# register_file

register_file/m4.png
Cells faint in the background.
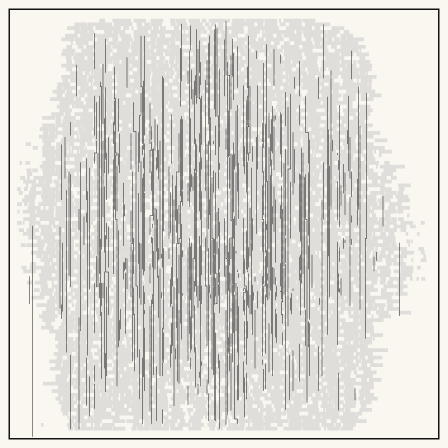
## config.mk

```make
export PLATFORM = sky130hd
export DESIGN_NAME = register_file
export DESIGN_NICKNAME = d
export VERILOG_FILES = /design/src/rtl/register_file.sv
export SDC_FILE = /design/constraint.sdc
export NUM_CORES = 2
export LEC_CHECK = 0
export CAP_MARGIN = 20
export CORE_MARGIN = 5
export CORE_UTILIZATION = 60
export CTS_BUF_LIST = sky130_fd_sc_hd__clkbuf_8 sky130_fd_sc_hd__clkbuf_16
export DETAILED_ROUTE_END_ITERATION = 10
export GPL_TIMING_DRIVEN = 0
export PLACE_DENSITY = 0.86
export RECOVER_POWER = 100
export SETUP_SLACK_MARGIN = 0.3
export SLEW_MARGIN = 20
export SYNTH_ARGS = -nofsm -noshare
export SYNTH_HDL_FRONTEND = slang
export SYNTH_SLANG_ARGS = --single-unit
```

## constraint.sdc

```tcl
create_clock -name clk -period 5 [get_ports clk]
set_clock_uncertainty 0.1 [all_clocks]
set_input_delay 1.25 -clock clk [delete_from_list [all_inputs] [get_ports clk]]
set_output_delay 1.25 -clock clk [all_outputs]
set_load 0.02 [all_outputs]
```

## src/rtl/register_file.sv

```systemverilog
// Integer register file for the reduced RV32I core: 2**AddrWidth registers, two combinational
// read ports and one synchronous write port, with x0 hardwired to zero.
module register_file #(
   parameter int unsigned DataWidth = 32,
   parameter int unsigned AddrWidth = 5
) (
   input  logic                 clk,
   input  logic                 rst_n,
   input  logic [AddrWidth-1:0] rs1,
   output logic [DataWidth-1:0] rs1_data_out,
   input  logic [AddrWidth-1:0] rs2,
   output logic [DataWidth-1:0] rs2_data_out,
   input  logic [AddrWidth-1:0] rd,
   input  logic                 rd_write_enable,
   input  logic [DataWidth-1:0] rd_data_in
);

   localparam int unsigned NumRegs = 2 ** AddrWidth;

   logic [DataWidth-1:0] regs_q [NumRegs];
   logic                 write_en;

   // Writes to x0 are dropped so entry 0 never leaves its reset value.
   assign write_en = rd_write_enable && (rd != '0);

   always_ff @(posedge clk or negedge rst_n) begin
      if (!rst_n) begin
         for (int i = 0; i < NumRegs; i++) begin
            regs_q[i] <= '0;
         end
      end else if (write_en) begin
         regs_q[rd] <= rd_data_in;
      end
   end

   // No write bypass: a same-cycle write to rs1/rs2 shows up only after the edge.
   always_comb begin
      rs1_data_out = '0;
      rs2_data_out = '0;
      if (rs1 != '0) begin
         rs1_data_out = regs_q[rs1];
      end
      if (rs2 != '0) begin
         rs2_data_out = regs_q[rs2];
      end
   end

endmodule

```

==> results.sh <==
# physical design summary
export IMPL_p_leak_nw=26.6
export IMPL_tightestPinTransition_ns=2.82
export IMPL_route_detailed_drc=0
export IMPL_synth_distinct_cells=34
export IMPL_largest_register_ffs=1024
export IMPL_buf_share_pct=6.42
export IMPL_io_buffers=103
export IMPL_power_density_nw_per_um2=398
export IMPL_ys_warn_count=0
export IMPL_grt_pass1_wl_um=287000
export IMPL_ctsHoldBuffers=0
export IMPL_worstSetupStartpointType="input port"
export IMPL_seq_share_pct=40.9
export IMPL_ys_ff=1024
export IMPL_hpwl_um=139000
export IMPL_final_layout_size_suffix_gt1_share_pct=52.7
export IMPL_aoi_share_pct=4.84
export IMPL_min_to="regs_q[1001]"
export IMPL_failed_checks="capacitance limit, slew limit"
export IMPL_largest_cell_class="logic gates"
export IMPL_status="finished with violations"
export IMPL_maxSlewViolCount=99
export IMPL_flop_area_sq_um=25600
export IMPL_die_w_um=311
export IMPL_nMultiInputCombCells=2163
export IMPL_powerSeq_mw=11.2
export IMPL_maxCapViolCount=1
export IMPL_seqPwrFrac_pct=44.6
export IMPL_switching_share_pct=29.9
export IMPL_rr_startpoint="regs_q[454]"
About register_file/m4.png:
nets with wire on the layer: 285
share of all routed wire: 9.4%
wire length on this layer: 18900 um
main direction: vertical
longest straight run: 173 um
Total Wirelength: 201000 um
Vias: 39419

==> cell usage after synthesis, types with 3 or more instances <==
| master | n | area [sq um] |
|---|---|---|
| a211oi_1 | 64 | 480 |
| a221oi_1 | 46 | 403 |
| a22oi_1 | 64 | 480 |
| a311oi_1 | 64 | 561 |
| buf_1 | 7 | 26.3 |
| buf_2 | 172 | 861 |
| buf_4 | 31 | 233 |
| clkbuf_1 | 221 | 830 |
| dfrtp_1 | 1024 | 25600 |
| mux2_1 | 10 | 113 |
| mux2_2 | 1046 | 11800 |
| mux2i_1 | 128 | 1280 |
| mux4_2 | 448 | 10100 |
| nand2_1 | 49 | 184 |
| nand2b_1 | 5 | 31.3 |
| nand4b_1 | 3 | 26.3 |
| nor2_1 | 19 | 71.3 |
| nor2b_1 | 71 | 444 |
| nor3_1 | 3 | 15.0 |
| o2111ai_1 | 18 | 158 |
| o21ai_0 | 101 | 505 |
| o21ai_1 | 9 | 45.0 |
| or3_1 | 3 | 18.8 |
==> routing by layer <==
layer	share of wire [%]	up-vias	track usage, %	wire length (um)
li1	-	14482	-	-
met1	32	20236	48.8	64300
met2	41	3626	56.5	82900
met3	17	1063	22.9	34400
met4	9.4	12	28.9	18900
met5	0.19	-	0.642	384

# pwr_load_sequencer

==> src/rtl/pwr_load_sequencer.sv <==
// pwr_load_sequencer: scheduled toggling-flop power load with LED status and activity counter
module pwr_load_sequencer #(
    parameter int NUM_CH        = 8,
    parameter int LOAD_W        = 64,
    parameter int LEVEL_W       = 4,
    parameter int STEP_CYCLES   = 1000000,
    parameter int HEARTBEAT_DIV = 50000000
) (
    input  logic               clk_in,
    input  logic               rst,
    input  logic               en,
    input  logic [1:0]         mode,
    input  logic [LEVEL_W-1:0] static_level,
    input  logic [NUM_CH-1:0]  ch_enable,
    output logic [NUM_CH-1:0]  load_out,
    output logic [LEVEL_W-1:0] cur_level,
    output logic               busy,
    output logic [31:0]        act_cnt,
    output logic [3:0]         USER_LED
);
    localparam int DW = $clog2(STEP_CYCLES);
    localparam int HW = $clog2(HEARTBEAT_DIV);
    localparam logic [LEVEL_W-1:0] MAX = '1;
    localparam logic [LEVEL_W-1:0] ONE = LEVEL_W'(1);

    typedef enum logic [2:0] {IDLE, STATIC, RAMP_UP, RAMP_DOWN, STEP_HI, STEP_LO} state_t;

    state_t             state;
    logic [1:0]         run_mode;
    logic [1:0]         led_class;
    logic [DW-1:0]      dwell;
    logic [LEVEL_W-1:0] duty_cnt;
    logic [HW-1:0]      hb_cnt;
    logic               hb;
    logic               gate;
    logic               start;
    logic               dwell_done;
    logic [32:0]        act_sum;

    (* keep = "true", dont_touch = "true" *) logic [LOAD_W-1:0] bank [NUM_CH];

    assign gate       = duty_cnt < cur_level;
    assign start      = en && mode != 2'd3;
    assign dwell_done = dwell == DW'(STEP_CYCLES - 1);
    assign act_sum    = {1'b0, act_cnt} + 33'($countones(ch_enable));
    assign USER_LED   = {led_class, busy, hb};

    // Duty phase counter and free-running heartbeat, both independent of en
    always_ff @(posedge clk_in) begin
        if (rst) begin
            duty_cnt <= '0;
            hb_cnt   <= '0;
            hb       <= 1'b0;
        end else begin
            duty_cnt <= duty_cnt + ONE;
            hb_cnt   <= hb_cnt == HW'(HEARTBEAT_DIV - 1) ? '0 : hb_cnt + HW'(1);
            hb       <= hb_cnt == HW'(HEARTBEAT_DIV - 1) ? ~hb : hb;
        end
    end

    // Schedule FSM: state, level, dwell and status outputs all move on one edge
    always_ff @(posedge clk_in) begin
        if (rst) begin
            state     <= IDLE;
            run_mode  <= 2'd0;
            led_class <= 2'b00;
            busy      <= 1'b0;
            dwell     <= '0;
            cur_level <= '0;
        end else if (state != IDLE && (!en || mode != run_mode)) begin
            state     <= IDLE;
            led_class <= 2'b00;
            busy      <= 1'b0;
            dwell     <= '0;
            cur_level <= '0;
        end else begin
            case (state)
                IDLE: begin
                    run_mode  <= mode;
                    busy      <= start;
                    dwell     <= '0;
                    led_class <= start ? mode + 2'd1 : 2'b00;
                    state     <= !start ? IDLE : mode == 2'd0 ? STATIC : mode == 2'd1 ? RAMP_UP : STEP_HI;
                    cur_level <= (start && mode != 2'd1) ? static_level : '0;
                end
                STATIC: begin
                    dwell     <= '0;
                    cur_level <= static_level;
                end
                RAMP_UP: begin
                    dwell <= dwell_done ? '0 : dwell + DW'(1);
                    if (dwell_done) begin
                        state     <= cur_level == MAX ? RAMP_DOWN : RAMP_UP;
                        cur_level <= cur_level == MAX ? MAX - ONE : cur_level + ONE;
                    end
                end
                RAMP_DOWN: begin
                    dwell <= dwell_done ? '0 : dwell + DW'(1);
                    if (dwell_done) begin
                        state     <= cur_level == '0 ? RAMP_UP : RAMP_DOWN;
                        cur_level <= cur_level == '0 ? ONE : cur_level - ONE;
                    end
                end
                STEP_HI: begin
                    dwell <= dwell_done ? '0 : dwell + DW'(1);
                    if (dwell_done) begin
                        state     <= STEP_LO;
                        cur_level <= '0;
                    end
                end
                STEP_LO: begin
                    dwell <= dwell_done ? '0 : dwell + DW'(1);
                    if (dwell_done) begin
                        state     <= STEP_HI;
                        cur_level <= static_level;
                    end
                end
                default: begin
                    state     <= IDLE;
                    busy      <= 1'b0;
                    led_class <= 2'b00;
                    dwell     <= '0;
                    cur_level <= '0;
                end
            endcase
        end
    end

    // Load banks: whole bank inverts on gated cycles; load_out mirrors the new bit 0
    always_ff @(posedge clk_in) begin
        if (rst) begin
            for (int i = 0; i < NUM_CH; i++) bank[i] <= '0;
            load_out <= '0;
        end else begin
            for (int i = 0; i < NUM_CH; i++) begin
                if (gate && ch_enable[i]) begin
                    bank[i]     <= ~bank[i];
                    load_out[i] <= ~bank[i][0];
                end
            end
        end
    end

    // Saturating count of channel-toggle events
    always_ff @(posedge clk_in) begin
        if (rst) act_cnt <= '0;
        else if (gate) act_cnt <= act_sum[32] ? '1 : act_sum[31:0];
    end
endmodule

==> config.mk <==
export PLATFORM = sky130hd
export DESIGN_NAME = pwr_load_sequencer
export DESIGN_NICKNAME = d
export VERILOG_FILES = /design/src/rtl/pwr_load_sequencer.sv
export SDC_FILE = /design/constraint.sdc
export NUM_CORES = 1
export LEC_CHECK = 0
export ABC_AREA = 1
export CAP_MARGIN = 20
export CORE_UTILIZATION = 50
export CTS_CLUSTER_DIAMETER = 40
export DETAILED_ROUTE_END_ITERATION = 16
export GPL_TIMING_DRIVEN = 0
export HOLD_SLACK_MARGIN = 0.12
export PLACE_DENSITY = 0.82
export SYNTH_ARGS = -nofsm -noshare
export SYNTH_HDL_FRONTEND = slang
export SYNTH_SLANG_ARGS = --single-unit
==> constraint.sdc <==
create_clock -name clk_in -period 5 [get_ports clk_in]
set_input_delay 0.75 -clock clk_in [delete_from_list [all_inputs] [get_ports clk_in]]
set_output_delay 0.75 -clock clk_in [all_outputs]
set_load 0.005 [all_outputs]
pwr_load_sequencer/layers.png
Only two layers are drawn.
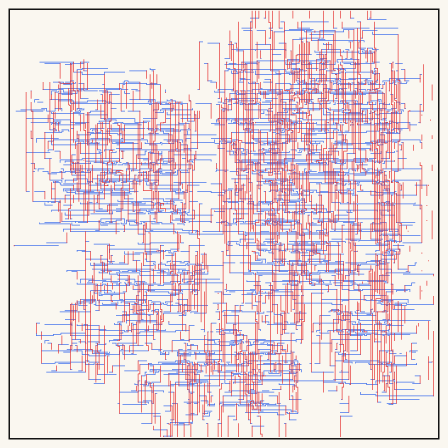
[M2] red | wire length: 7200 um
[M1] blue | wire length: 6770 um
total global-route track usage: 24.2%
Total Wirelength: 15200 um
Vias: 6117

==> results.sh <==
# physical design summary
export IMPL_status="completed"
export IMPL_core_area_sq_um=12600
export IMPL_largest_registers="act_cnt: 32 flops, hb_cnt: 26 flops, dwell: 20 flops"
export IMPL_cts_tree="yes"
export IMPL_r2r_slack_ns=1.65
export IMPL_met3_length_um=998
export IMPL_relSlewSlack_pct=63.0
export IMPL_rr_startpoint="act_cnt[0]"
export IMPL_cp_end_kind="flip-flop"
export IMPL_stdcell_count=1196
export IMPL_ys_warn_count=0
export IMPL_crit_path_max_fanout=8
export IMPL_syn2layout_area_growth_pct=17.5
export IMPL_num_nets_final=1059
export IMPL_lay_top_cells="nand2_1 (228), nor2_1 (138), inv_1 (128), dfxtp_1 (103), nand3_1 (68)"
-- area by class of cell --
type	instances	area [sq um]
Fill cell	1207	4990
Tap cell	172	215
Inverter	132	495
Sequential cell	111	2300
Clock buffer	13	250
Multi-Input combinational cell	681	3560
Buffer	19	129
Clock inverter	3	18.8
Timing Repair Buffer	65	651
-- Yosys cell counts, types with 5 or more instances --
cell type	instances
inv_1	128
nor2_4	6
nor3_1	20
or2_2	6
dfxtp_1	103
buf_6	5
a21oi_1	50
nand3_2	7
xnor2_1	14
nor3_2	6
nand4_1	26
nand3_1	68
nor2_1	138
o21ai_0	20
nor2_2	6
nand2_2	7
edfxtp_1	8
buf_2	7
nand2_1	228
o21bai_1	7
nand3b_1	11
ha_1	18
fa_1	5
xor2_1	17
-- cell families (layout without fill, tap and decap cells) --
kind of cell | count (synthesis) | after routing | share of synthesized area, %
buf+inv | 151 | 232 | 9.62
flops | 111 | 111 | 35.5
xor+xnor | 31 | 31 | 4.18
compound gates | 84 | 84 | 7.15
fa+ha+maj | 23 | 23 | 5.01
simple gates | 543 | 543 | 38.6

# alu_result_out_fifo

[src/rtl/alu_result_out_fifo.sv]
// Output stage for the dual ALU: queues {res1,res0} result pairs and presents one
// word at a time on the user GPIOs, host-paced (synchronised adv) or timed (auto_mode).
module alu_result_out_fifo #(
  parameter int RES_W       = 7,
  parameter int DEPTH       = 4,
  parameter int HOLD_CYCLES = 1000,
  parameter int SYNC_STAGES = 2
) (
  input  logic                     clock,
  input  logic                     resetb,
  input  logic                     in_valid,
  input  logic [RES_W-1:0]         in_res0,
  input  logic [RES_W-1:0]         in_res1,
  output logic                     in_ready,
  input  logic                     auto_mode,
  input  logic                     adv,
  input  logic                     clr,
  output logic [2*RES_W:0]         io_out,
  output logic [2*RES_W:0]         io_oeb,
  output logic [$clog2(DEPTH):0]   count,
  output logic                     underrun,
  output logic [7:0]               words_shown
);

  localparam int AW = $clog2(DEPTH);
  localparam int HW = $clog2(HOLD_CYCLES + 1);
  localparam int WW = 2 * RES_W;
  localparam int OW = 2 * RES_W + 1;
  localparam logic [AW:0]   C_FULL  = (AW+1)'(DEPTH);
  localparam logic [HW-1:0] C_HOLD1 = HW'(HOLD_CYCLES - 1);

  typedef enum logic {S_IDLE, S_SHOW} state_t;

  logic [WW-1:0]          r_mem [DEPTH];
  logic [AW-1:0]          r_wr_ptr;
  logic [AW-1:0]          r_rd_ptr;
  logic [AW:0]            r_count;
  logic [SYNC_STAGES-1:0] r_sync;
  logic                   r_adv_prev;
  logic [HW-1:0]          r_hold;
  state_t                 r_state;
  state_t                 w_state_nxt;
  logic [OW-1:0]          r_io_out;
  logic [OW-1:0]          r_io_oeb;
  logic                   r_underrun;
  logic [7:0]             r_words;

  logic w_ready;
  logic w_push;
  logic w_nonempty;
  logic w_adv_pulse;
  logic w_hold_zero;
  logic w_present;
  logic w_hold_dec;

  // Handshake decisions come from registered occupancy only
  assign w_ready     = (r_count != C_FULL);
  assign w_push      = in_valid & w_ready;
  assign w_nonempty  = (r_count != '0);
  assign w_adv_pulse = r_sync[SYNC_STAGES-1] & ~r_adv_prev;
  assign w_hold_zero = (r_hold == '0);

  always_ff @(posedge clock or negedge resetb) begin
    if (!resetb) begin
      r_sync     <= '0;
      r_adv_prev <= 1'b0;
    end else begin
      r_sync     <= {r_sync[SYNC_STAGES-2:0], adv};
      r_adv_prev <= r_sync[SYNC_STAGES-1];
    end
  end

  always_ff @(posedge clock or negedge resetb) begin
    if (!resetb) r_state <= S_IDLE;
    else         r_state <= w_state_nxt;
  end

  always_comb begin
    w_state_nxt = r_state;
    case (r_state)
      S_IDLE:  if (w_nonempty && (auto_mode || w_adv_pulse)) w_state_nxt = S_SHOW;
      S_SHOW:  if (auto_mode && w_hold_zero && !w_nonempty) w_state_nxt = S_IDLE;
      default: w_state_nxt = S_IDLE;
    endcase
  end

  // Manual mode in SHOW leaves hold_cnt frozen so a later switch to auto resumes it
  always_comb begin
    w_present  = 1'b0;
    w_hold_dec = 1'b0;
    case (r_state)
      S_IDLE: w_present = w_nonempty && (auto_mode || w_adv_pulse);
      S_SHOW: begin
        if (auto_mode) begin
          w_hold_dec = !w_hold_zero;
          w_present  = w_hold_zero && w_nonempty;
        end else begin
          w_present  = w_adv_pulse && w_nonempty;
        end
      end
      default: ;
    endcase
  end

  always_ff @(posedge clock) begin
    if (w_push) r_mem[r_wr_ptr] <= {in_res1, in_res0};
  end

  always_ff @(posedge clock or negedge resetb) begin
    if (!resetb) begin
      r_wr_ptr <= '0;
      r_rd_ptr <= '0;
      r_count  <= '0;
    end else begin
      if (w_push)    r_wr_ptr <= r_wr_ptr + 1'b1;
      if (w_present) r_rd_ptr <= r_rd_ptr + 1'b1;
      case ({w_push, w_present})
        2'b10:   r_count <= r_count + 1'b1;
        2'b01:   r_count <= r_count - 1'b1;
        default: ;
      endcase
    end
  end

  // Bit 0 flips on every presented word so repeated values are still visible
  always_ff @(posedge clock or negedge resetb) begin
    if (!resetb) begin
      r_io_out <= '0;
      r_io_oeb <= '1;
      r_hold   <= '0;
    end else begin
      if (w_present) begin
        r_io_out <= {r_mem[r_rd_ptr], ~r_io_out[0]};
        r_io_oeb <= '0;
        if (auto_mode) r_hold <= C_HOLD1;
      end else if (w_hold_dec) begin
        r_hold <= r_hold - 1'b1;
      end
    end
  end

  always_ff @(posedge clock or negedge resetb) begin
    if (!resetb) begin
      r_underrun <= 1'b0;
      r_words    <= '0;
    end else if (clr) begin
      r_underrun <= 1'b0;
      r_words    <= '0;
    end else begin
      if (w_adv_pulse && !w_nonempty) r_underrun <= 1'b1;
      if (w_present)                  r_words    <= r_words + 8'd1;
    end
  end

  assign in_ready    = w_ready;
  assign io_out      = r_io_out;
  assign io_oeb      = r_io_oeb;
  assign count       = r_count;
  assign underrun    = r_underrun;
  assign words_shown = r_words;

endmodule
[config.mk]
export PLATFORM = sky130hd
export DESIGN_NAME = alu_result_out_fifo
export DESIGN_NICKNAME = d
export VERILOG_FILES = /design/src/rtl/alu_result_out_fifo.sv
export SDC_FILE = /design/constraint.sdc
export NUM_CORES = 1
export LEC_CHECK = 0
export CORE_ASPECT_RATIO = 1.75
export CORE_MARGIN = 5
export CORE_UTILIZATION = 54
export DETAILED_ROUTE_END_ITERATION = 6
export PLACE_DENSITY = 0.91
export SLEW_MARGIN = 20
export SYNTH_ARGS = -nofsm -noshare
export SYNTH_HDL_FRONTEND = slang
export SYNTH_SLANG_ARGS = --single-unit
[constraint.sdc]
create_clock -name clock -period 3.25 [get_ports clock]
set_input_delay 0.325 -clock clock [delete_from_list [all_inputs] [get_ports clock]]
set_output_delay 0.325 -clock clock [all_outputs]
set_load 0.005 [all_outputs]
alu_result_out_fifo/floorplan.png
Scale bar: 20 um. Pins as bars on the die edge. Tap cells in grey.
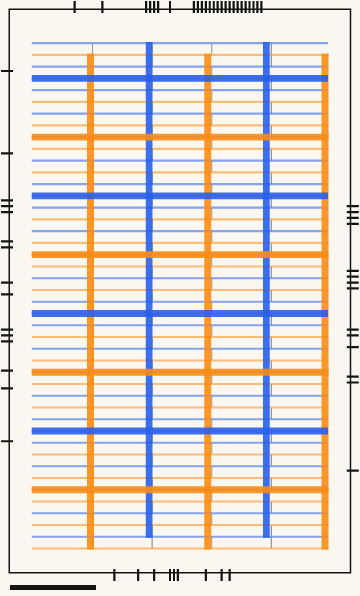
[VDD] blue
[VSS] orange
tap cells: 90
rows: 43
met1 rails: 44
signal pins: 63
die width: 78.6 um
Die Ht: 130 um

alu_result_out_fifo/layers.png
Only two layers are drawn.
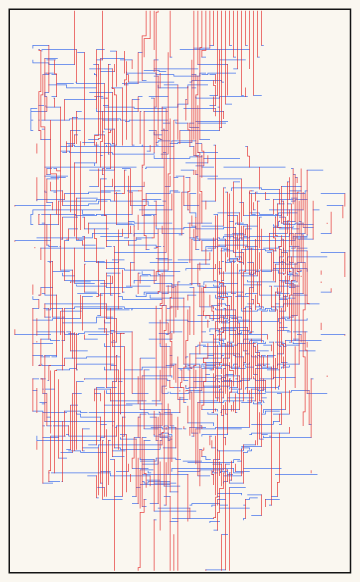
[M2] red | wire length: 4950 um
[M1] blue | wire length: 3190 um
total global-route track usage: 18.3%
Vias: 2609

path summary, 6_finish.rpt:
path,from,to,slack [ns],cells past startpoint
worst max-delay path,r_hold[0],count[2],0.82,11
worst min-delay path,resetb,words_shown[0],-0.01,1
worst max register to register,r_hold[0],count[2],0.82,11
worst min register to register,r_sync[0],r_sync[1],0.35,0
max in group asynchronous,resetb,io_out[0],2.85,1
min in group clock,r_sync[0],r_sync[1],0.35,0
layer usage:
layer	vias to the layer above	share of wire (%)	GRT usage, %
met3	12	5.1	4.49
met1	1312	37	20.4
met4	0	1.4	6.90
met5	-	0	0
met2	94	57	33.4
li1	1191	-	-
critical path, cell delays in order (launching register included):
cell	delay [ns]
dfrtp_1	0.42
inv_1	0.10
ha_1	0.17
nor2b_1	0.30
a31oi_2	0.19
nor2_4	0.14
ha_1	0.18
inv_1	0.06
fa_1	0.38
xor2_1	0.17
nor2_1	0.11
xor2_1	0.14
layout make-up:
cell class	count	area, sq um	share of cell area (%)
clock buffers	9	225	4.26
clock inverters	7	53.8	1.02
inverters	9	33.8	0.639
multi-input cells	157	1390	26.3
flip-flops and latches	102	2830	53.6
well taps	90	113	2.13
repair buffers	65	641	12.1
==> results.sh <==
# physical design summary
export IMPL_powerSeq_mw=1.98
export IMPL_htree_levels=3
export IMPL_clk_latency_ns=0.34
export IMPL_lay_top_count="clkdlybuf4s50_1"
export IMPL_skew_ns=0.00880
export IMPL_drtIter0Drc=207
export IMPL_status="finished with violations"
export IMPL_stdcell_count=439
export IMPL_finalCriticalPeriod_ns=2.43
export IMPL_drt_vias_per_instance=5.94
export IMPL_first_global_vias=2795
export IMPL_grt_max_degree=47
export IMPL_ctsHoldBuffers=0
export IMPL_fin_area_sq_um=5290
export IMPL_io_buffers=62
export IMPL_postCtsSetupBuffers=0
export IMPL_rows=43
export IMPL_crit_path_max_fanout=5
export IMPL_failed_checks="hold timing"
export IMPL_syn2layout_area_growth_pct=18.9
export IMPL_ys_ff=102
export IMPL_fp_nets=321
export IMPL_cp_end_kind="flip-flop"
export IMPL_power_density_nw_per_um2=792
export IMPL_synth_distinct_cells=50
export IMPL_core_area_sq_um=8020
export IMPL_hold_viol=27
export IMPL_post_cts_resized=0
export IMPL_whs_ns=-0.0148
export IMPL_synth_avg_cell_area_sq_um=15.2

# map_rom_arbiter_flat

map_rom_arbiter_flat/layers.png
Only two layers are drawn.
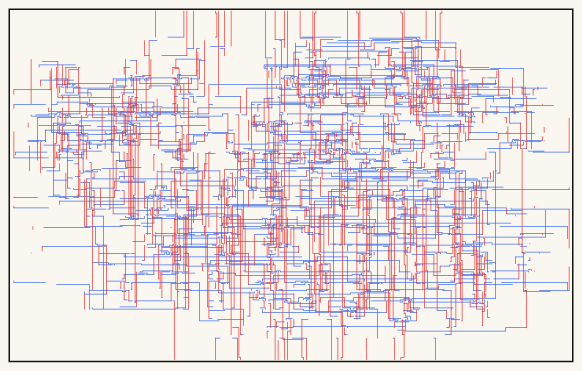
map_rom_arbiter_flat/closeup.png
Region (111, 13) to (136, 38) um. Cells in grey, sequential cells in the stronger grey; small squares are vias.
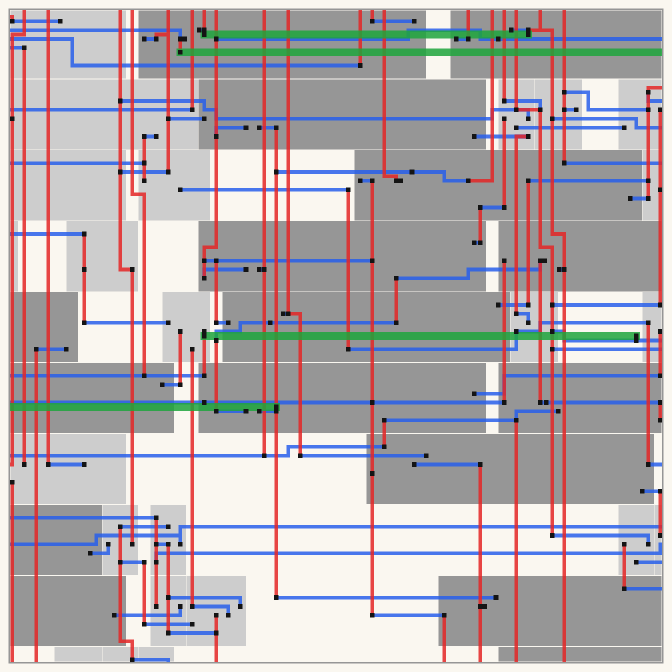
map_rom_arbiter_flat/ff_map.png
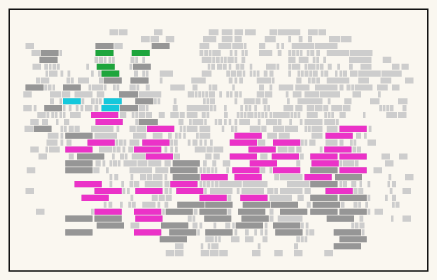
File: src/rtl/map_rom_arbiter_if.sv
// Query/result channel between the game-logic FSM and the map ROM arbiter.
// The master pushes (x, y) queries and receives one in-order result pulse per query.
interface map_rom_arbiter_if;
  logic       q_valid;
  logic       q_ready;
  logic [9:0] q_x;
  logic [9:0] q_y;
  logic       r_valid;
  logic [3:0] r_index;
  logic       r_oob;

  modport master (
    output q_valid, q_x, q_y,
    input  q_ready, r_valid, r_index, r_oob
  );

  modport slave (
    input  q_valid, q_x, q_y,
    output q_ready, r_valid, r_index, r_oob
  );
endinterface

File: src/rtl/map_rom_arbiter.sv
// Shares the single-port map ROM between the pixel path (active display) and queued game-logic
// queries (blanking). Pixel: 2 edges from DrawX/DrawY; query: 3 edges best case; q_ready = FIFO not full.
module map_rom_arbiter #(
  parameter int QDEPTH = 4,
  parameter int H_RES  = 640,
  parameter int V_RES  = 480,
  parameter int AW     = 20
) (
  input  logic                vga_clk,
  input  logic                reset,
  input  logic [9:0]          DrawX,
  input  logic [9:0]          DrawY,
  input  logic                blank,
  output logic [AW-1:0]       rom_address,
  input  logic [3:0]          rom_q,
  output logic [3:0]          pix_index,
  output logic                pix_valid,
  map_rom_arbiter_if.slave    qif
);

  localparam int PW = $clog2(QDEPTH);
  localparam int CW = PW + 1;

  // The registered state is the owner of the read currently in flight inside the ROM.
  typedef enum logic [1:0] {TAG_NONE, TAG_PIXEL, TAG_QUERY, TAG_OOB} tag_e;

  tag_e          tag_q, tag_d;
  logic [9:0]    qx_mem [QDEPTH];
  logic [9:0]    qy_mem [QDEPTH];
  logic [PW-1:0] wr_ptr_q, rd_ptr_q;
  logic [CW-1:0] count_q, count_d;
  logic          full, empty, push, pop, head_inb;
  logic [9:0]    head_x, head_y;
  logic [AW-1:0] pix_addr, head_addr;
  logic [3:0]    pix_index_q, r_index_q;
  logic          pix_valid_q, r_valid_q, r_oob_q;

  function automatic logic [AW-1:0] map_addr(input logic [9:0] x, input logic [9:0] y);
    logic [AW-1:0] yw;
    yw = AW'(y);
    return AW'(x) + (yw << 9) + (yw << 7);
  endfunction

  assign full        = (count_q == CW'(QDEPTH));
  assign empty       = (count_q == '0);
  assign qif.q_ready = !full;
  assign push        = qif.q_valid && !full;
  assign pop         = !blank && !empty;
  assign count_d     = count_q + CW'(push) - CW'(pop);

  assign head_x    = qx_mem[rd_ptr_q];
  assign head_y    = qy_mem[rd_ptr_q];
  assign head_inb  = (32'(head_x) < H_RES) && (32'(head_y) < V_RES);
  assign pix_addr  = map_addr(DrawX, DrawY);
  assign head_addr = map_addr(head_x, head_y);

  always_comb begin
    tag_d       = TAG_NONE;
    rom_address = '0;
    if (blank) begin
      tag_d       = TAG_PIXEL;
      rom_address = pix_addr;
    end else if (pop) begin
      if (head_inb) begin
        tag_d       = TAG_QUERY;
        rom_address = head_addr;
      end else begin
        tag_d = TAG_OOB;
      end
    end
  end

  always_ff @(posedge vga_clk) begin
    if (reset) tag_q <= TAG_NONE;
    else       tag_q <= tag_d;
  end

  always_ff @(posedge vga_clk) begin
    if (reset) begin
      wr_ptr_q <= '0;
      rd_ptr_q <= '0;
      count_q  <= '0;
    end else begin
      if (push) wr_ptr_q <= wr_ptr_q + 1'b1;
      if (pop)  rd_ptr_q <= rd_ptr_q + 1'b1;
      count_q <= count_d;
    end
  end

  always_ff @(posedge vga_clk) begin
    if (push && !reset) begin
      qx_mem[wr_ptr_q] <= qif.q_x;
      qy_mem[wr_ptr_q] <= qif.q_y;
    end
  end

  // Out-of-bounds entries complete in their FIFO slot without touching the ROM.
  always_ff @(posedge vga_clk) begin
    if (reset) begin
      pix_index_q <= '0;
      pix_valid_q <= 1'b0;
      r_index_q   <= '0;
      r_valid_q   <= 1'b0;
      r_oob_q     <= 1'b0;
    end else begin
      pix_valid_q <= (tag_q == TAG_PIXEL);
      r_valid_q   <= (tag_q == TAG_QUERY) || (tag_q == TAG_OOB);
      case (tag_q)
        TAG_PIXEL: pix_index_q <= rom_q;
        TAG_QUERY: begin
          r_index_q <= rom_q;
          r_oob_q   <= 1'b0;
        end
        TAG_OOB: begin
          r_index_q <= '0;
          r_oob_q   <= 1'b1;
        end
        default: ;
      endcase
    end
  end

  assign pix_index   = pix_index_q;
  assign pix_valid   = pix_valid_q;
  assign qif.r_index = r_index_q;
  assign qif.r_valid = r_valid_q;
  assign qif.r_oob   = r_oob_q;

endmodule
File: src/flat_wrapper.sv
// flat-port wrapper written by rule: the top's interface ports become plain ports
module map_rom_arbiter_flat 
#(
  parameter int QDEPTH = 4,
  parameter int H_RES  = 640,
  parameter int V_RES  = 480,
  parameter int AW     = 20
)
  (vga_clk, reset, DrawX, DrawY, blank, rom_address, rom_q, pix_index, pix_valid, qif_q_valid, qif_q_x, qif_q_y, qif_q_ready, qif_r_valid, qif_r_index, qif_r_oob);
  map_rom_arbiter_if qif_i ();
  input  logic vga_clk;
  input  logic reset;
  input  logic [9:0] DrawX;
  input  logic [9:0] DrawY;
  input  logic blank;
  output logic [AW-1:0] rom_address;
  input  logic [3:0] rom_q;
  output logic [3:0] pix_index;
  output logic pix_valid;
  input wire logic [$bits(qif_i.q_valid)-1:0] qif_q_valid;
  input wire logic [$bits(qif_i.q_x)-1:0] qif_q_x;
  input wire logic [$bits(qif_i.q_y)-1:0] qif_q_y;
  output wire logic [$bits(qif_i.q_ready)-1:0] qif_q_ready;
  output wire logic [$bits(qif_i.r_valid)-1:0] qif_r_valid;
  output wire logic [$bits(qif_i.r_index)-1:0] qif_r_index;
  output wire logic [$bits(qif_i.r_oob)-1:0] qif_r_oob;
  assign qif_i.q_valid = qif_q_valid;
  assign qif_i.q_x = qif_q_x;
  assign qif_i.q_y = qif_q_y;
  assign qif_q_ready = qif_i.q_ready;
  assign qif_r_valid = qif_i.r_valid;
  assign qif_r_index = qif_i.r_index;
  assign qif_r_oob = qif_i.r_oob;
  map_rom_arbiter #(.QDEPTH(QDEPTH), .H_RES(H_RES), .V_RES(V_RES), .AW(AW)) u_core (.vga_clk(vga_clk), .reset(reset), .DrawX(DrawX), .DrawY(DrawY), .blank(blank), .rom_address(rom_address), .rom_q(rom_q), .pix_index(pix_index), .pix_valid(pix_valid), .qif(qif_i));
endmodule
File: config.mk
export PLATFORM = sky130hd
export DESIGN_NAME = map_rom_arbiter_flat
export DESIGN_NICKNAME = d
export VERILOG_FILES = /design/src/rtl/map_rom_arbiter_if.sv /design/src/rtl/map_rom_arbiter.sv /design/src/flat_wrapper.sv
export SDC_FILE = /design/constraint.sdc
export NUM_CORES = 1
export LEC_CHECK = 0
export ABC_AREA = 1
export CAP_MARGIN = 40
export CELL_PAD_IN_SITES_DETAIL_PLACEMENT = 0
export CELL_PAD_IN_SITES_GLOBAL_PLACEMENT = 1
export CORE_ASPECT_RATIO = 0.6
export CORE_MARGIN = 5
export CORE_UTILIZATION = 38
export CTS_CLUSTER_DIAMETER = 120
export DETAILED_ROUTE_END_ITERATION = 16
export GPL_TIMING_DRIVEN = 0
export PLACE_DENSITY = 0.83
export SLEW_MARGIN = 10
export SYNTH_ARGS = -nofsm -noshare
export SYNTH_HDL_FRONTEND = slang
export SYNTH_SLANG_ARGS = --single-unit
File: constraint.sdc
create_clock -name vga_clk -period 3.33 [get_ports vga_clk]
set_input_delay 0.666 -clock vga_clk [delete_from_list [all_inputs] [get_ports vga_clk]]
set_output_delay 0.666 -clock vga_clk [all_outputs]
set_load 0.05 [all_outputs]
==> results.sh <==
# physical design summary
export IMPL_lay_top_cells="nand2_1 (145), edfxtp_1 (80), nor2_1 (51), clkdlybuf4s50_1 (50), inv_1 (49)"
export IMPL_drt_vias_per_instance=4.90
export IMPL_ys_sh_adder_pct=12.0
export IMPL_die_height_um=103
export IMPL_status="finished with violations"
export IMPL_synthCells=581
export IMPL_first_global_vias=4386
export IMPL_finalCriticalPeriod_ns=3.88
export IMPL_setup_violations_final=10
export IMPL_place_ws_ns=-1.08
export IMPL_comb_area_sq_um=2650
export IMPL_rsz0062_at_grt="yes"
export IMPL_synth_seq_share_pct=52.3
export IMPL_top_cell="nand2_1"
export IMPL_crit_path_max_fanout=5
export IMPL_postCtsSetupBuffers=11
export IMPL_synth_top_cell_by_area="edfxtp_1"
export IMPL_nNonClkInverters=53
export IMPL_power_internal_mw=3.31
export IMPL_synth_mux_area_fraction_pct=0
export IMPL_setup_slack_ns=-0.555
export IMPL_cts_num_sinks=102
export IMPL_syn2layout_area_growth_pct=36.5
export IMPL_clkCellAreaFrac_pct=3.80
export IMPL_io_buffers=78
export IMPL_failed_checks="setup timing"
export IMPL_cts_inserted_buffers=9
export IMPL_ff_type="edfxtp_1"
export IMPL_placed_area_sq_um=6640
export IMPL_synth_simple_area_share_pct=20.1
About map_rom_arbiter_flat/layers.png:
[M2] red | wire length: 5990 um
[M1] blue | wire length: 6690 um
Total Wirelength: 13800 um
total global-route track usage: 16.8%
average routed wire per standard cell: 15.5 um

About map_rom_arbiter_flat/closeup.png:
[M3] green
[M2] red
[M1] blue
most frequent: edfxtp_1 (12), nor2_1 (4), o21ai_0 (3)
sequential cells in the window: 12
cells with their middle in the window: 25
netlist names of flops here include: `u_core.qx_mem` (10), `u_core.qy_mem` (2)

About map_rom_arbiter_flat/ff_map.png:
[`u_core.qif.r_index`] green | sequential cells: 4 | where: upper left
[`u_core.count_q`] cyan | sequential cells: 3
[`u_core.qy_mem`] magenta | sequential cells: 40
sequential share of cell area: 38.4%
Seq. pwr: 1.52 mW
Flop area: 2850 sq um
fin util: 53.6%

-- final timing paths --
kind | to | cells after the start
setup / recovery | rom_address[18] | 15
hold reg to reg | u_core.qif.r_index[1] | 2
setup reg to reg | u_core.count_q[2] | 9
hold / removal | u_core.qif.r_index[1] | 2
-- per-layer routing --
layer | routed length [um] | track usage, % | vias to the layer above
li1 | - | - | 2188
met5 | 0 | 0 | -
met2 | 5990 | 26.4 | 141
met4 | 76 | 2.58 | 0
met1 | 6690 | 24.1 | 2013
met3 | 1030 | 4.16 | 7
-- kinds of logic after synthesis --
group | count (synthesis)
AND-OR/OR-AND | 86
XOR/XNOR | 8
adder cells (fa/ha/maj) | 49
buffers and inverters | 71
flip-flops | 102
AND/OR/NAND/NOR | 265
-- sequential cells by signal, summed over array words and instances, names as in the netlist, named ones only --
signal / cells
u_core.qx_mem: 40
u_core.qy_mem: 40
u_core.pix_index: 4
u_core.qif.r_index: 4
u_core.count_q: 3
u_core.rd_ptr_q: 2
u_core.tag_q: 2
u_core.wr_ptr_q: 2
u_core.pix_valid: 1
u_core.qif.r_oob: 1
u_core.qif.r_valid: 1

# vpu_lanes

vpu_lanes/congestion_map.png
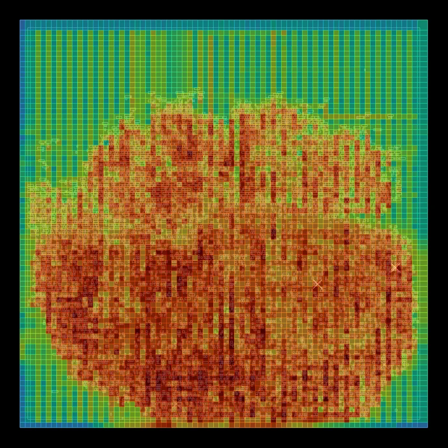
vpu_lanes/closeup.png
Region (391, 122) to (416, 147) um. Cells in grey, sequential cells in the stronger grey; small squares are vias.
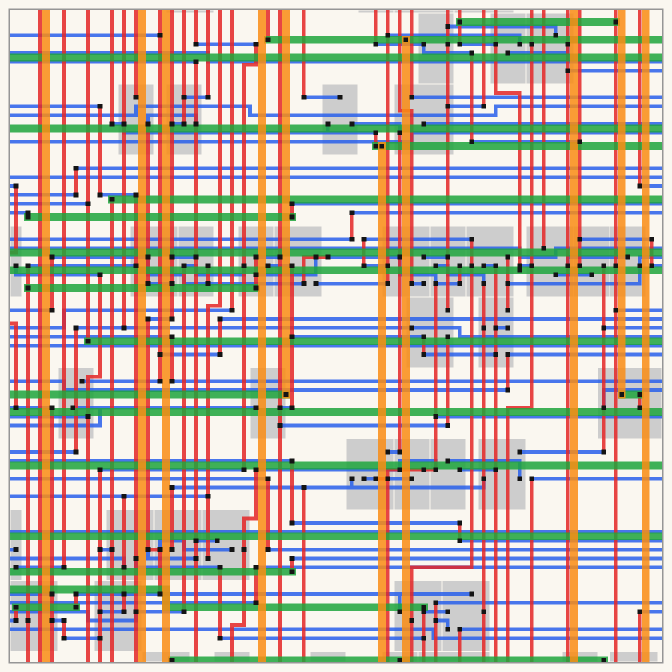
## src/rtl/vpu_pkg.sv

```systemverilog
// Shared opcodes, FSM state type and result clamp/truncate helper for the lane vector unit.
// Saturating arithmetic is selected at build time with the VPU_SAT_EN macro.
package vpu_pkg;

`ifdef VPU_SAT_EN
    localparam bit SAT_EN = 1'b1;
`else
    localparam bit SAT_EN = 1'b0;
`endif

    localparam logic [5:0] OP_ADD  = 6'd2;
    localparam logic [5:0] OP_MOVE = 6'd3;
    localparam logic [5:0] OP_RELU = 6'd4;
    localparam logic [5:0] OP_SMUL = 6'd5;
    localparam logic [5:0] OP_SUB  = 6'd6;
    localparam logic [5:0] OP_MAX  = 6'd7;

    typedef enum logic [1:0] {
        ST_IDLE,
        ST_STREAM,
        ST_DONE
    } state_t;

    function automatic bit op_legal(input logic [5:0] op);
        return (op >= OP_ADD) && (op <= OP_MAX);
    endfunction

    // Clamps v to a w-bit signed range when sat is set; the caller keeps the low w bits.
    function automatic logic signed [63:0] sat_trunc(input logic signed [63:0] v,
                                                     input int w, input bit sat);
        logic signed [63:0] hi;
        logic signed [63:0] lo;
        hi = (64'sd1 <<< (w - 1)) - 64'sd1;
        lo = -(64'sd1 <<< (w - 1));
        if (sat && (v > hi)) return hi;
        if (sat && (v < lo)) return lo;
        return v;
    endfunction

endpackage

```

## src/rtl/vpu_lane.sv

```systemverilog
// Single-element signed ALU, purely combinational (zero latency, no flow control).
// Disabled lanes output zero; saturation follows VPU_SAT_EN via vpu_pkg::SAT_EN.
module vpu_lane
    import vpu_pkg::*;
#(
    parameter int NUM_SIZE = 16
) (
    input  logic [5:0]                 opcode,
    input  logic signed [NUM_SIZE-1:0] a,
    input  logic signed [NUM_SIZE-1:0] b,
    input  logic signed [NUM_SIZE-1:0] scalar,
    input  logic                       en,
    output logic [NUM_SIZE-1:0]        result
);

    logic signed [63:0]   wide;
    logic [NUM_SIZE-1:0]  clamped;

    always_comb begin
        wide = '0;
        case (opcode)
            OP_ADD:  wide = 64'(a) + 64'(b);
            OP_SUB:  wide = 64'(a) - 64'(b);
            OP_SMUL: wide = 64'(scalar) * 64'(a);
            OP_MOVE: wide = 64'(a);
            OP_RELU: wide = (a > 0) ? 64'(a) : 64'sd0;
            OP_MAX:  wide = (a > b) ? 64'(a) : 64'(b);
            default: wide = '0;
        endcase
        // MOVE/RELU/MAX are always in range, so clamping them is a no-op.
        clamped = NUM_SIZE'(sat_trunc(wide, NUM_SIZE, SAT_EN));
        result  = en ? clamped : '0;
    end

endmodule

```

## src/rtl/vpu_lanes.sv

```systemverilog
// Multi-beat vector unit: LANES elements per beat, first beat valid the cycle after start.
// Beats held stable while wb_ready is low; start is ignored until back in IDLE. Macro: VPU_SAT_EN.
module vpu_lanes
    import vpu_pkg::*;
#(
    parameter  int NUM_SIZE        = 16,
    parameter  int WORDS_IN_MEMORY = 32,
    parameter  int LANES           = 4,
    parameter  int MAX_LEN         = 16,
    localparam int ADDR_W          = $clog2(WORDS_IN_MEMORY),
    localparam int LEN_W           = $clog2(MAX_LEN + 1) + 1
) (
    input  logic                          clk,
    input  logic                          rst,
    input  logic [NUM_SIZE*WORDS_IN_MEMORY-1:0] flat_memory,
    input  logic [5:0]                    opcode,
    input  logic [ADDR_W-1:0]             src_a,
    input  logic [ADDR_W-1:0]             src_b,
    input  logic [ADDR_W-1:0]             dest,
    input  logic [LEN_W-1:0]              length,
    input  logic                          start,
    output logic                          busy,
    output logic                          done,
    output logic                          err,
    output logic                          wb_valid,
    input  logic                          wb_ready,
    output logic [ADDR_W-1:0]             wb_addr,
    output logic [LANES*NUM_SIZE-1:0]     wb_data,
    output logic [LANES-1:0]              wb_mask
);

    state_t                state, state_nxt;
    logic [5:0]            op_q;
    logic [ADDR_W-1:0]     src_a_q, src_b_q, dest_q;
    logic [LEN_W-1:0]      len_q, beat_q;
    logic [NUM_SIZE-1:0]   scalar_q;
    logic                  err_q;

    logic                  req_bad, hs, last_beat, load;
    logic [5:0]            sel_op;
    logic [ADDR_W-1:0]     sel_src_a, sel_src_b, sel_dest;
    logic [LEN_W-1:0]      sel_len, sel_beat;
    logic [NUM_SIZE-1:0]   sel_scalar;
    logic [ADDR_W-1:0]     beat_addr;
    logic [LANES*NUM_SIZE-1:0] beat_data;
    logic [LANES-1:0]      beat_mask;

    assign req_bad   = !op_legal(opcode) || (length > LEN_W'(MAX_LEN));
    assign hs        = (state == ST_STREAM) && wb_ready;
    assign last_beat = ((32'(beat_q) + 32'd1) * 32'(LANES)) >= 32'(len_q);
    assign load      = ((state == ST_IDLE) && start && !req_bad && (length != '0))
                     || (hs && !last_beat);

    // In IDLE the first beat is computed straight from the request; afterwards from the latches.
    always_comb begin
        if (state == ST_IDLE) begin
            sel_op     = opcode;
            sel_src_a  = src_a;
            sel_src_b  = src_b;
            sel_dest   = dest;
            sel_len    = length;
            sel_beat   = '0;
            sel_scalar = flat_memory[32'(src_b)*NUM_SIZE +: NUM_SIZE];
        end else begin
            sel_op     = op_q;
            sel_src_a  = src_a_q;
            sel_src_b  = src_b_q;
            sel_dest   = dest_q;
            sel_len    = len_q;
            sel_beat   = beat_q + LEN_W'(1);
            sel_scalar = scalar_q;
        end
    end

    assign beat_addr = ADDR_W'(32'(sel_dest) + 32'(sel_beat) * 32'(LANES));

    for (genvar j = 0; j < LANES; j++) begin : g_lane
        logic [31:0]       elem;
        logic [ADDR_W-1:0] a_idx, b_idx;
        assign elem         = 32'(sel_beat) * 32'(LANES) + 32'(j);
        assign a_idx        = ADDR_W'(32'(sel_src_a) + elem);
        assign b_idx        = ADDR_W'(32'(sel_src_b) + elem);
        assign beat_mask[j] = elem < 32'(sel_len);

        vpu_lane #(.NUM_SIZE(NUM_SIZE)) u_lane (
            .opcode (sel_op),
            .a      (flat_memory[32'(a_idx)*NUM_SIZE +: NUM_SIZE]),
            .b      (flat_memory[32'(b_idx)*NUM_SIZE +: NUM_SIZE]),
            .scalar (sel_scalar),
            .en     (beat_mask[j]),
            .result (beat_data[j*NUM_SIZE +: NUM_SIZE])
        );
    end

    always_ff @(posedge clk) begin
        if (rst) state <= ST_IDLE;
        else     state <= state_nxt;
    end

    always_comb begin
        state_nxt = state;
        case (state)
            ST_IDLE: begin
                if (start) begin
                    if (req_bad || (length == '0)) state_nxt = ST_DONE;
                    else                           state_nxt = ST_STREAM;
                end
            end
            ST_STREAM: if (hs && last_beat) state_nxt = ST_DONE;
            ST_DONE:   state_nxt = ST_IDLE;
            default:   state_nxt = ST_IDLE;
        endcase
    end

    always_comb begin
        busy     = (state != ST_IDLE);
        wb_valid = (state == ST_STREAM);
        done     = (state == ST_DONE);
        err      = (state == ST_DONE) && err_q;
    end

    always_ff @(posedge clk) begin
        if (rst) begin
            op_q     <= '0;
            src_a_q  <= '0;
            src_b_q  <= '0;
            dest_q   <= '0;
            len_q    <= '0;
            beat_q   <= '0;
            scalar_q <= '0;
            err_q    <= 1'b0;
            wb_addr  <= '0;
            wb_data  <= '0;
            wb_mask  <= '0;
        end else begin
            if ((state == ST_IDLE) && start) begin
                op_q     <= opcode;
                src_a_q  <= src_a;
                src_b_q  <= src_b;
                dest_q   <= dest;
                len_q    <= length;
                beat_q   <= '0;
                scalar_q <= sel_scalar;
                err_q    <= req_bad;
            end else if (hs && !last_beat) begin
                beat_q <= beat_q + LEN_W'(1);
            end
            if (load) begin
                wb_addr <= beat_addr;
                wb_data <= beat_data;
                wb_mask <= beat_mask;
            end
        end
    end

endmodule
```

## config.mk

```make
export PLATFORM = sky130hd
export DESIGN_NAME = vpu_lanes
export DESIGN_NICKNAME = d
export VERILOG_FILES = /design/src/rtl/vpu_pkg.sv /design/src/rtl/vpu_lane.sv /design/src/rtl/vpu_lanes.sv
export SDC_FILE = /design/constraint.sdc
export NUM_CORES = 2
export LEC_CHECK = 0
export ABC_AREA = 1
export CAP_MARGIN = 5
export CORE_MARGIN = 10
export CORE_UTILIZATION = 25
export CTS_CLUSTER_SIZE = 24
export DETAILED_ROUTE_END_ITERATION = 6
export DONT_BUFFER_PORTS = 1
export SYNTH_ARGS = -nofsm -noshare
export SYNTH_HDL_FRONTEND = slang
export SYNTH_SLANG_ARGS = --single-unit
```

## constraint.sdc

```tcl
create_clock -name clk -period 10.2 [get_ports clk]
set_input_delay 1.53 -clock clk [delete_from_list [all_inputs] [get_ports clk]]
set_output_delay 1.53 -clock clk [all_outputs]
set_load 0.01 [all_outputs]
```

==> results.sh <==
# physical design summary
export IMPL_place_ws_ns=0.422
export IMPL_failed_checks="DRC"
export IMPL_fmax_ghz=0.104
export IMPL_status="finished with violations"
export IMPL_worstSetupPathType="reg2reg"
export IMPL_worstSetupStartpointType="flip-flop"
export IMPL_crit_required_ns=10.65
export IMPL_grt_ovfl_total=0
export IMPL_die_area_sq_um=289000
export IMPL_ff_type="dfxtp_1"
export IMPL_route_detailed_drc=24
export IMPL_powerSeq_mw=0.512
export IMPL_io_buffers=0
export IMPL_gp_congestion=1.09
export IMPL_num_io_pins=620
export IMPL_post_cts_resized=0
export IMPL_maxSlewViolCount=0
export IMPL_skew_ns=0.0319
export IMPL_grt_usage_pct=34.2
export IMPL_hpwl_um=411000
export IMPL_finalSetupTns_ns=0
export IMPL_hold_class="reg2reg"
export IMPL_largest_registers="wb_data: 64 flops, scalar_q: 16 flops"
export IMPL_synth_seq_share_pct=3.73
export IMPL_aoi_share_pct=19.2
Notes on vpu_lanes/congestion_map.png above:
GRT busiest layer: met2
GRT met1 Usage: 43.4%
fin util: 27.2%
GR Util met3: 17.2%
met2 Usage GRT: 44.5%

Notes on vpu_lanes/closeup.png above:
[M1] blue
[M3] green
[M4] orange
[M2] red
sequential cells in the window: 0
most frequent: nand2_1 (14), o21ai_0 (10)
cells with their middle in the window: 33

==> final timing paths <==
path	end	slack (ns)	depth (start not counted)
hold reg to reg	dest_q[0]	0.46	2
setup / recovery	wb_data[15]	0.55	44
setup reg to reg	wb_data[15]	0.55	44
hold / removal	dest_q[0]	0.46	2
==> worst max-delay path, delay by kind of cell, from the launching register on <==
kind	cells	cell delay, ns
adder cells (fa/ha/maj)	7	3.39
AND/OR/NAND/NOR	19	2.92
buffers and inverters	13	1.86
AND-OR/OR-AND	5	0.83
flip-flops	1	0.45
==> layout make-up <==
type | count | area, sq um | area share (%)
multi-input cells | 10212 | 54800 | 75.3
inverters | 1553 | 5860 | 8.05
well taps | 3552 | 4440 | 6.11
repair buffers | 470 | 4290 | 5.90
flip-flops and latches | 125 | 2500 | 3.44
clock buffers | 17 | 425 | 0.585
diodes | 107 | 268 | 0.368
clock inverters | 15 | 173 | 0.237
==> routing by layer <==
metal,GRT usage [%],vias up
met5,0,-
met4,22.4,100
met3,17.2,1399
met2,44.5,6766
met1,43.4,43736
li1,-,40790

# usb_reg_bridge

usb_reg_bridge/closeup.png
Region (49, 8) to (74, 33) um. Cells in grey, sequential cells in the stronger grey; small squares are vias.
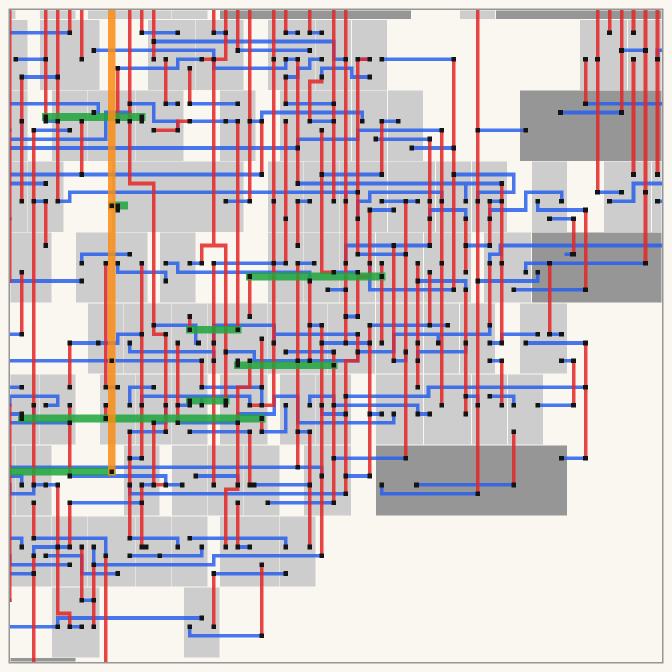
usb_reg_bridge/floorplan.png
Scale bar: 20 um. Pins as bars on the die edge. Tap cells in grey.
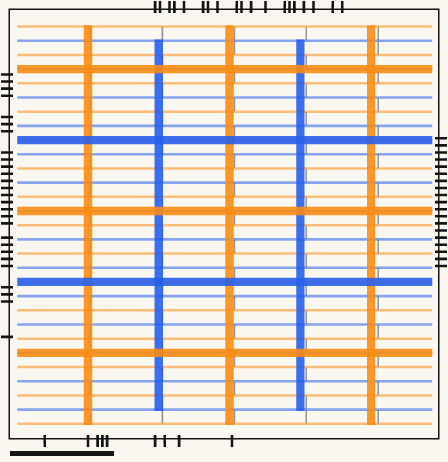
usb_reg_bridge/layers.png
Only two layers are drawn.
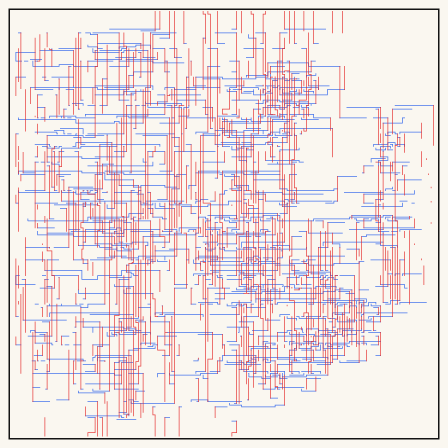
===== config.mk =====
export PLATFORM = sky130hd
export DESIGN_NAME = usb_reg_bridge
export DESIGN_NICKNAME = d
export VERILOG_FILES = /design/src/rtl/usb_reg_bridge.sv
export SDC_FILE = /design/constraint.sdc
export NUM_CORES = 1
export LEC_CHECK = 0
export ABC_AREA = 1
export CORE_UTILIZATION = 54
export CTS_BUF_LIST = sky130_fd_sc_hd__clkbuf_8 sky130_fd_sc_hd__clkbuf_16
export DETAILED_ROUTE_END_ITERATION = 8
export PLACE_DENSITY = 0.92
export RECOVER_POWER = 50
export SLEW_MARGIN = 25
export SYNTH_ARGS = -nofsm -noshare
export SYNTH_HDL_FRONTEND = slang
export SYNTH_SLANG_ARGS = --single-unit
export TNS_END_PERCENT = 50

===== constraint.sdc =====
create_clock -name clk_usb -period 3.8 [get_ports clk_usb]
set_input_delay 0.76 -clock clk_usb [delete_from_list [all_inputs] [get_ports clk_usb]]
set_output_delay 0.76 -clock clk_usb [all_outputs]
set_load 0.05 [all_outputs]

===== src/rtl/usb_reg_bridge.sv =====
// usb_reg_bridge: USB MCU parallel bus to internal register bus bridge.
// Synchronises the cwusb_* strobes into clk_usb, latches address, and runs a
// read/write/turnaround FSM with programmable read latency and output hold.
// Optional: define USB_REG_PROTERR_EN to enable the protocol error counter.
module usb_reg_bridge #(
    parameter int pADDR_WIDTH   = 8,
    parameter int pBYTECNT_SIZE = 7,
    parameter int pSYNC_STAGES  = 2,
    parameter int pRD_LATENCY   = 1,
    parameter int pHOLD_CYCLES  = 2,
    parameter int pBYTECNT_WRAP = 1
) (
    input  logic                     clk_usb,
    input  logic                     reset,
    input  logic [7:0]               cwusb_din,
    output logic [7:0]               cwusb_dout,
    output logic                     cwusb_isout,
    input  logic [pADDR_WIDTH-1:0]   cwusb_addr,
    input  logic                     cwusb_rdn,
    input  logic                     cwusb_wrn,
    input  logic                     cwusb_cen,
    input  logic                     cwusb_alen,
    input  logic                     I_drive_data,
    output logic [pADDR_WIDTH-1:0]   reg_address,
    output logic [pBYTECNT_SIZE-1:0] reg_bytecnt,
    output logic [7:0]               reg_datao,
    input  logic [7:0]               reg_datai,
    output logic                     reg_read,
    output logic                     reg_write,
    output logic                     reg_addrvalid,
    output logic [7:0]               err_count
);
    typedef enum logic [2:0] {IDLE, WR, RD_WAIT, RD_HOLD, TURN, ERR} state_t;

    localparam logic [7:0]               LAT_LAST  = 8'(pRD_LATENCY);
    localparam logic [7:0]               HOLD_LAST = 8'(pHOLD_CYCLES - 1);
    localparam logic [pBYTECNT_SIZE-1:0] BC_MAX    = '1;

    // strobes {rdn,wrn,cen,alen}; address and data travel alongside so they
    // line up with the synchronised strobes
    logic [pSYNC_STAGES-1:0][3:0]             strb_q;
    logic [pSYNC_STAGES-1:0][pADDR_WIDTH-1:0] addr_q;
    logic [pSYNC_STAGES-1:0][7:0]             din_q;

    // synchroniser chains, idle-high strobes after reset
    always_ff @(posedge clk_usb) begin
        if (reset) begin
            strb_q <= '1;
            addr_q <= '0;
            din_q  <= '0;
        end else begin
            strb_q <= {strb_q[pSYNC_STAGES-2:0], {cwusb_rdn, cwusb_wrn, cwusb_cen, cwusb_alen}};
            addr_q <= {addr_q[pSYNC_STAGES-2:0], cwusb_addr};
            din_q  <= {din_q[pSYNC_STAGES-2:0], cwusb_din};
        end
    end

    logic rd, wr, al;
    assign rd = ~strb_q[pSYNC_STAGES-1][3] & ~strb_q[pSYNC_STAGES-1][1];
    assign wr = ~strb_q[pSYNC_STAGES-1][2] & ~strb_q[pSYNC_STAGES-1][1];
    assign al = ~strb_q[pSYNC_STAGES-1][0];

    state_t state_q, state_d;
    logic [7:0] cnt_q, cnt_d;
    logic       gone_q, gone_d;
    logic       rd_pulse, wr_pulse, cap, rd_done;

    // next-state: TURN shares the IDLE decode so a new strobe aborts the hold
    always_comb begin
        state_d  = state_q;
        cnt_d    = cnt_q;
        gone_d   = gone_q;
        rd_pulse = 1'b0;
        wr_pulse = 1'b0;
        cap      = 1'b0;
        rd_done  = 1'b0;
        case (state_q)
            IDLE, TURN: begin
                if (state_q == TURN) begin
                    if (cnt_q == HOLD_LAST) state_d = IDLE;
                    else                    cnt_d   = cnt_q + 8'd1;
                end
                if (rd && wr) begin
                    state_d = ERR;
                end else if (wr) begin
                    state_d = WR;
                end else if (rd) begin
                    state_d  = RD_WAIT;
                    rd_pulse = 1'b1;
                    cnt_d    = '0;
                    gone_d   = 1'b0;
                end
            end
            WR: begin
                if (!wr) begin
                    wr_pulse = 1'b1;
                    state_d  = IDLE;
                end
            end
            RD_WAIT: begin
                if (!rd) gone_d = 1'b1;
                if (cnt_q == LAT_LAST) begin
                    cap = 1'b1;
                    if (gone_q || !rd) begin
                        state_d = TURN;
                        cnt_d   = '0;
                        rd_done = 1'b1;
                    end else begin
                        state_d = RD_HOLD;
                    end
                end else begin
                    cnt_d = cnt_q + 8'd1;
                end
            end
            RD_HOLD: begin
                if (!rd) begin
                    state_d = TURN;
                    cnt_d   = '0;
                    rd_done = 1'b1;
                end
            end
            ERR: begin
                if (!rd && !wr) state_d = IDLE;
            end
            default: state_d = IDLE;
        endcase
    end

    logic                     rd_q, wr_q, isout_q, av_q;
    logic [7:0]               dout_q, datao_q;
    logic [pADDR_WIDTH-1:0]   raddr_q;
    logic [pBYTECNT_SIZE-1:0] bc_q, bc_inc;
    logic                     al_prev_q;

    assign bc_inc = (bc_q == BC_MAX) ? ((pBYTECNT_WRAP != 0) ? '0 : BC_MAX)
                                     : bc_q + 1'b1;

    // FSM state, pulses, data capture and address tracking
    always_ff @(posedge clk_usb) begin
        if (reset) begin
            state_q   <= IDLE;
            cnt_q     <= '0;
            gone_q    <= 1'b0;
            rd_q      <= 1'b0;
            wr_q      <= 1'b0;
            isout_q   <= 1'b0;
            dout_q    <= '0;
            datao_q   <= '0;
            raddr_q   <= '0;
            bc_q      <= '0;
            av_q      <= 1'b0;
            al_prev_q <= 1'b0;
        end else begin
            state_q   <= state_d;
            cnt_q     <= cnt_d;
            gone_q    <= gone_d;
            rd_q      <= rd_pulse;
            wr_q      <= wr_pulse;
            isout_q   <= (state_d == RD_WAIT) || (state_d == RD_HOLD) || (state_d == TURN);
            al_prev_q <= al;
            if (cap)             dout_q  <= reg_datai;
            if (state_q == WR)   datao_q <= din_q[pSYNC_STAGES-1];
            // address latch clears the byte index ahead of any increment
            if (al) begin
                raddr_q <= addr_q[pSYNC_STAGES-1];
                bc_q    <= '0;
                av_q    <= 1'b0;
            end else begin
                if (al_prev_q)       av_q <= 1'b1;
                if (wr_q || rd_done) bc_q <= bc_inc;
            end
        end
    end

`ifdef USB_REG_PROTERR_EN
    logic [7:0] err_q;
    logic       wr_prev_q;

    // count ERR entries and writes that collide with a read in progress
    always_ff @(posedge clk_usb) begin
        if (reset) begin
            err_q     <= '0;
            wr_prev_q <= 1'b0;
        end else begin
            wr_prev_q <= wr;
            if ((err_q != 8'hFF) &&
                (((state_d == ERR) && (state_q != ERR)) ||
                 (wr && !wr_prev_q && ((state_q == RD_WAIT) || (state_q == RD_HOLD)))))
                err_q <= err_q + 8'd1;
        end
    end
    assign err_count = err_q;
`else
    assign err_count = 8'h00;
`endif

    assign cwusb_dout    = dout_q;
    assign cwusb_isout   = isout_q | I_drive_data;
    assign reg_address   = raddr_q;
    assign reg_bytecnt   = bc_q;
    assign reg_datao     = datao_q;
    assign reg_read      = rd_q;
    assign reg_write     = wr_q;
    assign reg_addrvalid = av_q;
endmodule


==> results.sh <==
# physical design summary
export IMPL_min_from="din_q[3]"
export IMPL_clockRootBuffer="clkbuf_8"
export IMPL_status="completed"
export IMPL_die_area_sq_um=6730
export IMPL_netlist_area_sq_um=3460
export IMPL_synth_logic_top_family="simple AND/OR/NAND/NOR gates"
export IMPL_clk_pin_slew_worst_paths_ns=0.09
export IMPL_antenna_found_initial=0
export IMPL_warning_count=27
export IMPL_top_cell_area_share_pct=50.9
export IMPL_first_global_vias=2726
export IMPL_num_io_pins=74
export IMPL_rows=28
export IMPL_synth_mux_area_fraction_pct=0
export IMPL_switching_share_pct=24.9
export IMPL_nMultiInputCombCells=277
About usb_reg_bridge/closeup.png:
[M4] orange
[M1] blue
[M2] red
[M3] green
cells with their middle in the window: 74
most frequent: nand2_1 (19), o21ai_0 (14), nor2_1 (13)
netlist names of flops here include: `cnt_q` (2), `cwusb_dout` (1)
sequential cells in the window: 3

About usb_reg_bridge/floorplan.png:
[VDD] blue
[VSS] orange
met4 straps: 5
rows: 28
signal pins: 74
met5 straps: 5
met1 rails: 29
Die Ht: 82.1 um
die width: 82.1 um

About usb_reg_bridge/layers.png:
[M1] blue | wire length: 2920 um
[M2] red | wire length: 3690 um
average routed wire per standard cell: 12.0 um
total global-route track usage: 22.9%
Total Wirelength: 7130 um

==> per-layer routing <==
metal  vias to the layer above  track usage, %  share of wire [%]
met4                         0            10.2                1.5
met1                      1347            25.3                 41
met5                         -               0                  0
li1                       1507               -                  -
met3                        10            4.33                5.8
met2                       103            42.1                 52
==> flip-flops by register name (all words and copies together), names as in the netlist <==
register       cells
al_prev_q          1
state_q            3
reg_addrvalid      1
reg_address        8
isout_q            1
reg_write          1
reg_bytecnt        7
cnt_q              8
addr_q            16
reg_datao          8
strb_q             8
reg_read           1
cwusb_dout         8
din_q             16
gone_q             1
==> metrics by stage <==
stage | util (%) | worst slack, ns | power, mW | area [sq um]
floorplan | - | 1.87 | 1.05 | 3490
detailed placement | 68.5 | 0.917 | 1.09 | 4150
finish | 71.4 | 0.919 | 1.67 | 4330
global route | 71.4 | 0.882 | 1.74 | 4330
CTS | 71.6 | 0.917 | 1.68 | 4340
global placement | 68.5 | 0.906 | 1.09 | 4150
==> path summary, 6_finish.rpt <==
path	to	slack, ns	cells after the start
setup / recovery	cwusb_isout	0.92	3
hold / removal	din_q[11]	0.41	2
setup reg to reg	cnt_q[0]	2.05	8
hold reg to reg	din_q[11]	0.41	2

# run_before_decoder

run_before_decoder/closeup.png
Region (36, 4) to (61, 29) um. Cells in grey, sequential cells in the stronger grey; small squares are vias.
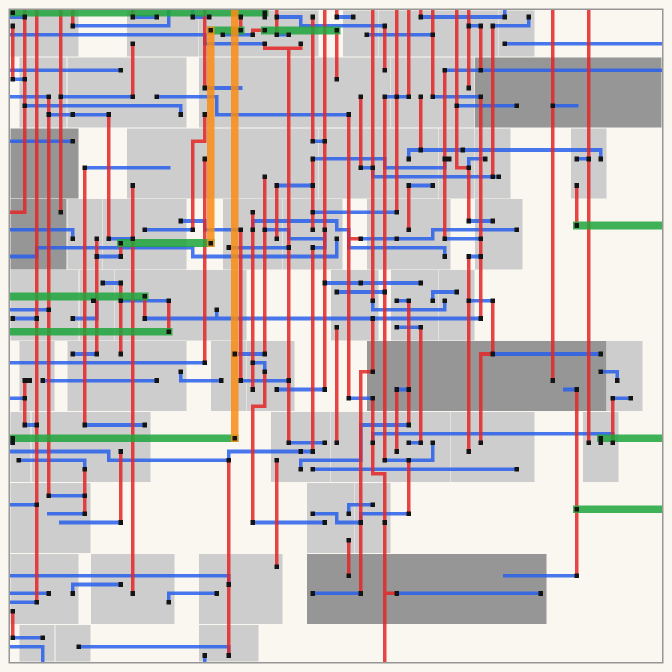
run_before_decoder/layers.png
Only two layers are drawn.
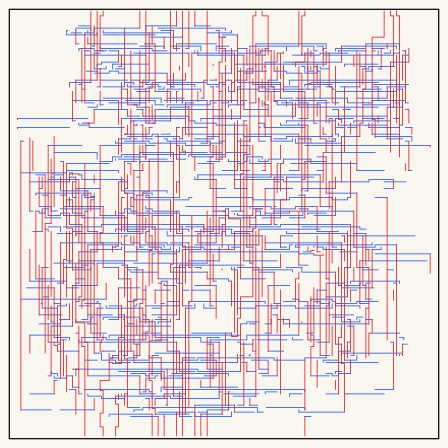
run_before_decoder/congestion_map.png
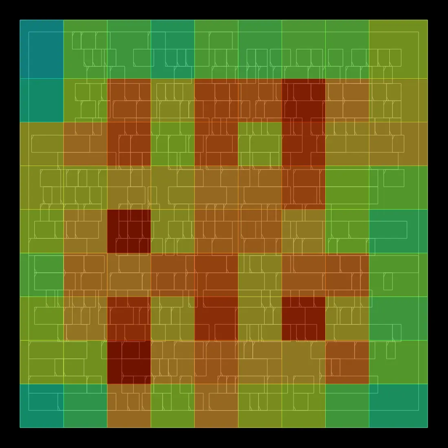
## src/rtl/cavlc_pkg.sv

```systemverilog
// Shared CAVLC definitions: decoder state encoding, block geometry and the
// run_before code table fragments that do not reduce to simple arithmetic.
package cavlc_pkg;

  localparam int MAX_COEFF = 16;
  localparam int WIN_W     = 11;

  typedef enum logic [1:0] {
    IDLE   = 2'd0,
    DECODE = 2'd1,
    FLUSH  = 2'd2
  } rb_state_e;

  // From this zeros_left upward the table uses 3-bit codes then a unary escape.
  localparam logic [3:0] RB_ZL_ESC = 4'd7;

  // zeros_left==6, 3-bit prefix -> run (prefixes 110/111 are the 2-bit code '11').
  localparam logic [31:0] RB_ZL6_RUN = {4'd0, 4'd0, 4'd5, 4'd6, 4'd3, 4'd4, 4'd2, 4'd1};

endpackage

```

## src/rtl/run_before_lut.sv

```systemverilog
// Combinational run_before codeword lookup on an MSB-first window.
// Flags an all-zero escape window and any run exceeding zeros_left as illegal.
module run_before_lut
  import cavlc_pkg::*;
(
  input  logic [WIN_W-1:0] window_i,
  input  logic [3:0]       zeros_left_i,
  output logic [3:0]       run_o,
  output logic [3:0]       len_o,
  output logic             illegal_o
);

  logic found;

  always_comb begin
    run_o     = 4'd0;
    len_o     = 4'd0;
    illegal_o = 1'b0;
    found     = 1'b0;
    case (zeros_left_i)
      4'd0: illegal_o = 1'b1;
      4'd1: begin
        run_o = window_i[10] ? 4'd0 : 4'd1;
        len_o = 4'd1;
      end
      4'd2: begin
        if (window_i[10]) begin
          run_o = 4'd0;
          len_o = 4'd1;
        end else begin
          run_o = window_i[9] ? 4'd1 : 4'd2;
          len_o = 4'd2;
        end
      end
      4'd3: begin
        run_o = 4'd3 - {2'b00, window_i[10:9]};
        len_o = 4'd2;
      end
      4'd4: begin
        if (window_i[10] | window_i[9]) begin
          run_o = 4'd3 - {2'b00, window_i[10:9]};
          len_o = 4'd2;
        end else begin
          run_o = window_i[8] ? 4'd3 : 4'd4;
          len_o = 4'd3;
        end
      end
      4'd5: begin
        if (window_i[10]) begin
          run_o = window_i[9] ? 4'd0 : 4'd1;
          len_o = 4'd2;
        end else begin
          run_o = 4'd5 - {2'b00, window_i[9:8]};
          len_o = 4'd3;
        end
      end
      4'd6: begin
        if (window_i[10:9] == 2'b11) begin
          run_o = 4'd0;
          len_o = 4'd2;
        end else begin
          run_o = RB_ZL6_RUN[{window_i[10:8], 2'b00} +: 4];
          len_o = 4'd3;
        end
      end
      default: begin
        if (window_i[10:8] != 3'b000) begin
          run_o = 4'd7 - {1'b0, window_i[10:8]};
          len_o = 4'd3;
        end else begin
          // Escape: position of the first 1 after the 000 prefix sets the length.
          for (int i = 7; i >= 0; i--) begin
            if (!found && window_i[i]) begin
              found = 1'b1;
              run_o = 4'(14 - i);
              len_o = 4'(11 - i);
            end
          end
          illegal_o = !found;
        end
      end
    endcase
    if (run_o > zeros_left_i) illegal_o = 1'b1;
  end

endmodule

```

## src/rtl/run_before_decoder.sv

```systemverilog
// Emits (run, zig-zag position) per coefficient in reverse order, one per cycle,
// consuming run_before codewords only on a run_valid & run_ready transfer.
module run_before_decoder
  import cavlc_pkg::*;
(
  input  logic             clk,
  input  logic             rst,
  input  logic             start,
  input  logic [4:0]       total_coeff,
  input  logic [3:0]       total_zeros,
  input  logic [WIN_W-1:0] bs_window,
  input  logic             bs_valid,
  output logic             bs_shift_en,
  output logic [3:0]       bs_shift,
  output logic             run_valid,
  input  logic             run_ready,
  output logic [3:0]       run_value,
  output logic [3:0]       coeff_pos,
  output logic             run_last,
  output logic             busy,
  output logic             error
);

  rb_state_e  state_q, state_d;
  logic [4:0] coeff_left_q, coeff_left_d;
  logic [3:0] zeros_left_q, zeros_left_d;
  logic [4:0] pos_q, pos_d;
  logic       error_q, error_d;

  logic [3:0] lut_run, lut_len;
  logic       lut_illegal;
  logic       bad_totals;

  run_before_lut u_lut (
    .window_i     (bs_window),
    .zeros_left_i (zeros_left_q),
    .run_o        (lut_run),
    .len_o        (lut_len),
    .illegal_o    (lut_illegal)
  );

  assign bad_totals = (total_coeff == 5'd0) ||
                      ((6'(total_coeff) + 6'(total_zeros)) > 6'(MAX_COEFF));

  always_ff @(posedge clk or negedge rst) begin
    if (!rst) begin
      state_q      <= IDLE;
      coeff_left_q <= 5'd0;
      zeros_left_q <= 4'd0;
      pos_q        <= 5'd0;
      error_q      <= 1'b0;
    end else begin
      state_q      <= state_d;
      coeff_left_q <= coeff_left_d;
      zeros_left_q <= zeros_left_d;
      pos_q        <= pos_d;
      error_q      <= error_d;
    end
  end

  always_comb begin
    state_d      = state_q;
    coeff_left_d = coeff_left_q;
    zeros_left_d = zeros_left_q;
    pos_d        = pos_q;
    error_d      = error_q;
    bs_shift_en  = 1'b0;
    bs_shift     = 4'd0;
    run_valid    = 1'b0;
    run_value    = 4'd0;
    run_last     = 1'b0;
    coeff_pos    = 4'd0;
    case (state_q)
      IDLE: begin
        if (start) begin
          error_d = bad_totals;
          if (!bad_totals) begin
            coeff_left_d = total_coeff;
            zeros_left_d = total_zeros;
            pos_d        = total_coeff + 5'(total_zeros) - 5'd1;
            state_d      = (total_zeros == 4'd0 && total_coeff > 5'd1) ? FLUSH : DECODE;
          end
        end
      end
      default: begin
        coeff_pos = pos_q[3:0];
        if (coeff_left_q == 5'd1) begin
          // Last coefficient owns every remaining zero; no codeword is sent for it.
          run_valid = 1'b1;
          run_value = zeros_left_q;
          run_last  = 1'b1;
          if (run_ready) begin
            state_d      = IDLE;
            coeff_left_d = 5'd0;
            zeros_left_d = 4'd0;
            pos_d        = 5'd0;
          end
        end else if (zeros_left_q == 4'd0) begin
          run_valid = 1'b1;
          if (run_ready) begin
            pos_d        = pos_q - 5'd1;
            coeff_left_d = coeff_left_q - 5'd1;
            state_d      = FLUSH;
          end
        end else if (bs_valid) begin
          if (lut_illegal) begin
            error_d      = 1'b1;
            state_d      = IDLE;
            coeff_left_d = 5'd0;
            zeros_left_d = 4'd0;
            pos_d        = 5'd0;
          end else begin
            run_valid = 1'b1;
            run_value = lut_run;
            if (run_ready) begin
              bs_shift_en  = 1'b1;
              bs_shift     = lut_len;
              pos_d        = pos_q - 5'(lut_run) - 5'd1;
              zeros_left_d = zeros_left_q - lut_run;
              coeff_left_d = coeff_left_q - 5'd1;
              state_d      = (zeros_left_d == 4'd0 && coeff_left_d > 5'd1) ? FLUSH : DECODE;
            end
          end
        end
      end
    endcase
  end

  assign busy  = (state_q != IDLE);
  assign error = error_q;

endmodule
```

## config.mk

```make
export PLATFORM = sky130hd
export DESIGN_NAME = run_before_decoder
export DESIGN_NICKNAME = d
export VERILOG_FILES = /design/src/rtl/cavlc_pkg.sv /design/src/rtl/run_before_lut.sv /design/src/rtl/run_before_decoder.sv
export SDC_FILE = /design/constraint.sdc
export NUM_CORES = 1
export LEC_CHECK = 0
export CORE_UTILIZATION = 60
export DETAILED_ROUTE_END_ITERATION = 12
export DONT_BUFFER_PORTS = 1
export GPL_ROUTABILITY_DRIVEN = 0
export GPL_TIMING_DRIVEN = 0
export PLACE_DENSITY = 0.76
export RECOVER_POWER = 100
export REMOVE_ABC_BUFFERS = 1
export SLEW_MARGIN = 0
export SYNTH_ARGS = -nofsm -noshare
export SYNTH_HDL_FRONTEND = slang
export SYNTH_SLANG_ARGS = --single-unit
```

## constraint.sdc

```tcl
create_clock -name clk -period 8.64 [get_ports clk]
set_input_delay 0.864 -clock clk [delete_from_list [all_inputs] [get_ports clk]]
set_output_delay 0.864 -clock clk [all_outputs]
set_load 0.01 [all_outputs]
```

==> results.sh <==
# physical design summary
export IMPL_r2r_end="pos_q[0]"
export IMPL_hold_class="in2async"
export IMPL_clk_latency_ns=0.26
export IMPL_crit_path_max_fanout=6
export IMPL_maxCapViolCount=1
export IMPL_nMultiInputCombCells=250
export IMPL_highest_layer="met4"
export IMPL_num_nets_final=352
export IMPL_top_cell_area_share_pct=17.1
export IMPL_status="finished with violations"
export IMPL_r2r_slack_ns=4.12
export IMPL_seq_share_pct=16.8
export IMPL_maxSlewViolCount=12
export IMPL_cp_end_kind="primary output"
export IMPL_relSlewSlack_pct=-54.8
export IMPL_yosys_stat_area_sq_um=2340
export IMPL_common_cells="inv_1 (30), nand2_1 (27), a21oi_1 (24)"
export IMPL_comb_area_share_pct=73.6
export IMPL_hpwl_um=4590
export IMPL_rsz0062_at_grt="no"
export IMPL_netlist_area_sq_um=2340
export IMPL_worstSetupPathType="in2out"
export IMPL_grt_max_degree=19
export IMPL_rows=22
export IMPL_failed_checks="capacitance limit, slew limit"
About run_before_decoder/closeup.png:
[M4] orange
[M3] green
[M2] red
[M1] blue
netlist names of flops here include: `pos_q` (3)
sequential cells in the window: 3
most frequent: inv_1 (11), ha_1 (7), xnor2_1 (6)
cells with their middle in the window: 50

About run_before_decoder/layers.png:
[M2] red | wire length: 2720 um
[M1] blue | wire length: 2700 um
average routed wire per standard cell: 17.0 um
total global-route track usage: 31.0%
Vias: 2280

About run_before_decoder/congestion_map.png:
GR Util met3: 6.51%
fin util: 64.5%
met2 Usage GRT: 48.0%
GRT met1 Usage: 42.5%

state kept, by name (all words and copies together) (netlist names):
| name | cells |
|---|---|
| state_q | 2 |
| zeros_left_q | 4 |
| coeff_left_q | 5 |
| error | 1 |
| pos_q | 4 |
where the power goes:
| group | internal [mW] | switching (mW) | total, mW |
|---|---|---|---|
| Combinational | 0.254 | 0.355 | 0.609 |
| Clock | 0.0406 | 0.0283 | 0.0689 |
| Sequential | 0.109 | 0.0589 | 0.168 |
| Total | 0.404 | 0.442 | 0.846 |
metrics by stage:
stage | hold WS [ns] | utilization [%] | setup WS (ns) | area, sq um
floorplan | 0.457 | - | 4.43 | 2280
global placement | 0.476 | 63.4 | 3.73 | 2340
detailed placement | 0.497 | 63.4 | 3.86 | 2340
CTS | 0.286 | 64.9 | 3.83 | 2390
global route | 0.280 | 64.5 | 3.47 | 2380
finish | 0.293 | 64.5 | 3.76 | 2380
how the worst max path moves through the flow:
stage	end	slack (ns)	cells after the start
2_1_floorplan	bs_shift[3]	4.43	13
3_3_place_gp	bs_shift[3]	3.73	10
3_5_place_dp	bs_shift[3]	3.86	13
4_1_cts	bs_shift[3]	3.83	13
5_1_grt	bs_shift[3]	3.47	10
6_report	bs_shift[1]	3.76	13


==> notes/layouts.md <==
Pictures saved along the way, in no particular order.

Power grid.
picture 1
Scale bar: 50 um. Pins as bars on the die edge. Tap cells in grey.
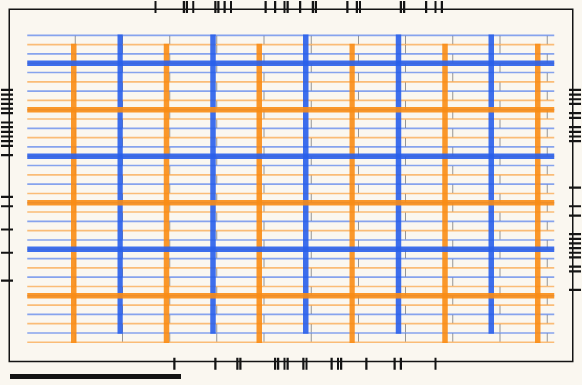
picture 2
Scale bar: 20 um. Pins as bars on the die edge. Tap cells in grey.
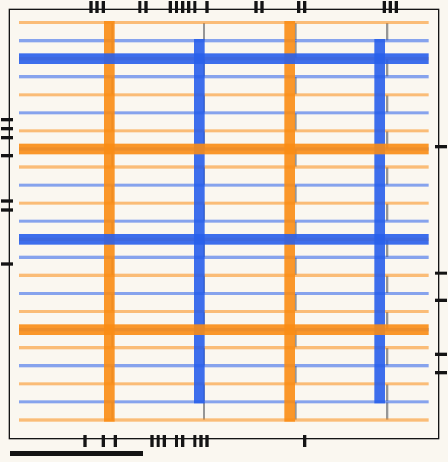
picture 3
Scale bar: 200 um. Pins as bars on the die edge. Tap cells in grey.
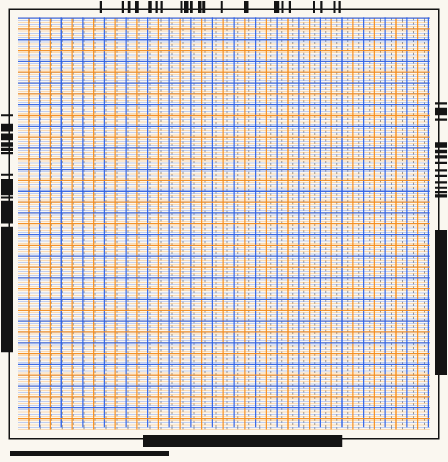
picture 4
Scale bar: 100 um. Pins as bars on the die edge. Tap cells in grey.
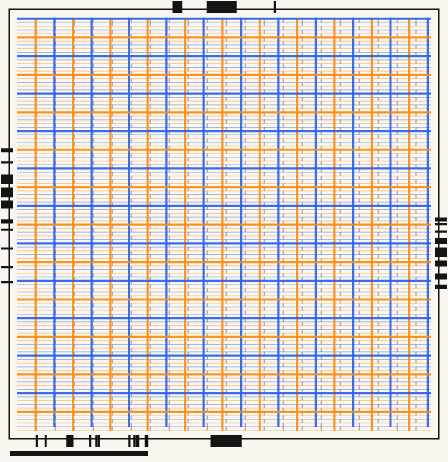
picture 5
Scale bar: 20 um. Pins as bars on the die edge. Tap cells in grey.
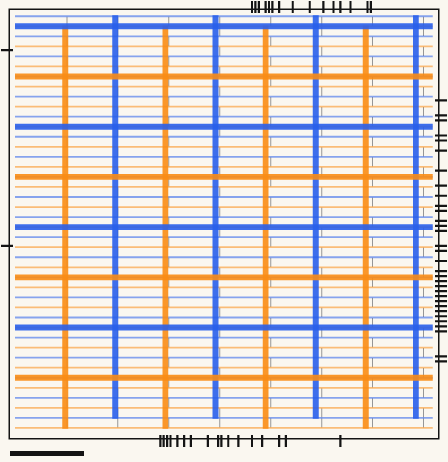
| picture | from |
|---|---|
| picture 2 | run_before_decoder |
| picture 3 | vpu_lanes |
| picture 4 | register_file |
| picture 1 | map_rom_arbiter_flat |
| picture 5 | pwr_load_sequencer |


==> screenshots <==
Zoomed window.
Plate I
Region (221, 65) to (246, 90) um. Cells in grey, sequential cells in the stronger grey; small squares are vias.
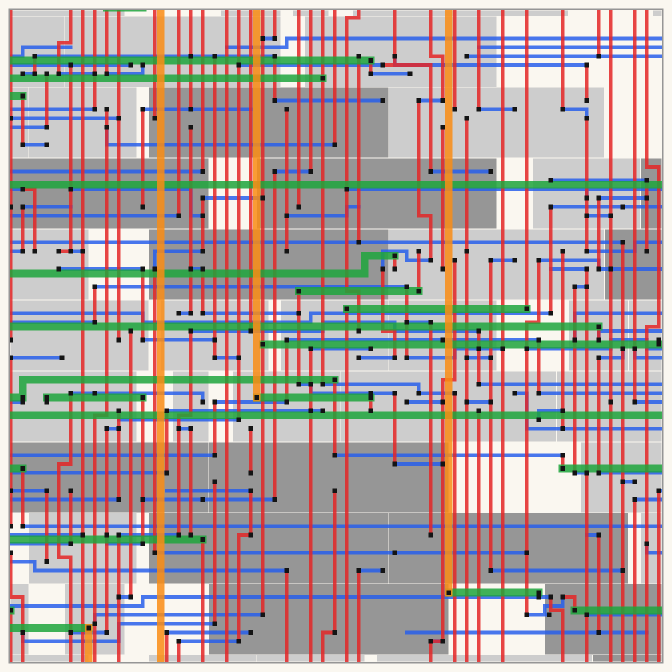
Plate II
Region (46, 20) to (71, 45) um. Cells in grey, sequential cells in the stronger grey; small squares are vias.
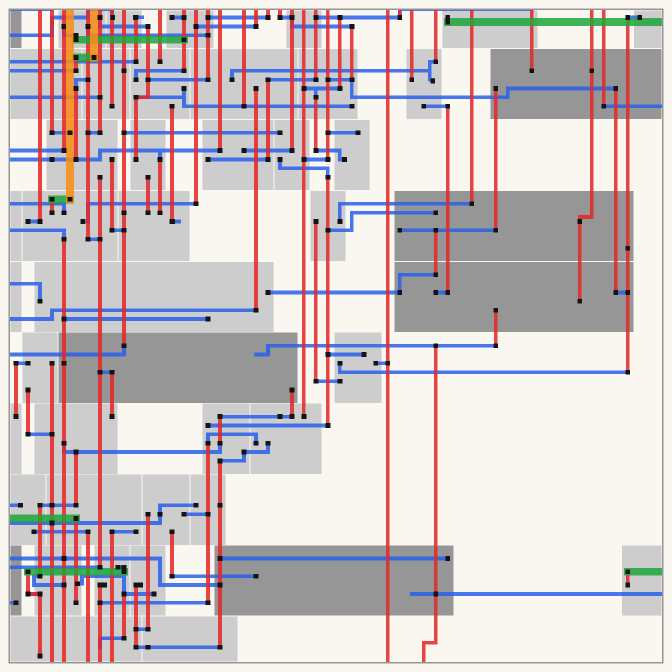
Plate III
Region (74, 16) to (99, 41) um. Cells in grey, sequential cells in the stronger grey; small squares are vias.
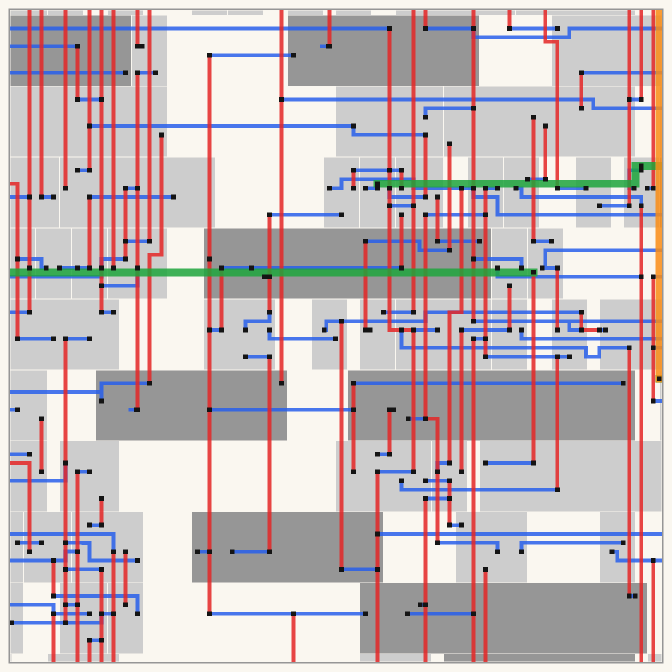
| from | picture |
|---|---|
| register_file | Plate I |
| alu_result_out_fifo | Plate II |
| pwr_load_sequencer | Plate III |

Power and IR drop assume default switching activity.
